# block 1

block_1/layer_met2.png
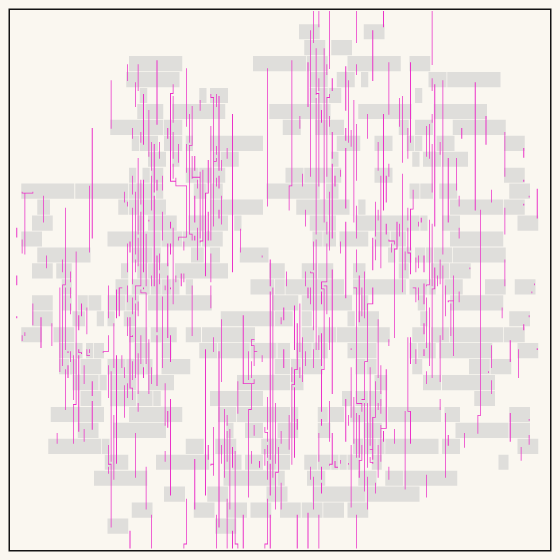

### src/rtl/mem_request_unit_if.sv
// rtl/mem_request_unit_if.sv - control-unit/memory handshake bundle for mem_request_unit
// master = the request unit; slave = the control unit, datapath and memory side.
interface mem_request_unit_if #(
  parameter int CNT_W = 32
);
  logic             ihit;
  logic             dhit;
  logic             MemRead;
  logic             MemWrite;
  logic             mem_halt;
  logic             imemREN;
  logic             dmemREN;
  logic             dmemWEN;
  logic             pc_en;
  logic             halt;
  logic             err;
  logic [CNT_W-1:0] instr_cnt;

  modport master (
    input  ihit, dhit, MemRead, MemWrite, mem_halt,
    output imemREN, dmemREN, dmemWEN, pc_en, halt, err, instr_cnt
  );

  modport slave (
    output ihit, dhit, MemRead, MemWrite, mem_halt,
    input  imemREN, dmemREN, dmemWEN, pc_en, halt, err, instr_cnt
  );
endinterface

### src/rtl/mem_request_unit.sv
// rtl/mem_request_unit.sv - fetch/data request sequencer with PC gating, halt latch and watchdog
// Issues one instruction fetch or one data access at a time and commits on the matching hit.
module mem_request_unit #(
  parameter int TIMEOUT_CYCLES = 256,
  parameter int CNT_W          = 32
) (
  input  logic                CLK,
  input  logic                nRST,
  mem_request_unit_if.master  bus
);

  localparam bit WD_EN = (TIMEOUT_CYCLES != 0);
  localparam int WD_W  = (TIMEOUT_CYCLES < 1) ? 1 : $clog2(TIMEOUT_CYCLES + 1);
  localparam logic [WD_W-1:0] WD_MAX = WD_W'(TIMEOUT_CYCLES);

  typedef enum logic [1:0] {
    IDLE   = 2'd0,
    FETCH  = 2'd1,
    DATA   = 2'd2,
    HALTED = 2'd3
  } state_t;

  state_t           state;
  logic [WD_W-1:0]  wd;
  logic [CNT_W-1:0] cnt;
  logic             imem_ren_q;
  logic             dmem_ren_q;
  logic             dmem_wen_q;
  logic             halt_q;
  logic             err_q;
  logic             timeout;
  logic             fetch_commit;
  logic             data_commit;
  logic             pc_en;

  // wd holds the number of the DATA cycle currently in progress, so the
  // last permitted cycle is the one where it equals TIMEOUT_CYCLES.
  assign timeout      = WD_EN && (state == DATA) && (wd == WD_MAX);
  assign fetch_commit = (state == FETCH) && bus.ihit && !bus.mem_halt &&
                        !bus.MemRead && !bus.MemWrite;
  assign data_commit  = (state == DATA) && bus.dhit && !timeout;
  assign pc_en        = fetch_commit || data_commit;

  always_ff @(posedge CLK or negedge nRST) begin
    if (!nRST) begin
      state      <= IDLE;
      wd         <= '0;
      cnt        <= '0;
      imem_ren_q <= 1'b0;
      dmem_ren_q <= 1'b0;
      dmem_wen_q <= 1'b0;
      halt_q     <= 1'b0;
      err_q      <= 1'b0;
    end else begin
      if (pc_en && (cnt != '1)) begin
        cnt <= cnt + CNT_W'(1);
      end

      case (state)
        IDLE: begin
          imem_ren_q <= 1'b1;
          state      <= FETCH;
        end

        FETCH: begin
          if (bus.ihit) begin
            if (bus.mem_halt) begin
              imem_ren_q <= 1'b0;
              halt_q     <= 1'b1;
              state      <= HALTED;
            end else if (bus.MemWrite) begin
              imem_ren_q <= 1'b0;
              dmem_wen_q <= 1'b1;
              dmem_ren_q <= 1'b0;
              wd         <= WD_W'(1);
              state      <= DATA;
            end else if (bus.MemRead) begin
              imem_ren_q <= 1'b0;
              dmem_ren_q <= 1'b1;
              dmem_wen_q <= 1'b0;
              wd         <= WD_W'(1);
              state      <= DATA;
            end
          end
        end

        DATA: begin
          // Timeout is tested first so a hit landing on the final cycle is discarded.
          if (timeout) begin
            dmem_ren_q <= 1'b0;
            dmem_wen_q <= 1'b0;
            err_q      <= 1'b1;
            halt_q     <= 1'b1;
            wd         <= '0;
            state      <= HALTED;
          end else if (bus.dhit) begin
            dmem_ren_q <= 1'b0;
            dmem_wen_q <= 1'b0;
            imem_ren_q <= 1'b1;
            wd         <= '0;
            state      <= FETCH;
          end else if (WD_EN) begin
            wd <= wd + WD_W'(1);
          end
        end

        HALTED: begin
          imem_ren_q <= 1'b0;
          dmem_ren_q <= 1'b0;
          dmem_wen_q <= 1'b0;
          halt_q     <= 1'b1;
        end

        default: begin
          state <= IDLE;
        end
      endcase
    end
  end

  assign bus.imemREN   = imem_ren_q;
  assign bus.dmemREN   = dmem_ren_q;
  assign bus.dmemWEN   = dmem_wen_q;
  assign bus.pc_en     = pc_en;
  assign bus.halt      = halt_q;
  assign bus.err       = err_q;
  assign bus.instr_cnt = cnt;

endmodule

### src/flat_wrapper.sv
// flat-port wrapper written by rule: the top's interface ports become plain ports
module mem_request_unit_flat 
#(
  parameter int TIMEOUT_CYCLES = 256,
  parameter int CNT_W          = 32
)
  (CLK, nRST, bus_ihit, bus_dhit, bus_MemRead, bus_MemWrite, bus_mem_halt, bus_imemREN, bus_dmemREN, bus_dmemWEN, bus_pc_en, bus_halt, bus_err, bus_instr_cnt);
  mem_request_unit_if #(.CNT_W(CNT_W)) bus_i ();
  input  logic CLK;
  input  logic nRST;
  input wire logic [$bits(bus_i.ihit)-1:0] bus_ihit;
  input wire logic [$bits(bus_i.dhit)-1:0] bus_dhit;
  input wire logic [$bits(bus_i.MemRead)-1:0] bus_MemRead;
  input wire logic [$bits(bus_i.MemWrite)-1:0] bus_MemWrite;
  input wire logic [$bits(bus_i.mem_halt)-1:0] bus_mem_halt;
  output wire logic [$bits(bus_i.imemREN)-1:0] bus_imemREN;
  output wire logic [$bits(bus_i.dmemREN)-1:0] bus_dmemREN;
  output wire logic [$bits(bus_i.dmemWEN)-1:0] bus_dmemWEN;
  output wire logic [$bits(bus_i.pc_en)-1:0] bus_pc_en;
  output wire logic [$bits(bus_i.halt)-1:0] bus_halt;
  output wire logic [$bits(bus_i.err)-1:0] bus_err;
  output wire logic [$bits(bus_i.instr_cnt)-1:0] bus_instr_cnt;
  assign bus_i.ihit = bus_ihit;
  assign bus_i.dhit = bus_dhit;
  assign bus_i.MemRead = bus_MemRead;
  assign bus_i.MemWrite = bus_MemWrite;
  assign bus_i.mem_halt = bus_mem_halt;
  assign bus_imemREN = bus_i.imemREN;
  assign bus_dmemREN = bus_i.dmemREN;
  assign bus_dmemWEN = bus_i.dmemWEN;
  assign bus_pc_en = bus_i.pc_en;
  assign bus_halt = bus_i.halt;
  assign bus_err = bus_i.err;
  assign bus_instr_cnt = bus_i.instr_cnt;
  mem_request_unit #(.TIMEOUT_CYCLES(TIMEOUT_CYCLES), .CNT_W(CNT_W)) u_core (.CLK(CLK), .nRST(nRST), .bus(bus_i));
endmodule
### config.mk
export PLATFORM = sky130hd
export DESIGN_NAME = mem_request_unit_flat
export DESIGN_NICKNAME = d
export VERILOG_FILES = /design/src/rtl/mem_request_unit_if.sv /design/src/rtl/mem_request_unit.sv /design/src/flat_wrapper.sv
export SDC_FILE = /design/constraint.sdc
export NUM_CORES = 1
export LEC_CHECK = 0
export ABC_CLOCK_PERIOD_IN_PS = 2800
export CORE_MARGIN = 1.5
export CORE_UTILIZATION = 33
export DETAILED_ROUTE_END_ITERATION = 10
export PLACE_DENSITY = 0.53
export REMOVE_ABC_BUFFERS = 1
export SLEW_MARGIN = 0
export SYNTH_ARGS = -nofsm -noshare
export SYNTH_HDL_FRONTEND = slang
export SYNTH_SLANG_ARGS = --single-unit
### constraint.sdc
create_clock -name CLK -period 2.8 [get_ports CLK]
set_clock_uncertainty 0.05 [all_clocks]
set_input_delay 0.28 -clock CLK [delete_from_list [all_inputs] [get_ports CLK]]
set_output_delay 0.28 -clock CLK [all_outputs]
set_load 0.02 [all_outputs]
# block 2

==> src/rtl/vp_pkg.sv <==
// Shared widths, switch bit positions, accumulator reload values and the
// channel-select helper for the bounding-box video processor.
package vp_pkg;

  localparam int PIX_W_D = 8;
  localparam int CH_D    = 3;
  localparam int X_W_D   = 11;
  localparam int Y_W_D   = 11;

  localparam int SW_OVL    = 2;
  localparam int SW_CH_LSB = 0;

  // Upper bounds for the generic channel-select helper.
  localparam int PIX_W_MAX = 16;
  localparam int CH_MAX    = 4;
  localparam int BUS_MAX   = PIX_W_MAX * CH_MAX;

  localparam bit ACC_MIN_FILL = 1'b1;
  localparam bit ACC_MAX_FILL = 1'b0;
  localparam bit ACC_ANY_RST  = 1'b0;

  // Channel 0 sits in the MSBs; selections past the last channel clamp to it.
  function automatic logic [PIX_W_MAX-1:0] ch_sel(input logic [BUS_MAX-1:0] pixel,
                                                  input logic [1:0]         sel,
                                                  input int                 ch,
                                                  input int                 pw);
    int                 idx;
    logic [BUS_MAX-1:0] field_mask;
    idx        = (int'(sel) >= ch) ? ch - 1 : int'(sel);
    field_mask = ~({BUS_MAX{1'b1}} << pw);
    return PIX_W_MAX'((pixel >> ((ch - 1 - idx) * pw)) & field_mask);
  endfunction

endpackage

==> src/rtl/vp_sync_delay.sv <==
// Fixed-length register pipeline used to keep syncs and pixel data aligned.
module vp_sync_delay #(
  parameter int N = 2,
  parameter int W = 1
) (
  input  logic         clk,
  input  logic         rst_n,
  input  logic [W-1:0] d_i,
  output logic [W-1:0] q_o
);

  logic [W-1:0] pipe_q [N];

  always_ff @(posedge clk) begin
    if (!rst_n) begin
      for (int i = 0; i < N; i++) pipe_q[i] <= '0;
    end else begin
      pipe_q[0] <= d_i;
      for (int i = 1; i < N; i++) pipe_q[i] <= pipe_q[i-1];
    end
  end

  assign q_o = pipe_q[N-1];

endmodule

==> src/rtl/vp_bbox.sv <==
// Threshold one colour channel, track the per-frame foreground bounding box and
// optionally outline the previous box on the video. Macro: VP_BBOX_CENTROID_EN.
module vp_bbox
  import vp_pkg::*;
#(
  parameter int PIX_W = PIX_W_D,
  parameter int CH    = CH_D,
  parameter int X_W   = X_W_D,
  parameter int Y_W   = Y_W_D,
  parameter logic [CH*PIX_W-1:0] OVL_COLOR = {CH{{PIX_W{1'b1}}}}
) (
  input  logic                 clk,
  input  logic                 rst_n,
  input  logic                 de_in,
  input  logic                 h_sync_in,
  input  logic                 v_sync_in,
  input  logic [CH*PIX_W-1:0]  pixel_in,
  input  logic [2:0]           sw,
  input  logic [PIX_W-1:0]     thr,
  output logic                 de_out,
  output logic                 h_sync_out,
  output logic                 v_sync_out,
  output logic [CH*PIX_W-1:0]  pixel_out,
  output logic [X_W-1:0]       x_min,
  output logic [X_W-1:0]       x_max,
  output logic [Y_W-1:0]       y_min,
  output logic [Y_W-1:0]       y_max,
  output logic                 bbox_empty,
`ifdef VP_BBOX_CENTROID_EN
  output logic [X_W-1:0]       cx,
  output logic [Y_W-1:0]       cy,
`endif
  output logic                 bbox_valid
);

  localparam int PW = CH * PIX_W;
  localparam logic [X_W-1:0] X_SAT = '1;
  localparam logic [Y_W-1:0] Y_SAT = '1;

  logic                 de_q, vs_q;
  logic [X_W-1:0]       x_q, x_d, px_x_q;
  logic [Y_W-1:0]       y_q, y_d, px_y_q;
  logic [X_W-1:0]       acc_xmin_q, acc_xmin_d, acc_xmax_q, acc_xmax_d;
  logic [Y_W-1:0]       acc_ymin_q, acc_ymin_d, acc_ymax_q, acc_ymax_d;
  logic                 any_q, any_d, armed_q, armed_d;
  logic [X_W-1:0]       x_min_q, x_min_d, x_max_q, x_max_d;
  logic [Y_W-1:0]       y_min_q, y_min_d, y_max_q, y_max_d;
  logic                 empty_q, empty_d, valid_q, valid_d;
  logic [PW-1:0]        pix_s1, pix_out_q, pix_out_d;
  logic [PIX_W_MAX-1:0] chan;
  logic                 de_fall, vs_rise, mask;
  logic                 in_x, in_y, ovl_hit;
`ifdef VP_BBOX_CENTROID_EN
  logic [X_W:0]         sum_x;
  logic [Y_W:0]         sum_y;
  logic [X_W-1:0]       cx_q, cx_d;
  logic [Y_W-1:0]       cy_q, cy_d;
`endif

  vp_sync_delay #(.N(2), .W(3)) u_sync_dly (
    .clk   (clk),
    .rst_n (rst_n),
    .d_i   ({de_in, h_sync_in, v_sync_in}),
    .q_o   ({de_out, h_sync_out, v_sync_out})
  );

  vp_sync_delay #(.N(1), .W(PW)) u_pix_dly (
    .clk   (clk),
    .rst_n (rst_n),
    .d_i   (pixel_in),
    .q_o   (pix_s1)
  );

  assign chan    = ch_sel(BUS_MAX'(pixel_in), sw[SW_CH_LSB +: 2], CH, PIX_W);
  assign mask    = de_in & (chan >= PIX_W_MAX'(thr));
  assign de_fall = de_q & ~de_in;
  assign vs_rise = v_sync_in & ~vs_q;

`ifdef VP_BBOX_CENTROID_EN
  assign sum_x = {1'b0, acc_xmin_q} + {1'b0, acc_xmax_q};
  assign sum_y = {1'b0, acc_ymin_q} + {1'b0, acc_ymax_q};
`endif

  always_comb begin
    x_d        = x_q;
    y_d        = y_q;
    acc_xmin_d = acc_xmin_q;
    acc_xmax_d = acc_xmax_q;
    acc_ymin_d = acc_ymin_q;
    acc_ymax_d = acc_ymax_q;
    any_d      = any_q;
    x_min_d    = x_min_q;
    x_max_d    = x_max_q;
    y_min_d    = y_min_q;
    y_max_d    = y_max_q;
    empty_d    = empty_q;
    valid_d    = 1'b0;
    armed_d    = armed_q | vs_rise;
`ifdef VP_BBOX_CENTROID_EN
    cx_d       = cx_q;
    cy_d       = cy_q;
`endif

    if (de_in) begin
      if (x_q != X_SAT) x_d = x_q + 1'b1;
    end else if (de_fall) begin
      x_d = '0;
    end

    if (vs_rise) begin
      y_d = '0;
    end else if (de_fall && (y_q != Y_SAT)) begin
      y_d = y_q + 1'b1;
    end

    // The frame-close reload takes priority over a coincident foreground pixel.
    if (vs_rise) begin
      acc_xmin_d = {X_W{ACC_MIN_FILL}};
      acc_xmax_d = {X_W{ACC_MAX_FILL}};
      acc_ymin_d = {Y_W{ACC_MIN_FILL}};
      acc_ymax_d = {Y_W{ACC_MAX_FILL}};
      any_d      = ACC_ANY_RST;
    end else if (mask) begin
      if (x_q < acc_xmin_q) acc_xmin_d = x_q;
      if (x_q > acc_xmax_q) acc_xmax_d = x_q;
      if (y_q < acc_ymin_q) acc_ymin_d = y_q;
      if (y_q > acc_ymax_q) acc_ymax_d = y_q;
      any_d = 1'b1;
    end

    if (vs_rise && armed_q) begin
      valid_d = 1'b1;
      empty_d = ~any_q;
      x_min_d = any_q ? acc_xmin_q : '0;
      x_max_d = any_q ? acc_xmax_q : '0;
      y_min_d = any_q ? acc_ymin_q : '0;
      y_max_d = any_q ? acc_ymax_q : '0;
`ifdef VP_BBOX_CENTROID_EN
      cx_d    = any_q ? sum_x[X_W:1] : '0;
      cy_d    = any_q ? sum_y[Y_W:1] : '0;
`endif
    end
  end

  // Stage 2: outline the previously latched box on the passing pixel.
  always_comb begin
    in_x    = (px_x_q >= x_min_q) && (px_x_q <= x_max_q);
    in_y    = (px_y_q >= y_min_q) && (px_y_q <= y_max_q);
    ovl_hit = (((px_x_q == x_min_q) || (px_x_q == x_max_q)) && in_y) ||
              (((px_y_q == y_min_q) || (px_y_q == y_max_q)) && in_x);
`ifdef VP_BBOX_CENTROID_EN
    ovl_hit = ovl_hit || (in_x && in_y && ((px_x_q == cx_q) || (px_y_q == cy_q)));
`endif
    pix_out_d = (sw[SW_OVL] && !empty_q && de_q && ovl_hit) ? OVL_COLOR : pix_s1;
  end

  always_ff @(posedge clk) begin
    if (!rst_n) begin
      de_q       <= 1'b0;
      vs_q       <= 1'b0;
      x_q        <= '0;
      y_q        <= '0;
      px_x_q     <= '0;
      px_y_q     <= '0;
      acc_xmin_q <= {X_W{ACC_MIN_FILL}};
      acc_xmax_q <= {X_W{ACC_MAX_FILL}};
      acc_ymin_q <= {Y_W{ACC_MIN_FILL}};
      acc_ymax_q <= {Y_W{ACC_MAX_FILL}};
      any_q      <= ACC_ANY_RST;
      armed_q    <= 1'b0;
      x_min_q    <= '0;
      x_max_q    <= '0;
      y_min_q    <= '0;
      y_max_q    <= '0;
      empty_q    <= 1'b1;
      valid_q    <= 1'b0;
      pix_out_q  <= '0;
`ifdef VP_BBOX_CENTROID_EN
      cx_q       <= '0;
      cy_q       <= '0;
`endif
    end else begin
      de_q       <= de_in;
      vs_q       <= v_sync_in;
      x_q        <= x_d;
      y_q        <= y_d;
      px_x_q     <= x_q;
      px_y_q     <= y_q;
      acc_xmin_q <= acc_xmin_d;
      acc_xmax_q <= acc_xmax_d;
      acc_ymin_q <= acc_ymin_d;
      acc_ymax_q <= acc_ymax_d;
      any_q      <= any_d;
      armed_q    <= armed_d;
      x_min_q    <= x_min_d;
      x_max_q    <= x_max_d;
      y_min_q    <= y_min_d;
      y_max_q    <= y_max_d;
      empty_q    <= empty_d;
      valid_q    <= valid_d;
      pix_out_q  <= pix_out_d;
`ifdef VP_BBOX_CENTROID_EN
      cx_q       <= cx_d;
      cy_q       <= cy_d;
`endif
    end
  end

  assign pixel_out  = pix_out_q;
  assign x_min      = x_min_q;
  assign x_max      = x_max_q;
  assign y_min      = y_min_q;
  assign y_max      = y_max_q;
  assign bbox_empty = empty_q;
  assign bbox_valid = valid_q;
`ifdef VP_BBOX_CENTROID_EN
  assign cx         = cx_q;
  assign cy         = cy_q;
`endif

endmodule

==> config.mk <==
export PLATFORM = sky130hd
export DESIGN_NAME = vp_bbox
export DESIGN_NICKNAME = d
export VERILOG_FILES = /design/src/rtl/vp_pkg.sv /design/src/rtl/vp_sync_delay.sv /design/src/rtl/vp_bbox.sv
export SDC_FILE = /design/constraint.sdc
export NUM_CORES = 1
export LEC_CHECK = 0
export CAP_MARGIN = 20
export CORE_ASPECT_RATIO = 0.6
export CORE_UTILIZATION = 28
export CTS_BUF_LIST = sky130_fd_sc_hd__clkbuf_4
export DETAILED_ROUTE_END_ITERATION = 12
export GPL_ROUTABILITY_DRIVEN = 0
export PLACE_DENSITY = 0.5
export SYNTH_ARGS = -nofsm -noshare
export SYNTH_HDL_FRONTEND = slang
export SYNTH_SLANG_ARGS = --single-unit
==> constraint.sdc <==
create_clock -name clk -period 3.9 [get_ports clk]
set_clock_uncertainty 0.15 [all_clocks]
set_input_delay 0.975 -clock clk [delete_from_list [all_inputs] [get_ports clk]]
set_output_delay 0.975 -clock clk [all_outputs]
set_load 0.02 [all_outputs]
# block 3

### config.mk
export PLATFORM = sky130hd
export DESIGN_NAME = snake_game_ctrl
export DESIGN_NICKNAME = d
export VERILOG_FILES = /design/src/rtl/snake_game_ctrl.sv
export SDC_FILE = /design/constraint.sdc
export NUM_CORES = 1
export LEC_CHECK = 0
export ABC_AREA = 1
export ABC_CLOCK_PERIOD_IN_PS = 2500
export CAP_MARGIN = 0
export CELL_PAD_IN_SITES_DETAIL_PLACEMENT = 1
export CELL_PAD_IN_SITES_GLOBAL_PLACEMENT = 2
export CORE_MARGIN = 3
export CORE_UTILIZATION = 32
export DETAILED_ROUTE_END_ITERATION = 7
export GPL_TIMING_DRIVEN = 0
export PLACE_DENSITY = 0.87
export SLEW_MARGIN = 20
export SYNTH_ARGS = -nofsm -noshare
export SYNTH_HDL_FRONTEND = slang
export SYNTH_SLANG_ARGS = --single-unit
### constraint.sdc
create_clock -name clk -period 2.5 [get_ports clk]
set_input_delay 0.375 -clock clk [delete_from_list [all_inputs] [get_ports clk]]
set_output_delay 0.375 -clock clk [all_outputs]
set_load 0.02 [all_outputs]
### src/rtl/snake_game_ctrl.sv
// Snake game sequencer: frame-to-tick pacing, direction filtering, apple eating and
// relocation, and the IDLE/RUN/DEAD/WON game state machine.
module snake_game_ctrl #(
  parameter int unsigned GAME_WIDTH     = 30,
  parameter int unsigned GAME_HEIGHT    = 14,
  parameter int unsigned TICK_FRAMES    = 8,
  parameter int unsigned MIN_FRAMES     = 2,
  parameter int unsigned SPEEDUP_APPLES = 4,
  parameter int unsigned INIT_APPLE_X   = 22,
  parameter int unsigned INIT_APPLE_Y   = 8
) (
  input  logic       clk,
  input  logic       rst,
  input  logic       i_frame,
  input  logic       i_start,
  input  logic [3:0] i_btn,
  input  logic [1:0] i_head_dir,
  input  logic       i_tick_done,
  input  logic [4:0] i_pos_x,
  input  logic [3:0] i_pos_y,
  input  logic       i_pos_first,
  input  logic       i_pos_last,
  input  logic       i_pos_valid,
  input  logic [4:0] i_head_x,
  input  logic [3:0] i_head_y,
  input  logic       i_failure,
  input  logic       i_success,
  output logic       o_tick,
  output logic [1:0] o_dir,
  output logic       o_eat,
  output logic       o_snake_rst,
  output logic [4:0] o_apple_x,
  output logic [3:0] o_apple_y,
  output logic       o_apple_valid,
  output logic [1:0] o_state,
  output logic [7:0] o_score
);
  typedef enum logic [1:0] {StIdle = 2'b00, StRun = 2'b01, StDead = 2'b10, StWon = 2'b11} state_e;
  typedef enum logic [1:0] {RelOk, RelPick, RelWait, RelCheck} rel_e;

  localparam logic [4:0] WidthLim    = 5'(GAME_WIDTH);
  localparam logic [3:0] HeightLim   = 4'(GAME_HEIGHT);
  localparam logic [7:0] TickInit    = 8'(TICK_FRAMES);
  localparam logic [7:0] MinFrames   = 8'(MIN_FRAMES);
  localparam logic [7:0] SpeedupLast = 8'(SPEEDUP_APPLES - 1);
  localparam logic [4:0] InitX       = 5'(INIT_APPLE_X);
  localparam logic [3:0] InitY       = 4'(INIT_APPLE_Y);

  state_e      state_q, state_d;
  rel_e        rel_q, rel_d;
  logic        start_q;
  logic        tick_q, tick_d;
  logic [1:0]  dir_q, dir_d;
  logic        eat_q, eat_d;
  logic        eaten_q, eaten_d;
  logic [4:0]  apple_x_q, apple_x_d;
  logic [3:0]  apple_y_q, apple_y_d;
  logic        apple_valid_q, apple_valid_d;
  logic [7:0]  score_q, score_d;
  logic [7:0]  frame_cnt_q, frame_cnt_d;
  logic [7:0]  period_q, period_d;
  logic [7:0]  spd_cnt_q, spd_cnt_d;
  logic [15:0] lfsr_q, lfsr_d;
  logic [4:0]  cand_x_q, cand_x_d;
  logic [3:0]  cand_y_q, cand_y_d;

  logic       start_edge, scan_start, cand_match, apple_hit;
  logic [1:0] btn_code;
  logic       unused_head;

  // Head position is consumed by the datapath, not by this sequencer.
  assign unused_head = ^{i_head_x, i_head_y};

  assign start_edge = i_start & ~start_q;
  assign scan_start = i_pos_valid & i_pos_first;
  assign cand_match = (i_pos_x == cand_x_q) && (i_pos_y == cand_y_q);
  assign apple_hit  = (state_q == StRun) && scan_start && apple_valid_q && !eaten_q &&
                      (i_pos_x == apple_x_q) && (i_pos_y == apple_y_q) && !i_failure;

  always_comb begin
    state_d       = state_q;
    rel_d         = rel_q;
    tick_d        = tick_q;
    dir_d         = dir_q;
    eat_d         = 1'b0;
    eaten_d       = eaten_q;
    apple_x_d     = apple_x_q;
    apple_y_d     = apple_y_q;
    apple_valid_d = apple_valid_q;
    score_d       = score_q;
    frame_cnt_d   = frame_cnt_q;
    period_d      = period_q;
    spd_cnt_d     = spd_cnt_q;
    lfsr_d        = lfsr_q;
    cand_x_d      = cand_x_q;
    cand_y_d      = cand_y_q;
    btn_code      = 2'b11;

    unique case (state_q)
      StIdle: if (start_edge) state_d = StRun;
      StRun: begin
        if (i_failure)      state_d = StDead;
        else if (i_success) state_d = StWon;
      end
      default: if (start_edge) state_d = StIdle;
    endcase

    // Only the highest-priority button counts; a reversal of it is simply dropped.
    if (i_btn[3])      btn_code = 2'b00;
    else if (i_btn[2]) btn_code = 2'b01;
    else if (i_btn[1]) btn_code = 2'b10;
    if (!tick_q && (state_q == StIdle || state_q == StRun) && (i_btn != 4'b0000) &&
        (btn_code != (i_head_dir ^ 2'b01))) begin
      dir_d = btn_code;
    end

    if (state_q == StRun) begin
      if (tick_q) begin
        if (i_tick_done) tick_d = 1'b0;
      end else if (i_frame) begin
        if (frame_cnt_q + 8'd1 >= period_q) begin
          frame_cnt_d = 8'd0;
          tick_d      = 1'b1;
        end else begin
          frame_cnt_d = frame_cnt_q + 8'd1;
        end
      end
    end

    if (i_tick_done) eaten_d = 1'b0;

    if (apple_hit) begin
      eat_d         = 1'b1;
      eaten_d       = 1'b1;
      apple_valid_d = 1'b0;
      rel_d         = RelPick;
      if (score_q != 8'hFF) score_d = score_q + 8'd1;
      if (spd_cnt_q == SpeedupLast) begin
        spd_cnt_d = 8'd0;
        if (period_q > MinFrames) period_d = period_q - 8'd1;
      end else begin
        spd_cnt_d = spd_cnt_q + 8'd1;
      end
    end

    if (state_q == StRun) begin
      unique case (rel_q)
        RelOk: ;
        RelPick: begin
          lfsr_d = {lfsr_q[14:0], lfsr_q[15] ^ lfsr_q[13] ^ lfsr_q[12] ^ lfsr_q[10]};
          if (lfsr_q[4:0] < WidthLim && lfsr_q[11:8] < HeightLim) begin
            cand_x_d = lfsr_q[4:0] + 5'd1;
            cand_y_d = lfsr_q[11:8] + 4'd1;
            rel_d    = RelWait;
          end
        end
        RelWait: begin
          if (scan_start) begin
            if (cand_match) begin
              rel_d = RelPick;
            end else if (i_pos_last) begin
              apple_x_d     = cand_x_q;
              apple_y_d     = cand_y_q;
              apple_valid_d = 1'b1;
              rel_d         = RelOk;
            end else begin
              rel_d = RelCheck;
            end
          end
        end
        RelCheck: begin
          if (i_pos_valid) begin
            if (cand_match) begin
              rel_d = RelPick;
            end else if (i_pos_last) begin
              apple_x_d     = cand_x_q;
              apple_y_d     = cand_y_q;
              apple_valid_d = 1'b1;
              rel_d         = RelOk;
            end
          end
        end
      endcase
    end

    if (state_d != StRun) tick_d = 1'b0;

    // Going to (or sitting in) IDLE restores a fresh game and drops any relocation.
    if (state_d == StIdle) begin
      eat_d         = 1'b0;
      eaten_d       = 1'b0;
      frame_cnt_d   = 8'd0;
      period_d      = TickInit;
      spd_cnt_d     = 8'd0;
      score_d       = 8'd0;
      apple_x_d     = InitX;
      apple_y_d     = InitY;
      apple_valid_d = 1'b1;
      rel_d         = RelOk;
    end
  end

  always_ff @(posedge clk or posedge rst) begin
    if (rst) begin
      state_q       <= StIdle;
      rel_q         <= RelOk;
      start_q       <= 1'b0;
      tick_q        <= 1'b0;
      dir_q         <= 2'b11;
      eat_q         <= 1'b0;
      eaten_q       <= 1'b0;
      apple_x_q     <= InitX;
      apple_y_q     <= InitY;
      apple_valid_q <= 1'b1;
      score_q       <= 8'd0;
      frame_cnt_q   <= 8'd0;
      period_q      <= TickInit;
      spd_cnt_q     <= 8'd0;
      lfsr_q        <= 16'hACE1;
      cand_x_q      <= 5'd0;
      cand_y_q      <= 4'd0;
    end else begin
      state_q       <= state_d;
      rel_q         <= rel_d;
      start_q       <= i_start;
      tick_q        <= tick_d;
      dir_q         <= dir_d;
      eat_q         <= eat_d;
      eaten_q       <= eaten_d;
      apple_x_q     <= apple_x_d;
      apple_y_q     <= apple_y_d;
      apple_valid_q <= apple_valid_d;
      score_q       <= score_d;
      frame_cnt_q   <= frame_cnt_d;
      period_q      <= period_d;
      spd_cnt_q     <= spd_cnt_d;
      lfsr_q        <= lfsr_d;
      cand_x_q      <= cand_x_d;
      cand_y_q      <= cand_y_d;
    end
  end

  assign o_tick        = tick_q;
  assign o_dir         = dir_q;
  assign o_eat         = eat_q;
  assign o_snake_rst   = (state_q == StIdle);
  assign o_apple_x     = apple_x_q;
  assign o_apple_y     = apple_y_q;
  assign o_apple_valid = apple_valid_q;
  assign o_state       = state_q;
  assign o_score       = score_q;

endmodule

block_3/layer_met2.png
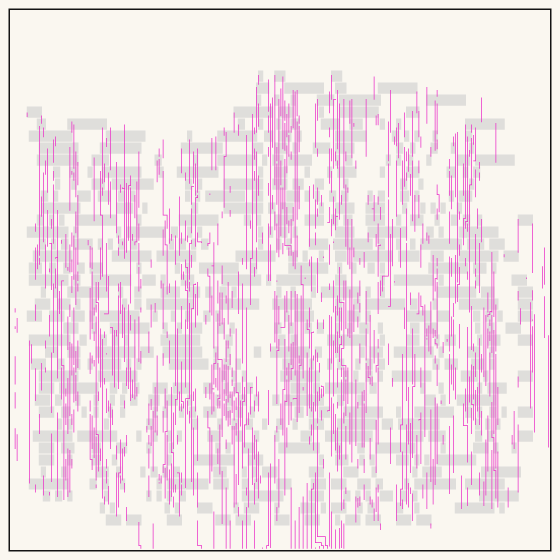
562 nets have wire on it. The longest straight run is 55.1 um. The wires run mostly vertical.
final wirelength: 12.0 mm
met2 usage: 30.3%
total number of vias: 3793

==> run_results.csv, block 3 <==
group,metric,value,unit
run_status,status,"finished clean",
drt,top_layer,"met4",
finish,fillCellCount,1565,
finish,n_all_inverters,71,
finish,antennaDiodeCount,0,
logic_synthesis,edf_count,0,
power,p_sw,0.00225,W
power,p_clk,0.00144,W
clocking,postCtsSetupBuffers,0,
die,boundaryPins,59,
power,internal_power,0.00346,W
clocking,clk_path_buf_depth,2,
grt,grt_overflow,0,
final_timing,slew-limit-headroom,69.0,%
logic_synthesis,muxShareOfSynthArea,0.519,%
power,power,0.00571,W
grt,grt_use_met3,3.92,%
power,pwr-share-clk,25.3,%
die,die_area,0.0150,mm2
critical_path,path_class,"reg -> reg",
clocking,htree_levels,3,
finish,final_area,0.00553,mm2
drt,post_drt_via_cell_ratio,4.88,
logic_synthesis,yosysChipArea,0.00434,mm2
clocking,clock-sinks,77,
power,pg_comb,0.00232,W
power,power_density,1030,mW/mm2
block_1/layer_met1.png
Bar = 20 um. Supply wires on this layer in grey.
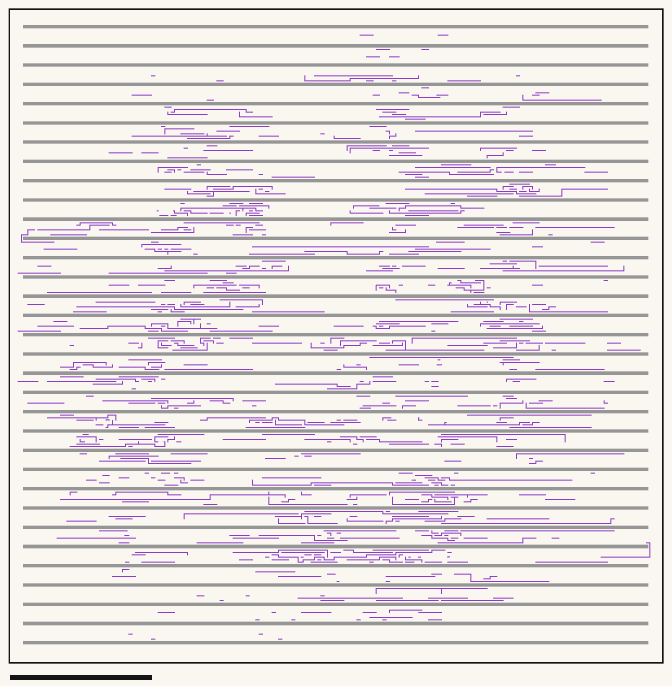
The wires run mostly horizontal. The layer carries 2640 um of wire. The layer holds 47% of the routed length. 281 nets have wire on it. The longest straight run is 24.8 um.
total number of vias: 2072
grt met1 use: 19.1%
final wirelength: 5.68 mm

About block_1/layer_met2.png:
267 nets have wire on it. The layer holds 49% of the routed length.
met2 usage: 24.1%

==> run_results.csv, block 1 <==
group,metric,value,unit
final_timing,hold_viol,0,
logic_synthesis,yosysSeqAreaShare,45.8,%
drt,drtAntennaViolNets,0,
run_status,status,"finished clean",
critical_path,crit_path_top_delay_cell,"clkdlybuf4s50_1",
logic_synthesis,syn_area_per_cell,10.2,um2
power,p_sw,0.000687,W
placement,place_ws,0.306,ns
grt,grt_pass1_vias,1984,
power,pwr-share-clk,24.5,%
die,rows,32,
grt,grt_max_degree,30,
run,warning_count,30,
logic_synthesis,synth_cell_types,46,
clocking,clock-sinks,48,
final_timing,rsz0062_at_grt,"false",
critical_path,cp.required,2.47,ns
power,p_leak,1.56,nW
logic_synthesis,aoi_share,7.40,%
power,swShare,33.8,%
block_2/layer_met4.png
Bar = 50 um. Supply wires on this layer in grey.
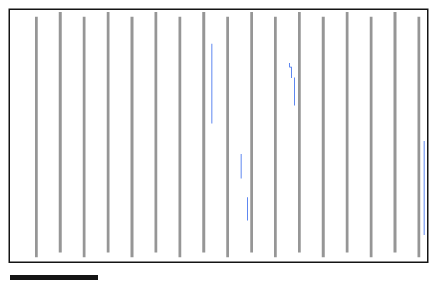
2 nets have wire on it. The layer carries 149 um of wire.
total number of vias: 7338
final wirelength: 25.9 mm

==> run_results.csv, block 2 <==
group,metric,value,unit
run_status,status,"finished clean",
finish,seq_cell_count,190,
finish,antennaDiodeCount,4,
power,swShare,29.2,%
logic_synthesis,synth_adder_area_share,13.0,%
logic_synthesis,ys_dominant_reg_cell,"dfxtp_1",
critical_path,cp_max_fo,11,
critical_path,r2r_slack,1.18,ns
grt,busiest_layer,"met1",
critical_path,path_class,"in -> reg",
power,vdd_ir_drop_max,206,uV
hold_path,hold_path_end,"pixel_out[3]$_SDFF_PN0_",
finish,fillCellCount,3386,
logic_synthesis,synth_cell_types,63,
die,die_area,0.0338,mm2
finish,top_area_cell_class,"logic gates",
critical_path,max_stage_delay,0.82,ns

# block 4

block_4/layer_met1.png
Bar = 20 um. Supply wires on this layer in grey.
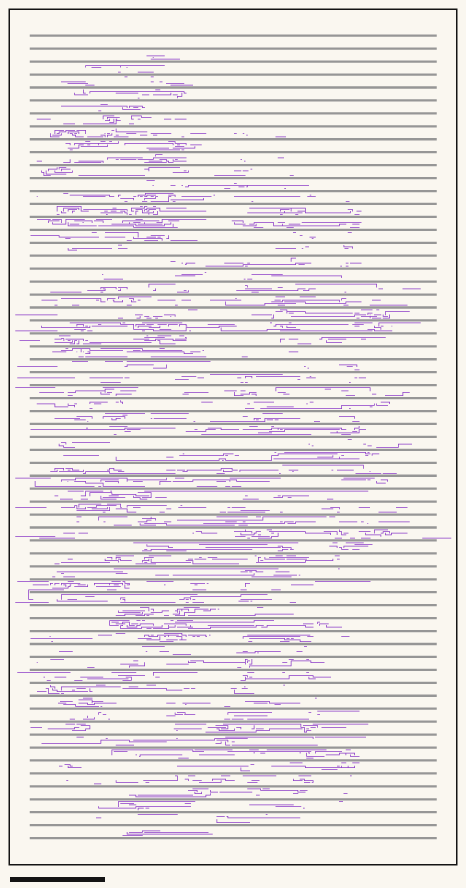

$ cat config.mk
export PLATFORM = sky130hd
export DESIGN_NAME = display_tx_scheduler
export DESIGN_NICKNAME = d
export VERILOG_FILES = /design/src/rtl/display_tx_scheduler.sv
export SDC_FILE = /design/constraint.sdc
export NUM_CORES = 1
export LEC_CHECK = 0
export ABC_AREA = 1
export CAP_MARGIN = 40
export CORE_ASPECT_RATIO = 2
export CORE_MARGIN = 4
export CORE_UTILIZATION = 31
export CTS_CLUSTER_DIAMETER = 60
export DETAILED_ROUTE_END_ITERATION = 8
export GPL_ROUTABILITY_DRIVEN = 0
export PLACE_DENSITY = 0.47
export SLEW_MARGIN = 20
export SYNTH_ARGS = -nofsm -noshare
export SYNTH_HDL_FRONTEND = slang
export SYNTH_SLANG_ARGS = --single-unit
$ cat constraint.sdc
create_clock -name sys_clock -period 3.5 [get_ports sys_clock]
set_input_delay 0.7 -clock sys_clock [delete_from_list [all_inputs] [get_ports sys_clock]]
set_output_delay 0.7 -clock sys_clock [all_outputs]
set_load 0.01 [all_outputs]
$ cat src/rtl/display_tx_scheduler.sv
// display_tx_scheduler: arbitrates CPU/aux bytes through a FIFO into the display TX port
// and sequences the full-frame clear-screen pulse.
module display_tx_scheduler #(
  parameter int FIFO_DEPTH = 8,
  parameter int CLR_PIXELS = 119928
) (
  input  logic                        sys_clock,
  input  logic                        reset_n,
  input  logic                        pixel_clken,
  input  logic                        cpu_req,
  input  logic [7:0]                  cpu_data,
  output logic                        cpu_ack,
  input  logic                        aux_req,
  input  logic [7:0]                  aux_data,
  output logic                        aux_ack,
  input  logic                        clr_req,
  input  logic                        disp_ready,
  output logic                        disp_w_en,
  output logic [7:0]                  disp_din,
  output logic                        disp_clr,
  output logic [$clog2(FIFO_DEPTH):0] fifo_level,
  output logic                        busy
);
  localparam int AW = $clog2(FIFO_DEPTH);
  localparam int CW = $clog2(CLR_PIXELS);
  localparam logic [AW:0] FULL = (AW+1)'(FIFO_DEPTH);
  localparam logic [CW-1:0] LAST = CW'(CLR_PIXELS - 1);
  typedef enum logic [1:0] {IDLE, SEND, CLEAR} state_t;
  state_t        state_q;
  logic [7:0]    mem_q [FIFO_DEPTH];
  logic [AW-1:0] wr_q, rd_q;
  logic [AW:0]   count_q, count_d;
  logic [CW-1:0] pix_q;
  logic          rr_q, allowed, aux_win, push, pop;
  logic [7:0]    push_data;
  // Full is judged on the registered count, so a same-cycle pop never frees a slot.
  assign allowed    = count_q < FULL && state_q != CLEAR;
  assign aux_win    = aux_req & (~cpu_req | rr_q);
  assign cpu_ack    = cpu_req & ~aux_win & allowed;
  assign aux_ack    = aux_win & allowed;
  assign push       = cpu_ack | aux_ack;
  assign push_data  = aux_ack ? aux_data : cpu_data;
  assign pop        = state_q == IDLE && count_q != '0 && disp_ready;
  assign count_d    = count_q + {AW'(0), push} - {AW'(0), pop};
  assign fifo_level = count_q;
  assign busy       = count_q != '0 || state_q != IDLE;
  always_ff @(posedge sys_clock)
    if (push) mem_q[wr_q] <= push_data;
  always_ff @(posedge sys_clock) begin
    if (!reset_n) begin
      state_q   <= IDLE;
      wr_q      <= '0;
      rd_q      <= '0;
      count_q   <= '0;
      pix_q     <= '0;
      rr_q      <= 1'b0;
      disp_w_en <= 1'b0;
      disp_din  <= '0;
      disp_clr  <= 1'b0;
    end else begin
      rr_q <= cpu_ack ? 1'b1 : aux_ack ? 1'b0 : rr_q;
      if (clr_req) begin
        state_q   <= CLEAR;
        disp_clr  <= 1'b1;
        disp_w_en <= 1'b0;
        count_q   <= '0;
        wr_q      <= '0;
        rd_q      <= '0;
        pix_q     <= '0;
      end else begin
        count_q <= count_d;
        if (push) wr_q <= wr_q + AW'(1);
        if (pop) rd_q <= rd_q + AW'(1);
        case (state_q)
          IDLE: if (pop) begin
            disp_din  <= mem_q[rd_q];
            disp_w_en <= 1'b1;
            state_q   <= SEND;
          end
          SEND: if (!disp_ready) begin
            disp_w_en <= 1'b0;
            state_q   <= IDLE;
          end
          CLEAR: if (pixel_clken) begin
            pix_q <= pix_q == LAST ? '0 : pix_q + CW'(1);
            if (pix_q == LAST) begin
              disp_clr <= 1'b0;
              state_q  <= IDLE;
            end
          end
          default: state_q <= IDLE;
        endcase
      end
    end
  end
endmodule

# block 5

===== src/rtl/ps_pkt_scfifo.sv =====
// Single-clock word FIFO with packet awareness: first-word-fall-through output,
// either cut-through (STREAM) or store-and-forward (PACKET) release of words.
module ps_pkt_scfifo #(
    parameter int DWIDTH = 8,
    parameter int DEPTH  = 16,
    parameter     MODE   = "STREAM"
) (
    input  logic                     clk,
    input  logic                     reset,
    input  logic [DWIDTH-1:0]        i_dat,
    input  logic                     i_val,
    input  logic                     i_eop,
    output logic                     i_rdy,
    output logic [DWIDTH-1:0]        o_dat,
    output logic                     o_val,
    output logic                     o_eop,
    input  logic                     o_rdy,
    output logic [$clog2(DEPTH):0]   o_usedw,
    output logic [$clog2(DEPTH):0]   o_pkts
);

    localparam int AW = $clog2(DEPTH);
    localparam int CW = AW + 1;
    localparam bit PKT_MODE = (MODE == "PACKET");
    localparam logic [CW-1:0] FULL_CNT = CW'(DEPTH);
    localparam logic [CW-1:0] ONE      = CW'(1);

    // Each entry holds {data, eop}.
    logic [DWIDTH:0]   mem_q [DEPTH];

    logic [AW-1:0]     wr_ptr_q, wr_ptr_d;
    logic [AW-1:0]     rd_ptr_q, rd_ptr_d;
    logic [CW-1:0]     usedw_q, usedw_d;
    logic [CW-1:0]     pkts_q, pkts_d;
    logic              release_q, release_d;
    logic              i_rdy_q, i_rdy_d;

    logic              wr_en;
    logic              rd_en;
    logic              wr_eop;
    logic              rd_eop;
    logic              head_avail;

    assign wr_en  = i_val & i_rdy_q;
    assign rd_en  = o_val & o_rdy;
    assign wr_eop = wr_en & i_eop;
    assign rd_eop = rd_en & o_eop;

    assign head_avail = (usedw_q != '0);

    // The output side is driven only from registered state, so a word written
    // into an empty FIFO cannot reach o_val/o_dat until the following cycle.
    always_comb begin
        if (PKT_MODE) begin
            o_val = head_avail & ((pkts_q != '0) | release_q);
        end else begin
            o_val = head_avail;
        end
    end

    assign {o_dat, o_eop} = mem_q[rd_ptr_q];
    assign i_rdy          = i_rdy_q;
    assign o_usedw        = usedw_q;
    assign o_pkts         = pkts_q;

    // Next-state logic for pointers, counters and the PACKET release flag.
    always_comb begin
        // NOTE: every always_comb output gets a default first so no path can infer a latch.
        wr_ptr_d  = wr_ptr_q;
        rd_ptr_d  = rd_ptr_q;
        usedw_d   = usedw_q;
        pkts_d    = pkts_q;
        release_d = release_q;

        // DEPTH is a power of two, so the natural AW-bit rollover is the wrap.
        if (wr_en) begin
            wr_ptr_d = wr_ptr_q + AW'(1);
        end
        if (rd_en) begin
            rd_ptr_d = rd_ptr_q + AW'(1);
        end

        case ({wr_en, rd_en})
            2'b10:   usedw_d = usedw_q + ONE;
            2'b01:   usedw_d = usedw_q - ONE;
            default: usedw_d = usedw_q;
        endcase

        case ({wr_eop, rd_eop})
            2'b10:   pkts_d = pkts_q + ONE;
            2'b01:   pkts_d = pkts_q - ONE;
            default: pkts_d = pkts_q;
        endcase

        // A full buffer with no complete packet would deadlock, so it is
        // released cut-through until the eop of that oversized packet leaves.
        if (PKT_MODE) begin
            if (rd_eop) begin
                release_d = 1'b0;
            end
            if ((usedw_d == FULL_CNT) && (pkts_d == '0)) begin
                release_d = 1'b1;
            end
        end else begin
            release_d = 1'b0;
        end

        i_rdy_d = (usedw_d < FULL_CNT);
    end

    always_ff @(posedge clk or negedge reset) begin
        if (!reset) begin
            // NOTE: state registers use non-blocking assignments so all flops update together at the edge.
            wr_ptr_q  <= '0;
            rd_ptr_q  <= '0;
            usedw_q   <= '0;
            pkts_q    <= '0;
            release_q <= 1'b0;
            i_rdy_q   <= 1'b0;
        end else begin
            wr_ptr_q  <= wr_ptr_d;
            rd_ptr_q  <= rd_ptr_d;
            usedw_q   <= usedw_d;
            pkts_q    <= pkts_d;
            release_q <= release_d;
            i_rdy_q   <= i_rdy_d;
        end
    end

    // NOTE: the storage array is not reset; cleared pointers and counts make stale entries unreachable.
    always_ff @(posedge clk) begin
        if (wr_en) begin
            mem_q[wr_ptr_q] <= {i_dat, i_eop};
        end
    end

endmodule


===== config.mk =====
export PLATFORM = sky130hd
export DESIGN_NAME = ps_pkt_scfifo
export DESIGN_NICKNAME = d
export VERILOG_FILES = /design/src/rtl/ps_pkt_scfifo.sv
export SDC_FILE = /design/constraint.sdc
export NUM_CORES = 1
export LEC_CHECK = 0
export CAP_MARGIN = 20
export CORE_MARGIN = 2
export CORE_UTILIZATION = 40
export CTS_CLUSTER_DIAMETER = 120
export DETAILED_ROUTE_END_ITERATION = 10
export DONT_BUFFER_PORTS = 1
export HOLD_SLACK_MARGIN = 0.05
export SYNTH_ARGS = -nofsm -noshare
export SYNTH_HDL_FRONTEND = slang
export SYNTH_SLANG_ARGS = --single-unit

===== constraint.sdc =====
create_clock -name clk -period 3.1 [get_ports clk]
set_input_delay 0.775 -clock clk [delete_from_list [all_inputs] [get_ports clk]]
set_output_delay 0.775 -clock clk [all_outputs]
set_load 0.02 [all_outputs]

block_4/layer_met3.png
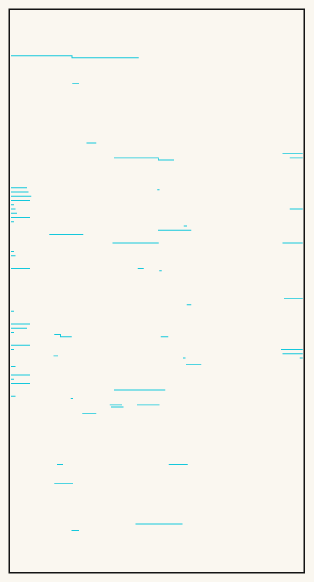
The longest straight run is 21.2 um. 47 nets have wire on it. The layer holds 2.5% of the routed length. The layer carries 295 um of wire.
routing usage on met3: 2.09%
total number of vias: 3382
final wirelength: 11.7 mm

About block_4/layer_met1.png:
515 nets have wire on it. The longest straight run is 46.9 um.
grt met1 use: 16.0%

==> run_results.csv, block 4 <==
group,metric,value,unit
drt,dr.pass1.iters,5,
drt,drtAntennaViolNets,0,
run_status,status,"finished clean",
clocking,cts_resized,0,
final_timing,hold_viol,0,
clocking,clk_path_buf_depth,2,
final_timing,slew-limit-headroom,45.5,%
finish,largest_reg_flops,64,
critical_path,endpoint,"aux_ack",
logic_synthesis,synthMostInstantiatedCell,"nor2_1",
die,boundaryPins,40,
finish,n_all_inverters,41,
critical_path,cp.required,2.80,ns
finish,seq_cell_count,104,
final_timing,finClkSkew,0.0103,ns
critical_path,r2r-start,"state_q[1]$_SDFFE_PN0P_",
clocking,clock-sinks,104,
final_timing,rsz0062_at_grt,"false",
placement,numPlacedInstances,710,
power,pwr-share-comb,10.8,%
finish,lay_top_count,"nor2_1",
logic_synthesis,yosysChipArea,0.00456,mm2
placement,io_buffers,39,
finish,fin_util,38.0,%
critical_path,worstPathArrival,2.18,ns
critical_path,r2r_slack,1.32,ns
final_timing,fmax,0.347,GHz
clocking,cts_hold_buf,0,
final_timing,hold_ws,0.463,ns
logic_synthesis,synthesis.nets,518,
block_5/layer_met3.png
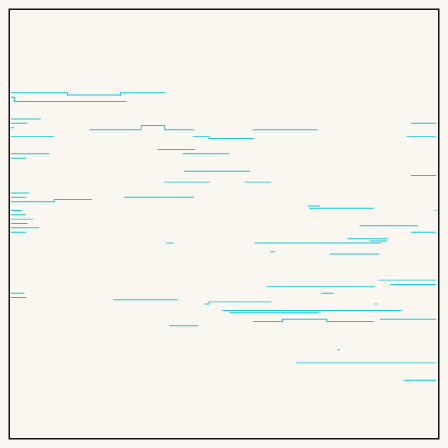
42 nets have wire on it. The layer holds 6.3% of the routed length. The wires run mostly horizontal. The layer carries 829 um of wire. The longest straight run is 55.7 um.
final wirelength: 13.3 mm
routing usage on met3: 4.95%
total number of vias: 3307

block_5/congestion.png
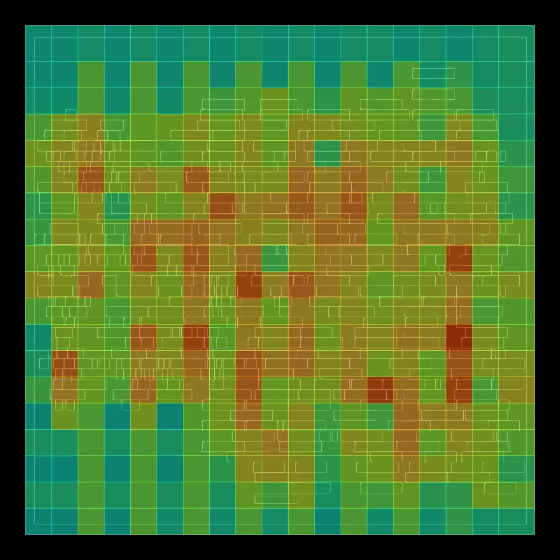
grt met1 use: 20.5%
Final Core Density: 47.7%
per-cell routed wire length: 21.0 um
GR Util All Layers: 15.9%

==> run_results.csv, block 5 <==
group,metric,value,unit
run,max_cap_viol_count,0,
logic_synthesis,synthesis.nets,388,
power,p_clk,0.00229,W
logic_synthesis,area_leaders,"edfxtp_1 64%, mux4_2 8.7%, dfrtp_1 7.1%, mux4_1 3.9%, ha_1 2.4%",
final_timing,report.final.slew_viol_count,0,
grt,grtUsageMet2,26.7,%
die,die_height,134,um
critical_path,max_stage_delay,0.52,ns
logic_synthesis,muxShareOfSynthArea,13.4,%
hold_path,hp-start,"i_dat[5]",
finish,n_all_buffers,37,
drt,drtAntennaViolNets,0,
critical_path,rr_endpoint,"o_pkts[4]$_DFFE_PN0P_",
drt,wl_met1,5.78,mm
critical_path,endpoint,"o_dat[1]",
die,taps,220,
placement,place_ws,-0.0614,ns
grt,grt_max_degree,33,
run_status,status,"finished clean",
finish,fillCellCount,1357,
final_timing,rsz0062_at_grt,"false",
logic_synthesis,largest_area_cell,"edfxtp_1",
logic_synthesis,ys_dominant_reg_cell,"edfxtp_1",
critical_path,path_class,"reg -> out",
power,p_seq,0.00296,W
drt,dr_wl_met3,828,um

==> screenshots <==
Signal wires on met2.
Plate I
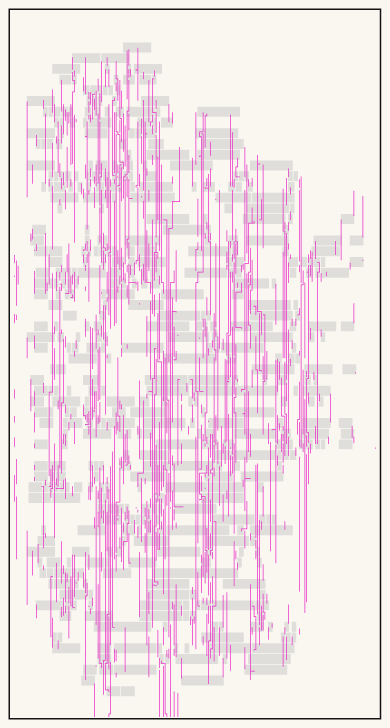
Plate II
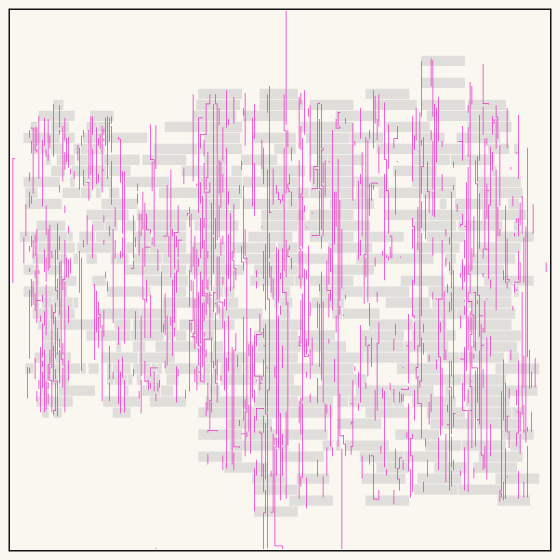
block 5 -> Plate II
block 4 -> Plate I

Key to Plate I:
The longest straight run is 63.1 um. The layer holds 56% of the routed length. The wires run mostly vertical. 448 nets have wire on it. The layer carries 6500 um of wire.


# block 6

block_6/layer_met2.png
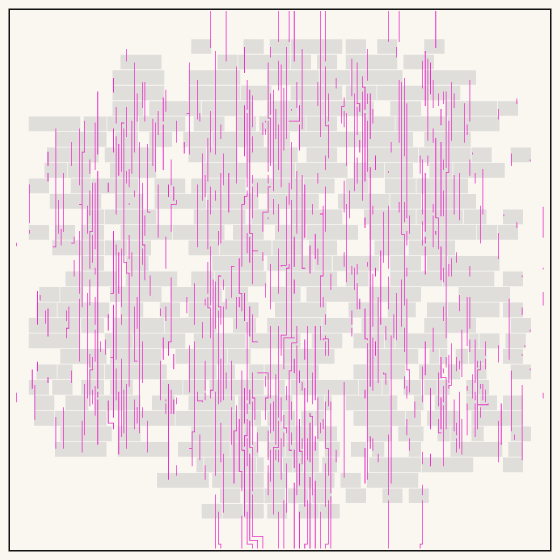

--- src/rtl/lockreg_bank.sv ---
// lockreg_bank: bank of NUM_REGS lockable data registers with sticky lock bits,
// violation pulse/address reporting and a saturating violation counter.
// Optional two-step key unlock FSM compiled in with LOCKREG_BANK_UNLOCK_EN.
module lockreg_bank #(
   parameter int               WIDTH     = 16,
   parameter int               NUM_REGS  = 4,
   parameter int               ADDR_W    = 2,
   parameter logic [WIDTH-1:0] RESET_VAL = '0,
   parameter int               VCNT_W    = 8,
   parameter logic [WIDTH-1:0] KEY1      = 16'hA5C3,
   parameter logic [WIDTH-1:0] KEY2      = 16'h3C5A
) (
   input  logic                Clk,
   input  logic                resetn,
   input  logic                wr_en,
   input  logic [ADDR_W-1:0]   wr_addr,
   input  logic [WIDTH-1:0]    wr_data,
   input  logic                trusted,
   input  logic [NUM_REGS-1:0] lock_set,
   input  logic [ADDR_W-1:0]   rd_addr,
   output logic [WIDTH-1:0]    rd_data,
   output logic [NUM_REGS-1:0] lock_status,
   output logic                violation,
   output logic [ADDR_W-1:0]   viol_addr,
   output logic [VCNT_W-1:0]   viol_count,
   input  logic                unlock_req,
   input  logic [ADDR_W-1:0]   unlock_addr,
   input  logic [WIDTH-1:0]    unlock_key
);

   logic [WIDTH-1:0]    regs_q [NUM_REGS];
   logic [WIDTH-1:0]    regs_d [NUM_REGS];
   logic [NUM_REGS-1:0] lock_q, lock_d;
   logic [WIDTH-1:0]    rd_data_q, rd_data_d;
   logic                violation_q, violation_d;
   logic [ADDR_W-1:0]   viol_addr_q, viol_addr_d;
   logic [VCNT_W-1:0]   viol_count_q, viol_count_d;

   // Results of the unlock path, consumed by the main datapath.
   logic [NUM_REGS-1:0] unlock_clr;
   logic                unlock_viol;
   logic [ADDR_W-1:0]   unlock_viol_addr;

`ifdef LOCKREG_BANK_UNLOCK_EN
   typedef enum logic {IDLE, ARMED} unlock_state_e;

   unlock_state_e     state_q, state_d;
   logic [ADDR_W-1:0] arm_addr_q, arm_addr_d;

   // Unlock handshake: KEY1 arms and captures the address, KEY2 on the very next cycle clears the lock.
   always_comb begin
      // NOTE: every always_comb output gets a default first so no path leaves it unassigned (no latch).
      state_d          = state_q;
      arm_addr_d       = arm_addr_q;
      unlock_clr       = '0;
      unlock_viol      = 1'b0;
      unlock_viol_addr = unlock_addr;
      case (state_q)
         IDLE: begin
            if (unlock_req) begin
               if (trusted && unlock_key == KEY1) begin
                  state_d    = ARMED;
                  arm_addr_d = unlock_addr;
               end else begin
                  unlock_viol = 1'b1;
               end
            end
         end
         ARMED: begin
            state_d = IDLE;
            if (unlock_req && trusted && unlock_key == KEY2 && unlock_addr == arm_addr_q) begin
               unlock_clr[arm_addr_q] = 1'b1;
            end else begin
               unlock_viol      = 1'b1;
               unlock_viol_addr = arm_addr_q;
            end
         end
         default: state_d = IDLE;
      endcase
   end

   // Unlock FSM state; reset aborts any handshake in progress.
   always_ff @(posedge Clk or negedge resetn) begin
      if (!resetn) begin
         state_q    <= IDLE;
         arm_addr_q <= '0;
      end else begin
         state_q    <= state_d;
         arm_addr_q <= arm_addr_d;
      end
   end
`else
   // Unlock ports are present but have no effect in this build.
   logic unused_unlock;
   assign unused_unlock    = ^{unlock_req, unlock_addr, unlock_key, KEY1, KEY2};
   assign unlock_clr       = '0;
   assign unlock_viol      = 1'b0;
   assign unlock_viol_addr = '0;
`endif

   logic              wr_blocked;
   logic [1:0]        viol_inc;
   logic [VCNT_W:0]   cnt_sum;

   // Next-state for data, locks, read port and violation reporting.
   always_comb begin
      regs_d       = regs_q;
      rd_data_d    = regs_q[rd_addr];
      // A lock requested in this same cycle already protects the target.
      wr_blocked   = wr_en && !trusted && (lock_q[wr_addr] || lock_set[wr_addr]);
      if (wr_en && !wr_blocked) begin
         regs_d[wr_addr] = wr_data;
      end

      // lock_set is ORed in after the clear so a same-cycle relock wins.
      lock_d       = (lock_q & ~unlock_clr) | lock_set;

      violation_d  = wr_blocked || unlock_viol;
      viol_addr_d  = viol_addr_q;
      if (wr_blocked) begin
         viol_addr_d = wr_addr;
      end else if (unlock_viol) begin
         viol_addr_d = unlock_viol_addr;
      end

      // A write and an unlock attempt may both be blocked in one cycle; each counts.
      viol_inc     = {1'b0, wr_blocked} + {1'b0, unlock_viol};
      cnt_sum      = {1'b0, viol_count_q} + {{(VCNT_W-1){1'b0}}, viol_inc};
      viol_count_d = cnt_sum[VCNT_W] ? {VCNT_W{1'b1}} : cnt_sum[VCNT_W-1:0];
   end

   // All architectural state, cleared asynchronously.
   always_ff @(posedge Clk or negedge resetn) begin
      if (!resetn) begin
         // NOTE: the data array is reset explicitly because its reset value is visible architecturally.
         for (int i = 0; i < NUM_REGS; i++) regs_q[i] <= RESET_VAL;
         lock_q       <= '0;
         rd_data_q    <= '0;
         violation_q  <= 1'b0;
         viol_addr_q  <= '0;
         viol_count_q <= '0;
      end else begin
         // NOTE: non-blocking assignments so every flop samples pre-edge values.
         regs_q       <= regs_d;
         lock_q       <= lock_d;
         rd_data_q    <= rd_data_d;
         violation_q  <= violation_d;
         viol_addr_q  <= viol_addr_d;
         viol_count_q <= viol_count_d;
      end
   end

   assign rd_data     = rd_data_q;
   assign lock_status = lock_q;
   assign violation   = violation_q;
   assign viol_addr   = viol_addr_q;
   assign viol_count  = viol_count_q;

endmodule

--- config.mk ---
export PLATFORM = sky130hd
export DESIGN_NAME = lockreg_bank
export DESIGN_NICKNAME = d
export VERILOG_FILES = /design/src/rtl/lockreg_bank.sv
export SDC_FILE = /design/constraint.sdc
export NUM_CORES = 1
export LEC_CHECK = 0
export CAP_MARGIN = 15
export CORE_MARGIN = 3
export CORE_UTILIZATION = 52
export CTS_CLUSTER_DIAMETER = 150
export DETAILED_ROUTE_END_ITERATION = 10
export PLACE_DENSITY = 0.87
export SYNTH_ARGS = -nofsm -noshare
export SYNTH_HDL_FRONTEND = slang
export SYNTH_SLANG_ARGS = --single-unit
--- constraint.sdc ---
create_clock -name Clk -period 2.7 [get_ports Clk]
set_input_delay 0.27 -clock Clk [delete_from_list [all_inputs] [get_ports Clk]]
set_output_delay 0.27 -clock Clk [all_outputs]
set_load 0.005 [all_outputs]
# block 7

[config.mk]
export PLATFORM = sky130hd
export DESIGN_NAME = hist_scaler_axis_flat
export DESIGN_NICKNAME = d
export VERILOG_FILES = /design/src/rtl/hist_scaler_axis_pkg.sv /design/src/rtl/hist_scaler_axis_if.sv /design/src/rtl/hist_scaler_axis_recip_div.sv /design/src/rtl/hist_scaler_axis.sv /design/src/flat_wrapper.sv
export SDC_FILE = /design/constraint.sdc
export NUM_CORES = 1
export LEC_CHECK = 0
export CAP_MARGIN = 0
export CORE_MARGIN = 2
export CORE_UTILIZATION = 53
export CTS_CLUSTER_DIAMETER = 100
export CTS_CLUSTER_SIZE = 16
export DETAILED_ROUTE_END_ITERATION = 8
export PLACE_DENSITY = 0.73
export SYNTH_ARGS = -nofsm -noshare
export SYNTH_HDL_FRONTEND = slang
export SYNTH_SLANG_ARGS = --single-unit
export TNS_END_PERCENT = 1
[constraint.sdc]
create_clock -name clk -period 5.65 [get_ports clk]
set_input_delay 1.4125 -clock clk [delete_from_list [all_inputs] [get_ports clk]]
set_output_delay 1.4125 -clock clk [all_outputs]
set_load 0.01 [all_outputs]
[src/rtl/hist_scaler_axis_pkg.sv]
// Shared widths, config FSM states and the gain reference function for the histogram output scaler.
package hist_pkg;

    localparam int unsigned DIN_W  = 14;
    localparam int unsigned DOUT_W = 8;
    localparam int unsigned FRAC_W = 16;
    localparam int unsigned GAIN_W = DOUT_W + FRAC_W;
    localparam int unsigned PROD_W = DIN_W + GAIN_W;
    localparam int unsigned CNT_W  = $clog2(GAIN_W);

    // (2^DOUT_W - 1) << FRAC_W, the fixed numerator of every gain.
    localparam logic [GAIN_W-1:0] GAIN_NUM = {{DOUT_W{1'b1}}, {FRAC_W{1'b0}}};

    typedef enum logic [1:0] {
        CFG_IDLE = 2'd0,
        CFG_DIV  = 2'd1,
        CFG_RDY  = 2'd2
    } cfg_state_e;

    typedef struct packed {
        logic tuser;
        logic tlast;
    } axis_side_t;

    function automatic logic [GAIN_W-1:0] gain_calc(input logic [DIN_W-1:0] span);
        logic [GAIN_W-1:0] s;
        s = (span == '0) ? GAIN_W'(1) : GAIN_W'(span);
        return GAIN_NUM / s;
    endfunction

    localparam logic [GAIN_W-1:0] GAIN_DEF = gain_calc({DIN_W{1'b1}});

endpackage

[src/rtl/hist_scaler_axis_if.sv]
// AXI-Stream beat bundle with sideband SOF (tuser) and EOL (tlast).
interface hist_scaler_axis_if #(
    parameter int unsigned W = 8
) ();
    logic [W-1:0] tdata;
    logic         tvalid;
    logic         tready;
    logic         tuser;
    logic         tlast;

    modport master (output tdata, output tvalid, output tuser, output tlast, input tready);
    modport slave  (input tdata, input tvalid, input tuser, input tlast, output tready);
endinterface

[src/rtl/hist_scaler_axis_recip_div.sv]
// Iterative unsigned restoring divider: one quotient bit per cycle, GAIN_W cycles per division.
module hist_recip_div
    import hist_pkg::*;
(
    input  logic              clk,
    input  logic              srst,
    input  logic              start_i,
    input  logic [GAIN_W-1:0] dividend_i,
    input  logic [DIN_W-1:0]  divisor_i,
    output logic              busy_o,
    output logic              done_c,
    output logic [GAIN_W-1:0] quot_o
);

    logic              busy_q;
    logic [CNT_W-1:0]  cnt_q;
    logic [DIN_W-1:0]  rem_q;
    logic [DIN_W-1:0]  rem_d;
    logic [DIN_W-1:0]  dvs_q;
    logic [GAIN_W-1:0] quot_q;
    logic [DIN_W:0]    trial_c;
    logic              ge_c;

    // Remainder stays below the divisor, so one extra bit holds the shifted trial value.
    always_comb begin
        trial_c = {rem_q, quot_q[GAIN_W-1]};
        ge_c    = (trial_c >= {1'b0, dvs_q});
        rem_d   = ge_c ? DIN_W'(trial_c - {1'b0, dvs_q}) : DIN_W'(trial_c);
    end

    assign done_c = busy_q && (cnt_q == CNT_W'(GAIN_W - 1));
    assign busy_o = busy_q;
    assign quot_o = quot_q;

    always_ff @(posedge clk) begin
        if (srst) begin
            busy_q <= 1'b0;
            cnt_q  <= '0;
            rem_q  <= '0;
            dvs_q  <= '0;
            quot_q <= '0;
        end else if (start_i) begin
            busy_q <= 1'b1;
            cnt_q  <= '0;
            rem_q  <= '0;
            dvs_q  <= divisor_i;
            quot_q <= dividend_i;
        end else if (busy_q) begin
            rem_q  <= rem_d;
            quot_q <= {quot_q[GAIN_W-2:0], ge_c};
            cnt_q  <= cnt_q + CNT_W'(1);
            if (done_c) begin
                busy_q <= 1'b0;
            end
        end
    end

endmodule

[src/rtl/hist_scaler_axis.sv]
// Window-and-gain scaler from DIN_W-bit samples to DOUT_W-bit video, with frame-synchronous config commit.
module hist_scaler_axis
    import hist_pkg::*;
(
    input  logic               clk,
    input  logic               srst,
    input  logic [DIN_W-1:0]   cfg_lo,
    input  logic [DIN_W-1:0]   cfg_hi,
    input  logic               cfg_valid,
    output logic               cfg_busy,
    output logic               cfg_pending,
    hist_scaler_axis_if.slave  s_axis,
    hist_scaler_axis_if.master m_axis
);

    localparam int unsigned       Q_W     = PROD_W - FRAC_W + 1;
    localparam logic [PROD_W:0]   RND     = (PROD_W + 1)'(1) << (FRAC_W - 1);
    localparam logic [Q_W-1:0]    OUT_MAX = Q_W'((1 << DOUT_W) - 1);

    cfg_state_e        state_q, state_d;
    logic              pend_q;
    logic [DIN_W-1:0]  pend_lo_q;
    logic [DIN_W-1:0]  act_lo_q;
    logic [GAIN_W-1:0] act_gain_q;
    logic [GAIN_W-1:0] div_quot;
    logic              div_busy;
    logic              div_done_c;
    logic              commit_c;
    logic              en_c;
    logic              s_fire_c;
    logic [DIN_W-1:0]  span_c;
    logic [DIN_W-1:0]  lo_use_c;
    logic [Q_W-1:0]    q_c;
    logic [DOUT_W-1:0] sat_c;

    logic              v1_q, v2_q, v3_q;
    axis_side_t        sd1_q, sd2_q, sd3_q;
    logic [DIN_W-1:0]  d1_q;
    logic [PROD_W-1:0] p2_q;
    logic [DOUT_W-1:0] q3_q;

    assign en_c          = ~v3_q | m_axis.tready;
    assign s_axis.tready = en_c;
    assign s_fire_c      = s_axis.tvalid & en_c;
    assign span_c        = (cfg_hi > cfg_lo) ? DIN_W'(cfg_hi - cfg_lo) : DIN_W'(1);

    hist_recip_div u_div (
        .clk        (clk),
        .srst       (srst),
        .start_i    (cfg_valid),
        .dividend_i (GAIN_NUM),
        .divisor_i  (span_c),
        .busy_o     (div_busy),
        .done_c     (div_done_c),
        .quot_o     (div_quot)
    );

    // Config FSM: a fresh strobe always wins, even on the commit cycle.
    always_comb begin
        state_d  = state_q;
        commit_c = 1'b0;
        case (state_q)
            CFG_DIV: if (div_done_c) state_d = CFG_RDY;
            CFG_RDY: begin
                if (s_fire_c && s_axis.tuser) begin
                    commit_c = 1'b1;
                    state_d  = CFG_IDLE;
                end
            end
            default: ;
        endcase
        if (cfg_valid) begin
            state_d = CFG_DIV;
        end
    end

    always_ff @(posedge clk) begin
        if (srst) begin
            state_q    <= CFG_IDLE;
            pend_q     <= 1'b0;
            pend_lo_q  <= '0;
            act_lo_q   <= '0;
            act_gain_q <= GAIN_DEF;
        end else begin
            state_q <= state_d;
            pend_q  <= (state_d == CFG_RDY);
            if (cfg_valid) begin
                pend_lo_q <= cfg_lo;
            end
            if (commit_c) begin
                act_lo_q   <= pend_lo_q;
                act_gain_q <= div_quot;
            end
        end
    end

    assign cfg_busy    = div_busy;
    assign cfg_pending = pend_q;

    // The SOF beat that commits must already see the new lo; the new gain is in place by its S2 step.
    always_comb begin
        lo_use_c = commit_c ? pend_lo_q : act_lo_q;
        q_c      = Q_W'(((PROD_W + 1)'({1'b0, p2_q}) + RND) >> FRAC_W);
        sat_c    = (q_c > OUT_MAX) ? {DOUT_W{1'b1}} : DOUT_W'(q_c);
    end

    always_ff @(posedge clk) begin
        if (srst) begin
            v1_q  <= 1'b0;
            v2_q  <= 1'b0;
            v3_q  <= 1'b0;
            sd1_q <= '0;
            sd2_q <= '0;
            sd3_q <= '0;
            d1_q  <= '0;
            p2_q  <= '0;
            q3_q  <= '0;
        end else if (en_c) begin
            v1_q  <= s_axis.tvalid;
            sd1_q <= '{tuser: s_axis.tuser, tlast: s_axis.tlast};
            d1_q  <= (s_axis.tdata > lo_use_c) ? DIN_W'(s_axis.tdata - lo_use_c) : '0;
            v2_q  <= v1_q;
            sd2_q <= sd1_q;
            p2_q  <= PROD_W'(d1_q) * PROD_W'(act_gain_q);
            v3_q  <= v2_q;
            sd3_q <= sd2_q;
            q3_q  <= sat_c;
        end
    end

    assign m_axis.tvalid = v3_q;
    assign m_axis.tdata  = q3_q;
    assign m_axis.tuser  = sd3_q.tuser;
    assign m_axis.tlast  = sd3_q.tlast;

endmodule
[src/flat_wrapper.sv]
// flat-port wrapper written by rule: the top's interface ports become plain ports
module hist_scaler_axis_flat import hist_pkg::*;
  (clk, srst, cfg_lo, cfg_hi, cfg_valid, cfg_busy, cfg_pending, s_axis_tdata, s_axis_tvalid, s_axis_tuser, s_axis_tlast, s_axis_tready, m_axis_tdata, m_axis_tvalid, m_axis_tuser, m_axis_tlast, m_axis_tready);
  hist_scaler_axis_if s_axis_i ();
  hist_scaler_axis_if m_axis_i ();
  input  logic clk;
  input  logic srst;
  input  logic [DIN_W-1:0] cfg_lo;
  input  logic [DIN_W-1:0] cfg_hi;
  input  logic cfg_valid;
  output logic cfg_busy;
  output logic cfg_pending;
  input wire logic [$bits(s_axis_i.tdata)-1:0] s_axis_tdata;
  input wire logic [$bits(s_axis_i.tvalid)-1:0] s_axis_tvalid;
  input wire logic [$bits(s_axis_i.tuser)-1:0] s_axis_tuser;
  input wire logic [$bits(s_axis_i.tlast)-1:0] s_axis_tlast;
  output wire logic [$bits(s_axis_i.tready)-1:0] s_axis_tready;
  output wire logic [$bits(m_axis_i.tdata)-1:0] m_axis_tdata;
  output wire logic [$bits(m_axis_i.tvalid)-1:0] m_axis_tvalid;
  output wire logic [$bits(m_axis_i.tuser)-1:0] m_axis_tuser;
  output wire logic [$bits(m_axis_i.tlast)-1:0] m_axis_tlast;
  input wire logic [$bits(m_axis_i.tready)-1:0] m_axis_tready;
  assign s_axis_i.tdata = s_axis_tdata;
  assign s_axis_i.tvalid = s_axis_tvalid;
  assign s_axis_i.tuser = s_axis_tuser;
  assign s_axis_i.tlast = s_axis_tlast;
  assign s_axis_tready = s_axis_i.tready;
  assign m_axis_tdata = m_axis_i.tdata;
  assign m_axis_tvalid = m_axis_i.tvalid;
  assign m_axis_tuser = m_axis_i.tuser;
  assign m_axis_tlast = m_axis_i.tlast;
  assign m_axis_i.tready = m_axis_tready;
  hist_scaler_axis u_core (.clk(clk), .srst(srst), .cfg_lo(cfg_lo), .cfg_hi(cfg_hi), .cfg_valid(cfg_valid), .cfg_busy(cfg_busy), .cfg_pending(cfg_pending), .s_axis(s_axis_i), .m_axis(m_axis_i));
endmodule
# block 8

===== config.mk =====
export PLATFORM = sky130hd
export DESIGN_NAME = sum_slice_ctrl
export DESIGN_NICKNAME = d
export VERILOG_FILES = /design/src/rtl/sum_slice_ctrl.sv
export SDC_FILE = /design/constraint.sdc
export NUM_CORES = 1
export LEC_CHECK = 0
export ABC_AREA = 1
export CAP_MARGIN = 20
export CELL_PAD_IN_SITES_DETAIL_PLACEMENT = 1
export CELL_PAD_IN_SITES_GLOBAL_PLACEMENT = 1
export CORE_MARGIN = 2
export CORE_UTILIZATION = 32
export DETAILED_ROUTE_END_ITERATION = 10
export GPL_TIMING_DRIVEN = 0
export HOLD_SLACK_MARGIN = 0.06
export PLACE_DENSITY_LB_ADDON = 0.1
export SETUP_SLACK_MARGIN = 0.2
export SYNTH_ARGS = -nofsm -noshare
export SYNTH_HDL_FRONTEND = slang
export SYNTH_SLANG_ARGS = --single-unit

===== constraint.sdc =====
create_clock -name clk -period 2.4 [get_ports clk]
set_clock_uncertainty 0.2 [all_clocks]
set_input_delay 0.48 -clock clk [delete_from_list [all_inputs] [get_ports clk]]
set_output_delay 0.48 -clock clk [all_outputs]
set_load 0.01 [all_outputs]

===== src/rtl/sum_slice_ctrl.sv =====
// Sequencer for a word-serial slice adder: frames operations, owns the inter-slice carry
// and buffers one sum slice. Optional abort input enabled by SUM_SLICE_CTRL_ABORT_EN.
module sum_slice_ctrl #(
    parameter int W     = 8,
    parameter int CNT_W = 16
) (
    input  logic             clk,
    input  logic             rst,
`ifdef SUM_SLICE_CTRL_ABORT_EN
    input  logic             abort,
`endif
    input  logic             start,
    input  logic [CNT_W-1:0] len_m1,
    output logic             busy,
    output logic             done,
    input  logic             in_valid,
    output logic             in_ready,
    input  logic [W-1:0]     a_in,
    input  logic [W-1:0]     b_in,
    output logic [W-1:0]     add_a,
    output logic [W-1:0]     add_b,
    output logic             add_cin,
    input  logic [W-1:0]     add_s,
    input  logic             add_cout,
    output logic             out_valid,
    input  logic             out_ready,
    output logic [W-1:0]     out_data,
    output logic             out_last
);

    typedef enum logic [1:0] {
        S_IDLE  = 2'd0,
        S_RUN   = 2'd1,
        S_DRAIN = 2'd2
    } state_t;

    state_t           state_q, state_d;
    logic             carry_q, carry_d;
    logic [CNT_W-1:0] cnt_q, cnt_d;
    logic [CNT_W-1:0] len_q, len_d;
    logic             out_valid_q, out_valid_d;
    logic [W-1:0]     out_data_q, out_data_d;
    logic             out_last_q, out_last_d;
    logic             done_q, done_d;

    logic             accept;
    logic             out_hs;

    // State register
    always_ff @(posedge clk) begin
        if (!rst) begin
            state_q     <= S_IDLE;
            carry_q     <= 1'b0;
            cnt_q       <= '0;
            len_q       <= '0;
            out_valid_q <= 1'b0;
            out_data_q  <= '0;
            out_last_q  <= 1'b0;
            done_q      <= 1'b0;
        end else begin
            state_q     <= state_d;
            carry_q     <= carry_d;
            cnt_q       <= cnt_d;
            len_q       <= len_d;
            out_valid_q <= out_valid_d;
            out_data_q  <= out_data_d;
            out_last_q  <= out_last_d;
            done_q      <= done_d;
        end
    end

    assign accept = (state_q == S_RUN) && in_valid && in_ready;
    assign out_hs = out_valid_q && out_ready;

    // Next-state and datapath updates
    always_comb begin
        state_d     = state_q;
        carry_d     = carry_q;
        cnt_d       = cnt_q;
        len_d       = len_q;
        out_valid_d = out_valid_q;
        out_data_d  = out_data_q;
        out_last_d  = out_last_q;
        done_d      = 1'b0;

        case (state_q)
            S_IDLE: begin
                if (start) begin
                    len_d   = len_m1;
                    cnt_d   = '0;
                    carry_d = 1'b0;
                    state_d = S_RUN;
                end
            end
            S_RUN: begin
                if (out_hs) begin
                    out_valid_d = 1'b0;
                end
                // An accept in the same cycle as a handshake reloads the buffer.
                if (accept) begin
                    out_data_d  = add_s;
                    out_valid_d = 1'b1;
                    out_last_d  = (cnt_q == len_q);
                    carry_d     = add_cout;
                    cnt_d       = cnt_q + CNT_W'(1);
                    if (cnt_q == len_q) begin
                        state_d = S_DRAIN;
                    end
                end
            end
            S_DRAIN: begin
                if (out_hs && out_last_q) begin
                    out_valid_d = 1'b0;
                    out_last_d  = 1'b0;
                    done_d      = 1'b1;
                    state_d     = S_IDLE;
                end
            end
            default: begin
                state_d = S_IDLE;
            end
        endcase

`ifdef SUM_SLICE_CTRL_ABORT_EN
        if (abort && (state_q != S_IDLE)) begin
            state_d     = S_IDLE;
            out_valid_d = 1'b0;
            out_last_d  = 1'b0;
            carry_d     = 1'b0;
            done_d      = 1'b0;
        end
`endif
    end

    // Outputs
    always_comb begin
        busy     = (state_q == S_RUN) || (state_q == S_DRAIN);
        in_ready = (state_q == S_RUN) && (!out_valid_q || out_ready);
    end

    assign done      = done_q;
    assign add_a     = a_in;
    assign add_b     = b_in;
    assign add_cin   = carry_q;
    assign out_valid = out_valid_q;
    assign out_data  = out_data_q;
    assign out_last  = out_last_q;

endmodule


# block 9

`config.mk`:
```
export PLATFORM = sky130hd
export DESIGN_NAME = rv32i_inst_encoder
export DESIGN_NICKNAME = d
export VERILOG_FILES = /design/src/rtl/rv32i_inst_encoder.sv
export SDC_FILE = /design/constraint.sdc
export NUM_CORES = 1
export LEC_CHECK = 0
export ABC_AREA = 1
export ABC_CLOCK_PERIOD_IN_PS = 5100
export CAP_MARGIN = 25
export CORE_ASPECT_RATIO = 0.5
export CORE_MARGIN = 1
export CORE_UTILIZATION = 50
export CTS_CLUSTER_DIAMETER = 30
export DETAILED_ROUTE_END_ITERATION = 10
export PLACE_DENSITY = 0.95
export SETUP_SLACK_MARGIN = 0.05
export SLEW_MARGIN = 40
export SYNTH_ARGS = -nofsm -noshare
export SYNTH_HDL_FRONTEND = slang
export SYNTH_SLANG_ARGS = --single-unit
```
`constraint.sdc`:
```
create_clock -name i_clk -period 5.1 [get_ports i_clk]
set_input_delay 0.51 -clock i_clk [delete_from_list [all_inputs] [get_ports i_clk]]
set_output_delay 0.51 -clock i_clk [all_outputs]
set_load 0.005 [all_outputs]
```
`src/rtl/rv32i_inst_encoder.sv`:
```
// ---------------------------------------------------------------------------
// rv32i_inst_encoder
// Field-level RV32I instruction encoder and program loader. It accepts one
// instruction request at a time, packs it into a 32-bit word, and writes the
// word into instruction memory at a self-incrementing byte address. Once a
// HALT word has been written it stops until START restarts the program.
//
// Ports
//   i_clk, i_rst_n        clock (rising edge), asynchronous active-low reset
//   i_req_valid/o_req_ready  request handshake (ready only in IDLE)
//   i_req_fmt             0=R 1=I 2=S 3=B 4=U 5=J 6=HALT 7=reserved
//   i_req_opcode/funct3/funct7/rd/rs1/rs2/imm  instruction fields
//   i_start               restart program at BASE_ADDR (IDLE/DONE only)
//   i_mem_ready           I-mem accepted the current write
//   o_i_mem_csn/o_i_mem_wen  I-mem chip select / write enable, active low
//   o_i_mem_addr          byte address of the write (wraps mod 2^ADDR_W)
//   o_i_mem_dout          encoded instruction
//   o_count               words written since reset/START, saturating
//   o_err                 sticky: request rejected or address wrapped
//   o_done                HALT word written
// ---------------------------------------------------------------------------
module rv32i_inst_encoder #(
    parameter int unsigned ADDR_W    = 12,
    parameter int unsigned BASE_ADDR = 0
) (
    input  logic              i_clk,
    input  logic              i_rst_n,
    input  logic              i_req_valid,
    output logic              o_req_ready,
    input  logic [2:0]        i_req_fmt,
    input  logic [6:0]        i_req_opcode,
    input  logic [2:0]        i_req_funct3,
    input  logic [6:0]        i_req_funct7,
    input  logic [4:0]        i_req_rd,
    input  logic [4:0]        i_req_rs1,
    input  logic [4:0]        i_req_rs2,
    input  logic [31:0]       i_req_imm,
    input  logic              i_start,
    input  logic              i_mem_ready,
    output logic              o_i_mem_csn,
    output logic              o_i_mem_wen,
    output logic [ADDR_W-1:0] o_i_mem_addr,
    output logic [31:0]       o_i_mem_dout,
    output logic [15:0]       o_count,
    output logic              o_err,
    output logic              o_done
);

    localparam logic [2:0] FMT_R    = 3'd0;
    localparam logic [2:0] FMT_I    = 3'd1;
    localparam logic [2:0] FMT_S    = 3'd2;
    localparam logic [2:0] FMT_B    = 3'd3;
    localparam logic [2:0] FMT_U    = 3'd4;
    localparam logic [2:0] FMT_J    = 3'd5;
    localparam logic [2:0] FMT_HALT = 3'd6;

    localparam logic [31:0]       HALT_WORD = 32'h0000_8067;
    localparam logic [ADDR_W-1:0] L_BASE    = ADDR_W'(BASE_ADDR);

    typedef enum logic [1:0] {
        S_IDLE  = 2'd0,
        S_WRITE = 2'd1,
        S_DONE  = 2'd2
    } state_t;

    // Packs one request; bit 32 is the accept flag (range/alignment/format ok).
    function automatic logic [32:0] f_encode(
        input logic [2:0]  fmt,
        input logic [6:0]  op,
        input logic [2:0]  f3,
        input logic [6:0]  f7,
        input logic [4:0]  rd,
        input logic [4:0]  rs1,
        input logic [4:0]  rs2,
        input logic [31:0] imm
    );
        logic        ok;
        logic [31:0] w;
        logic        is_shift;
        logic        imm12_ok;
        ok       = 1'b0;
        w        = 32'h0000_0000;
        // OP-IMM shifts carry funct7 in the upper immediate bits
        is_shift = (op == 7'b0010011) && ((f3 == 3'b001) || (f3 == 3'b101));
        imm12_ok = (imm[31:11] == 21'h00_0000) || (imm[31:11] == 21'h1F_FFFF);
        case (fmt)
            FMT_R: begin
                ok = 1'b1;
                w  = {f7, rs2, rs1, f3, rd, op};
            end
            FMT_I: begin
                if (is_shift) begin
                    ok = (imm[31:5] == 27'h000_0000);
                    w  = {f7, imm[4:0], rs1, f3, rd, op};
                end else begin
                    ok = imm12_ok;
                    w  = {imm[11:0], rs1, f3, rd, op};
                end
            end
            FMT_S: begin
                ok = imm12_ok;
                w  = {imm[11:5], rs2, rs1, f3, imm[4:0], op};
            end
            FMT_B: begin
                ok = ((imm[31:12] == 20'h0_0000) || (imm[31:12] == 20'hF_FFFF)) && (imm[0] == 1'b0);
                w  = {imm[12], imm[10:5], rs2, rs1, f3, imm[4:1], imm[11], op};
            end
            FMT_U: begin
                ok = 1'b1;
                w  = {imm[31:12], rd, op};
            end
            FMT_J: begin
                ok = ((imm[31:20] == 12'h000) || (imm[31:20] == 12'hFFF)) && (imm[0] == 1'b0);
                w  = {imm[20], imm[10:1], imm[11], imm[19:12], rd, op};
            end
            FMT_HALT: begin
                ok = 1'b1;
                w  = HALT_WORD;
            end
            default: begin
                ok = 1'b0;
                w  = 32'h0000_0000;
            end
        endcase
        return {ok, w};
    endfunction

    state_t            r_state;
    logic              r_is_halt;
    logic              r_req_ready;
    logic              r_mem_csn;
    logic              r_mem_wen;
    logic [ADDR_W-1:0] r_mem_addr;
    logic [31:0]       r_mem_dout;
    logic [15:0]       r_count;
    logic              r_err;
    logic              r_done;

    logic [32:0]       w_enc;
    logic              w_wrap;

    // Combinational encode of the presented request and wrap detection.
    always_comb begin
        w_enc  = f_encode(i_req_fmt, i_req_opcode, i_req_funct3, i_req_funct7,
                          i_req_rd, i_req_rs1, i_req_rs2, i_req_imm);
        // Last word-aligned address: the next increment wraps to zero
        w_wrap = &r_mem_addr[ADDR_W-1:2];
    end

    // Loader FSM with all outputs registered.
    always_ff @(posedge i_clk or negedge i_rst_n) begin
        if (!i_rst_n) begin
            r_state     <= S_IDLE;
            r_is_halt   <= 1'b0;
            r_req_ready <= 1'b1;
            r_mem_csn   <= 1'b1;
            r_mem_wen   <= 1'b1;
            r_mem_addr  <= L_BASE;
            r_mem_dout  <= 32'h0000_0000;
            r_count     <= 16'h0000;
            r_err       <= 1'b0;
            r_done      <= 1'b0;
        end else begin
            case (r_state)
                S_IDLE, S_DONE: begin
                    if (i_start) begin
                        // Restart wins over a simultaneous request
                        r_state     <= S_IDLE;
                        r_req_ready <= 1'b1;
                        r_mem_addr  <= L_BASE;
                        r_count     <= 16'h0000;
                        r_err       <= 1'b0;
                        r_done      <= 1'b0;
                    end else if ((r_state == S_IDLE) && i_req_valid) begin
                        if (w_enc[32]) begin
                            r_state     <= S_WRITE;
                            r_is_halt   <= (i_req_fmt == FMT_HALT);
                            r_mem_dout  <= w_enc[31:0];
                            r_req_ready <= 1'b0;
                            r_mem_csn   <= 1'b0;
                            r_mem_wen   <= 1'b0;
                        end else begin
                            r_err <= 1'b1;
                        end
                    end else begin
                        r_state <= r_state;
                    end
                end
                S_WRITE: begin
                    if (i_mem_ready) begin
                        r_mem_csn  <= 1'b1;
                        r_mem_wen  <= 1'b1;
                        r_mem_addr <= r_mem_addr + ADDR_W'(4);
                        if (w_wrap) begin
                            r_err <= 1'b1;
                        end else begin
                            r_err <= r_err;
                        end
                        if (r_count != 16'hFFFF) begin
                            r_count <= r_count + 16'd1;
                        end else begin
                            r_count <= r_count;
                        end
                        if (r_is_halt) begin
                            r_state     <= S_DONE;
                            r_done      <= 1'b1;
                            r_req_ready <= 1'b0;
                        end else begin
                            r_state     <= S_IDLE;
                            r_req_ready <= 1'b1;
                        end
                    end else begin
                        r_state <= S_WRITE;
                    end
                end
                default: begin
                    r_state     <= S_IDLE;
                    r_req_ready <= 1'b1;
                    r_mem_csn   <= 1'b1;
                    r_mem_wen   <= 1'b1;
                end
            endcase
        end
    end

    assign o_req_ready  = r_req_ready;
    assign o_i_mem_csn  = r_mem_csn;
    assign o_i_mem_wen  = r_mem_wen;
    assign o_i_mem_addr = r_mem_addr;
    assign o_i_mem_dout = r_mem_dout;
    assign o_count      = r_count;
    assign o_err        = r_err;
    assign o_done       = r_done;

endmodule

```
block_6/layer_met4.png
Bar = 20 um. Supply wires on this layer in grey.
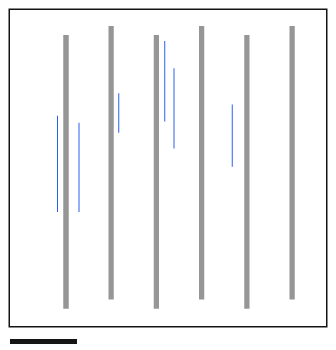
The wires run mostly vertical. The layer carries 133 um of wire. The longest straight run is 28.6 um.
total number of vias: 2300
final wirelength: 7.39 mm

block_6/layer_met1.png
Bar = 20 um. Supply wires on this layer in grey.
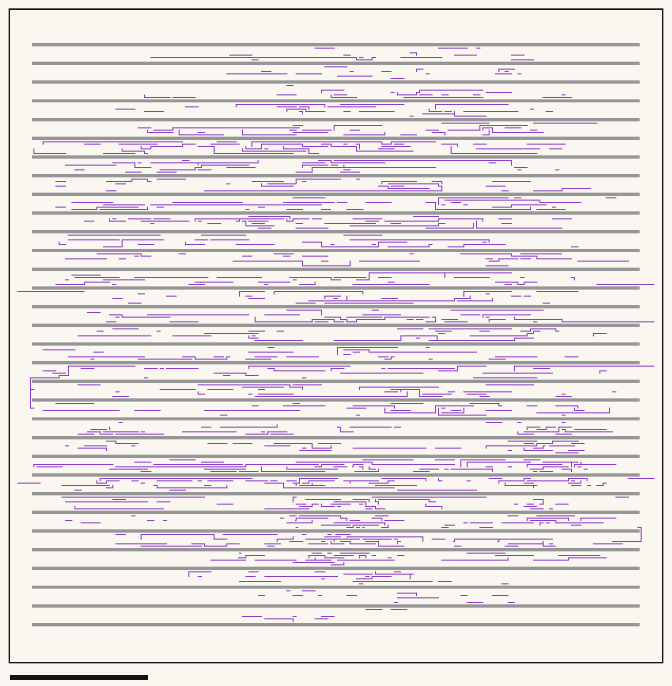
The layer carries 3390 um of wire. The layer holds 46% of the routed length.
grt met1 use: 25.3%

## Picture notes: block_6/layer_met2.png
The longest straight run is 51.0 um. The wires run mostly vertical. 319 nets have wire on it. The layer holds 48% of the routed length. The layer carries 3550 um of wire.
met2 usage: 27.8%

==> run_results.csv, block 6 <==
group,metric,value,unit
run_status,status,"finished clean",
drt,route.met2.wl,3.55,mm
finish,fin_util,68.1,%
logic_synthesis,synth_adder_area_share,0.610,%
logic_synthesis,yosys_warnings,0,
run,warning_count,45,
logic_synthesis,ys_ff,95,
critical_path,worstPathArrival,2.52,ns
clocking,cts.clk_slew.worst_paths,0.09,ns
placement,io_buffers,58,
drt,drc,0,
power,pwr-share-clk,28.5,%
finish,lay_top_count,"dfrtp_1",
logic_synthesis,area_leaders,"dfrtp_1 58%, mux2_4 11%, mux2_2 9.3%, mux4_2 8.8%, o2111ai_4 2.6%",
logic_synthesis,top_cell_area_share,58.0,%
run,max_cap_viol_count,0,
final_timing,hold_viol,0,
logic_synthesis,logic_family,"multiplexers",
finish,comb_share,31.7,%
logic_synthesis,syn_area_per_cell,16.9,um2
drt,top_layer,"met4",
grt,grt_max_degree,50,
drt,dr_wl_met3,310,um
critical_path,endpoint,"viol_count[7]$_DFF_PN0_",
critical_path,max_stage_delay,0.42,ns
finish,n_all_buffers,71,
drt,dr.pass1.iters,4,
logic_synthesis,ys_cells,243,
grt,grt_pass1_wl,12.3,mm
critical_path,critPathLaunchType,"input pin",
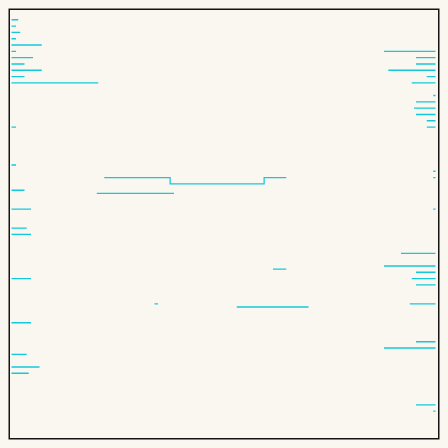
block_8/layer_met3.png
The wires run mostly horizontal. The longest straight run is 20.2 um. 49 nets have wire on it.
routing usage on met3: 3.04%
total number of vias: 2509
final wirelength: 7.11 mm

==> run_results.csv, block 8 <==
group,metric,value,unit
run_status,status,"finished clean",
hold_path,hold_path_class,"reg -> reg",
grt,grtUsageMet2,30.6,%
logic_synthesis,synthesis.nets,415,
finish,comb_share,36.4,%
clocking,clk_latency,0.31,ns
finish,antennaDiodeCount,0,
critical_path,critPathLaunchType,"input pin",
drt,dr_wl_met3,261,um
logic_synthesis,top_cell_area_share,37.0,%
die,taps,102,
clocking,cts_resized,2,
final_timing,fmax,0.465,GHz
final_timing,hold_viol,0,
clocking,postCtsSetupBuffers,0,
clocking,clk_path_buf_depth,2,
power,p_leak,1.36,nW
power,power_density,764,mW/mm2
finish,area.growth.synth_to_final,35.5,%
finish,fillCellCount,988,
logic_synthesis,yosys_warnings,0,
logic_synthesis,syn_area_per_cell,6.84,um2
die,initial_utilization,32.6,%
critical_path,rr_endpoint,"cnt_q[12]$_SDFFE_PN0P_",
grt,busiest_layer,"met2",
power,pwr-share-clk,28.3,%
logic_synthesis,synth_adder_area_share,2.51,%
logic_synthesis,yosysSeqAreaShare,37.0,%
block_9/layer_met2.png
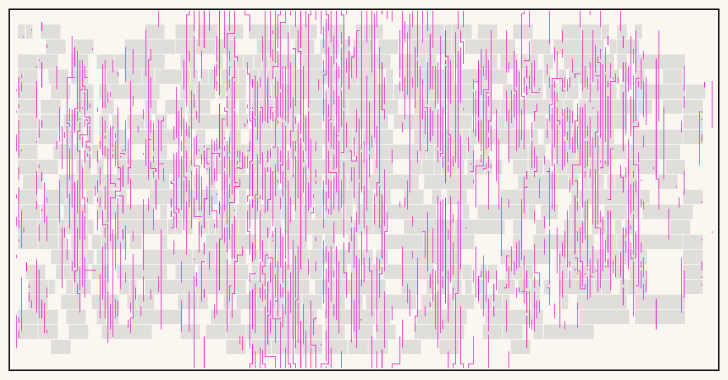
The layer holds 48% of the routed length. The wires run mostly vertical. 614 nets have wire on it. The layer carries 5350 um of wire.
total number of vias: 4044
met2 usage: 46.1%
final wirelength: 11.2 mm

==> run_results.csv, block 9 <==
group,metric,value,unit
die,rows,22,
grt,grt_pass1_vias,3824,
finish,clock_area_share,5.89,%
grt,antenna_found_initial,0,
logic_synthesis,yosysSeqAreaShare,40.9,%
final_timing,tns,0,ns
drt,dr.pass1.iters,5,
logic_synthesis,largest_area_cell,"dfrtp_1",
drt,first_iter_violations,402,
finish,fillCellCount,571,
finish,final_cell_mix,"133 x clkdlybuf4s50_1, 100 x nand2_1, 71 x inv_1",
finish,largest_reg_flops,32,
grt,use_met1,35.6,%
logic_synthesis,ys_cells,519,
run_status,status,"finished clean",
finish,antennaDiodeCount,0,
logic_synthesis,async_flop_share,100,%
final_timing,fmax,0.359,GHz
run,max_cap_viol_count,0,
drt,drtAntennaViolNets,0,
clocking,clk_path_buf_depth,2,
block_7/layer_met2.png
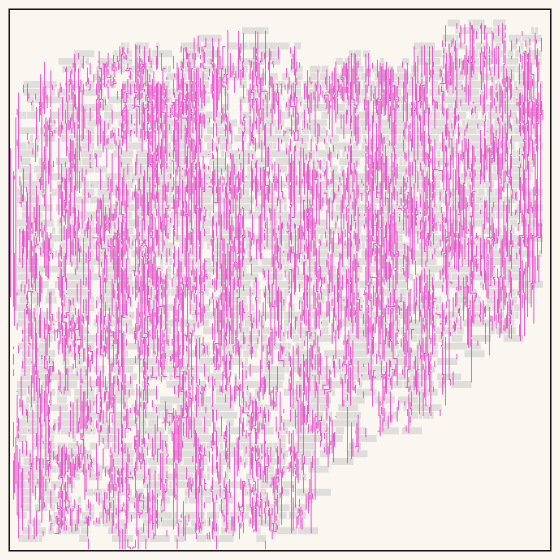
The longest straight run is 68.2 um. 2439 nets have wire on it. The layer carries 23.7 mm of wire. The layer holds 49% of the routed length.
met2 usage: 48.4%
final wirelength: 48.6 mm
total number of vias: 15.7k

==> run_results.csv, block 7 <==
group,metric,value,unit
run_status,violations,"setup timing",
run_status,status,"finished with violations",
final_timing,report.final.slew_viol_count,0,
critical_path,path_class,"reg -> reg",
placement,numPlacedInstances,2748,
finish,clock_area_share,2.71,%
clocking,clk_latency,0.45,ns
grt,grt_overflow,0,
clocking,clk_path_buf_depth,2,
finish,seq_share,15.4,%
finish,area.combinational,0.0141,mm2
final_timing,setup_viol,18,
critical_path,r2r_slack,-0.30,ns
grt,busiest_layer,"met2",
grt,antenna_found_initial,1,
final_timing,worst_slack,-0.299,ns
hold_path,hold_path_end,"u_core.v2_q$_SDFFE_PP0N_",


## Gallery

Metal 3.
picture 1
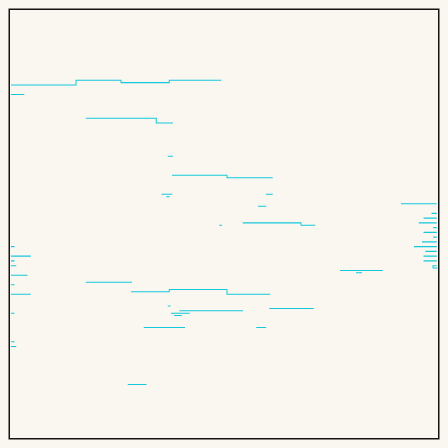
picture 2
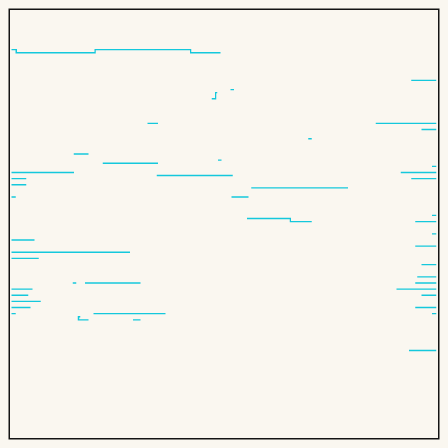
picture 3
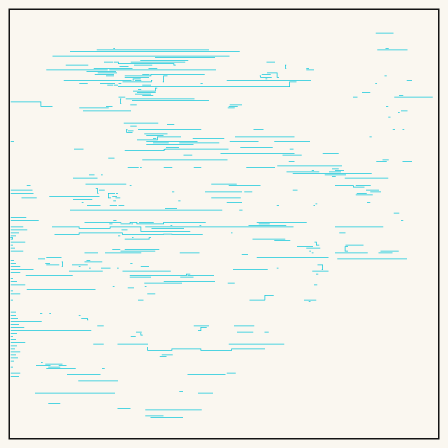
picture 4
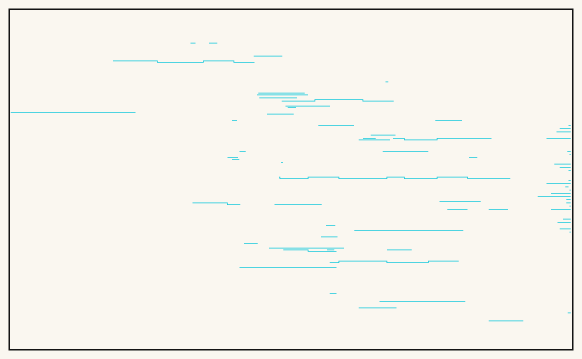
picture 5
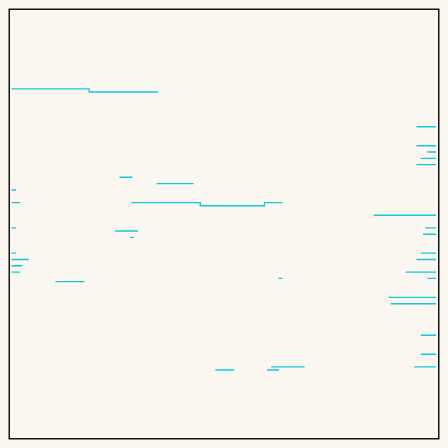
picture 6
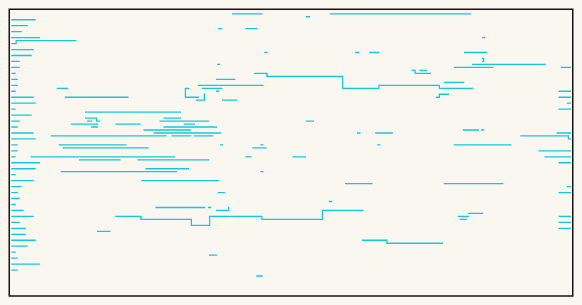
| from | picture |
|---|---|
| block 6 | picture 2 |
| block 3 | picture 1 |
| block 2 | picture 4 |
| block 7 | picture 3 |
| block 1 | picture 5 |
| block 9 | picture 6 |


==> notes/layouts.md <==
Pictures saved along the way, in no particular order.

Routing congestion.
panel A
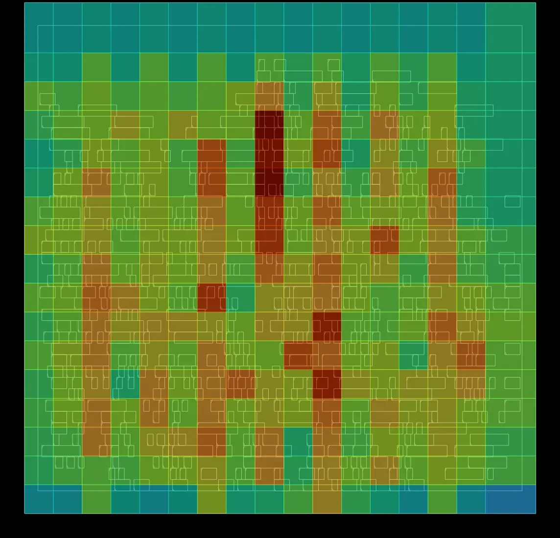
panel B
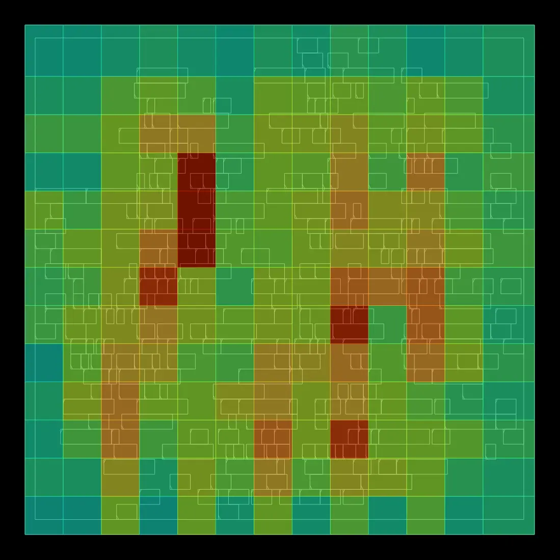
panel C
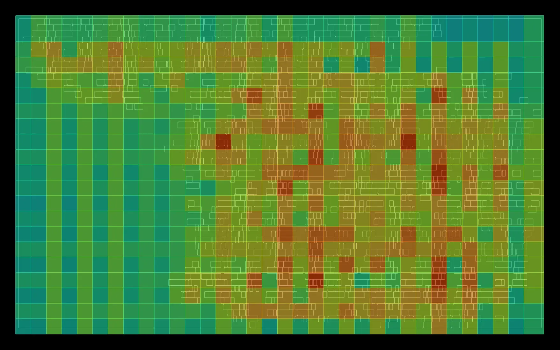
panel D
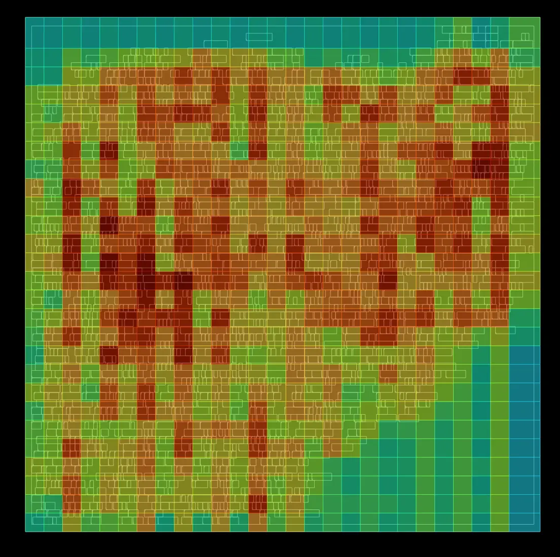
panel E
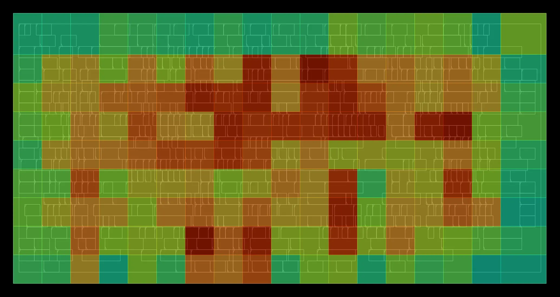
panel F
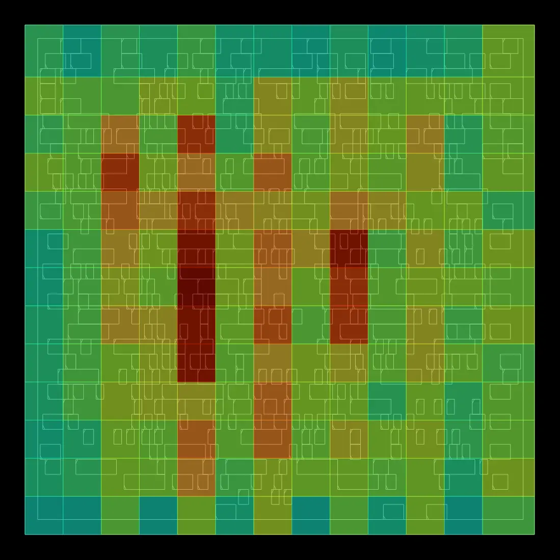
Of these, lowest utilization: panel C
Of these, highest utilization: panel E
For block 1, see panel B.
For block 7, see panel D.
For block 3, see panel A.
For block 9, see panel E.
For block 2, see panel C.
For block 8, see panel F.

Power is estimated from default activity; no workload was simulated.
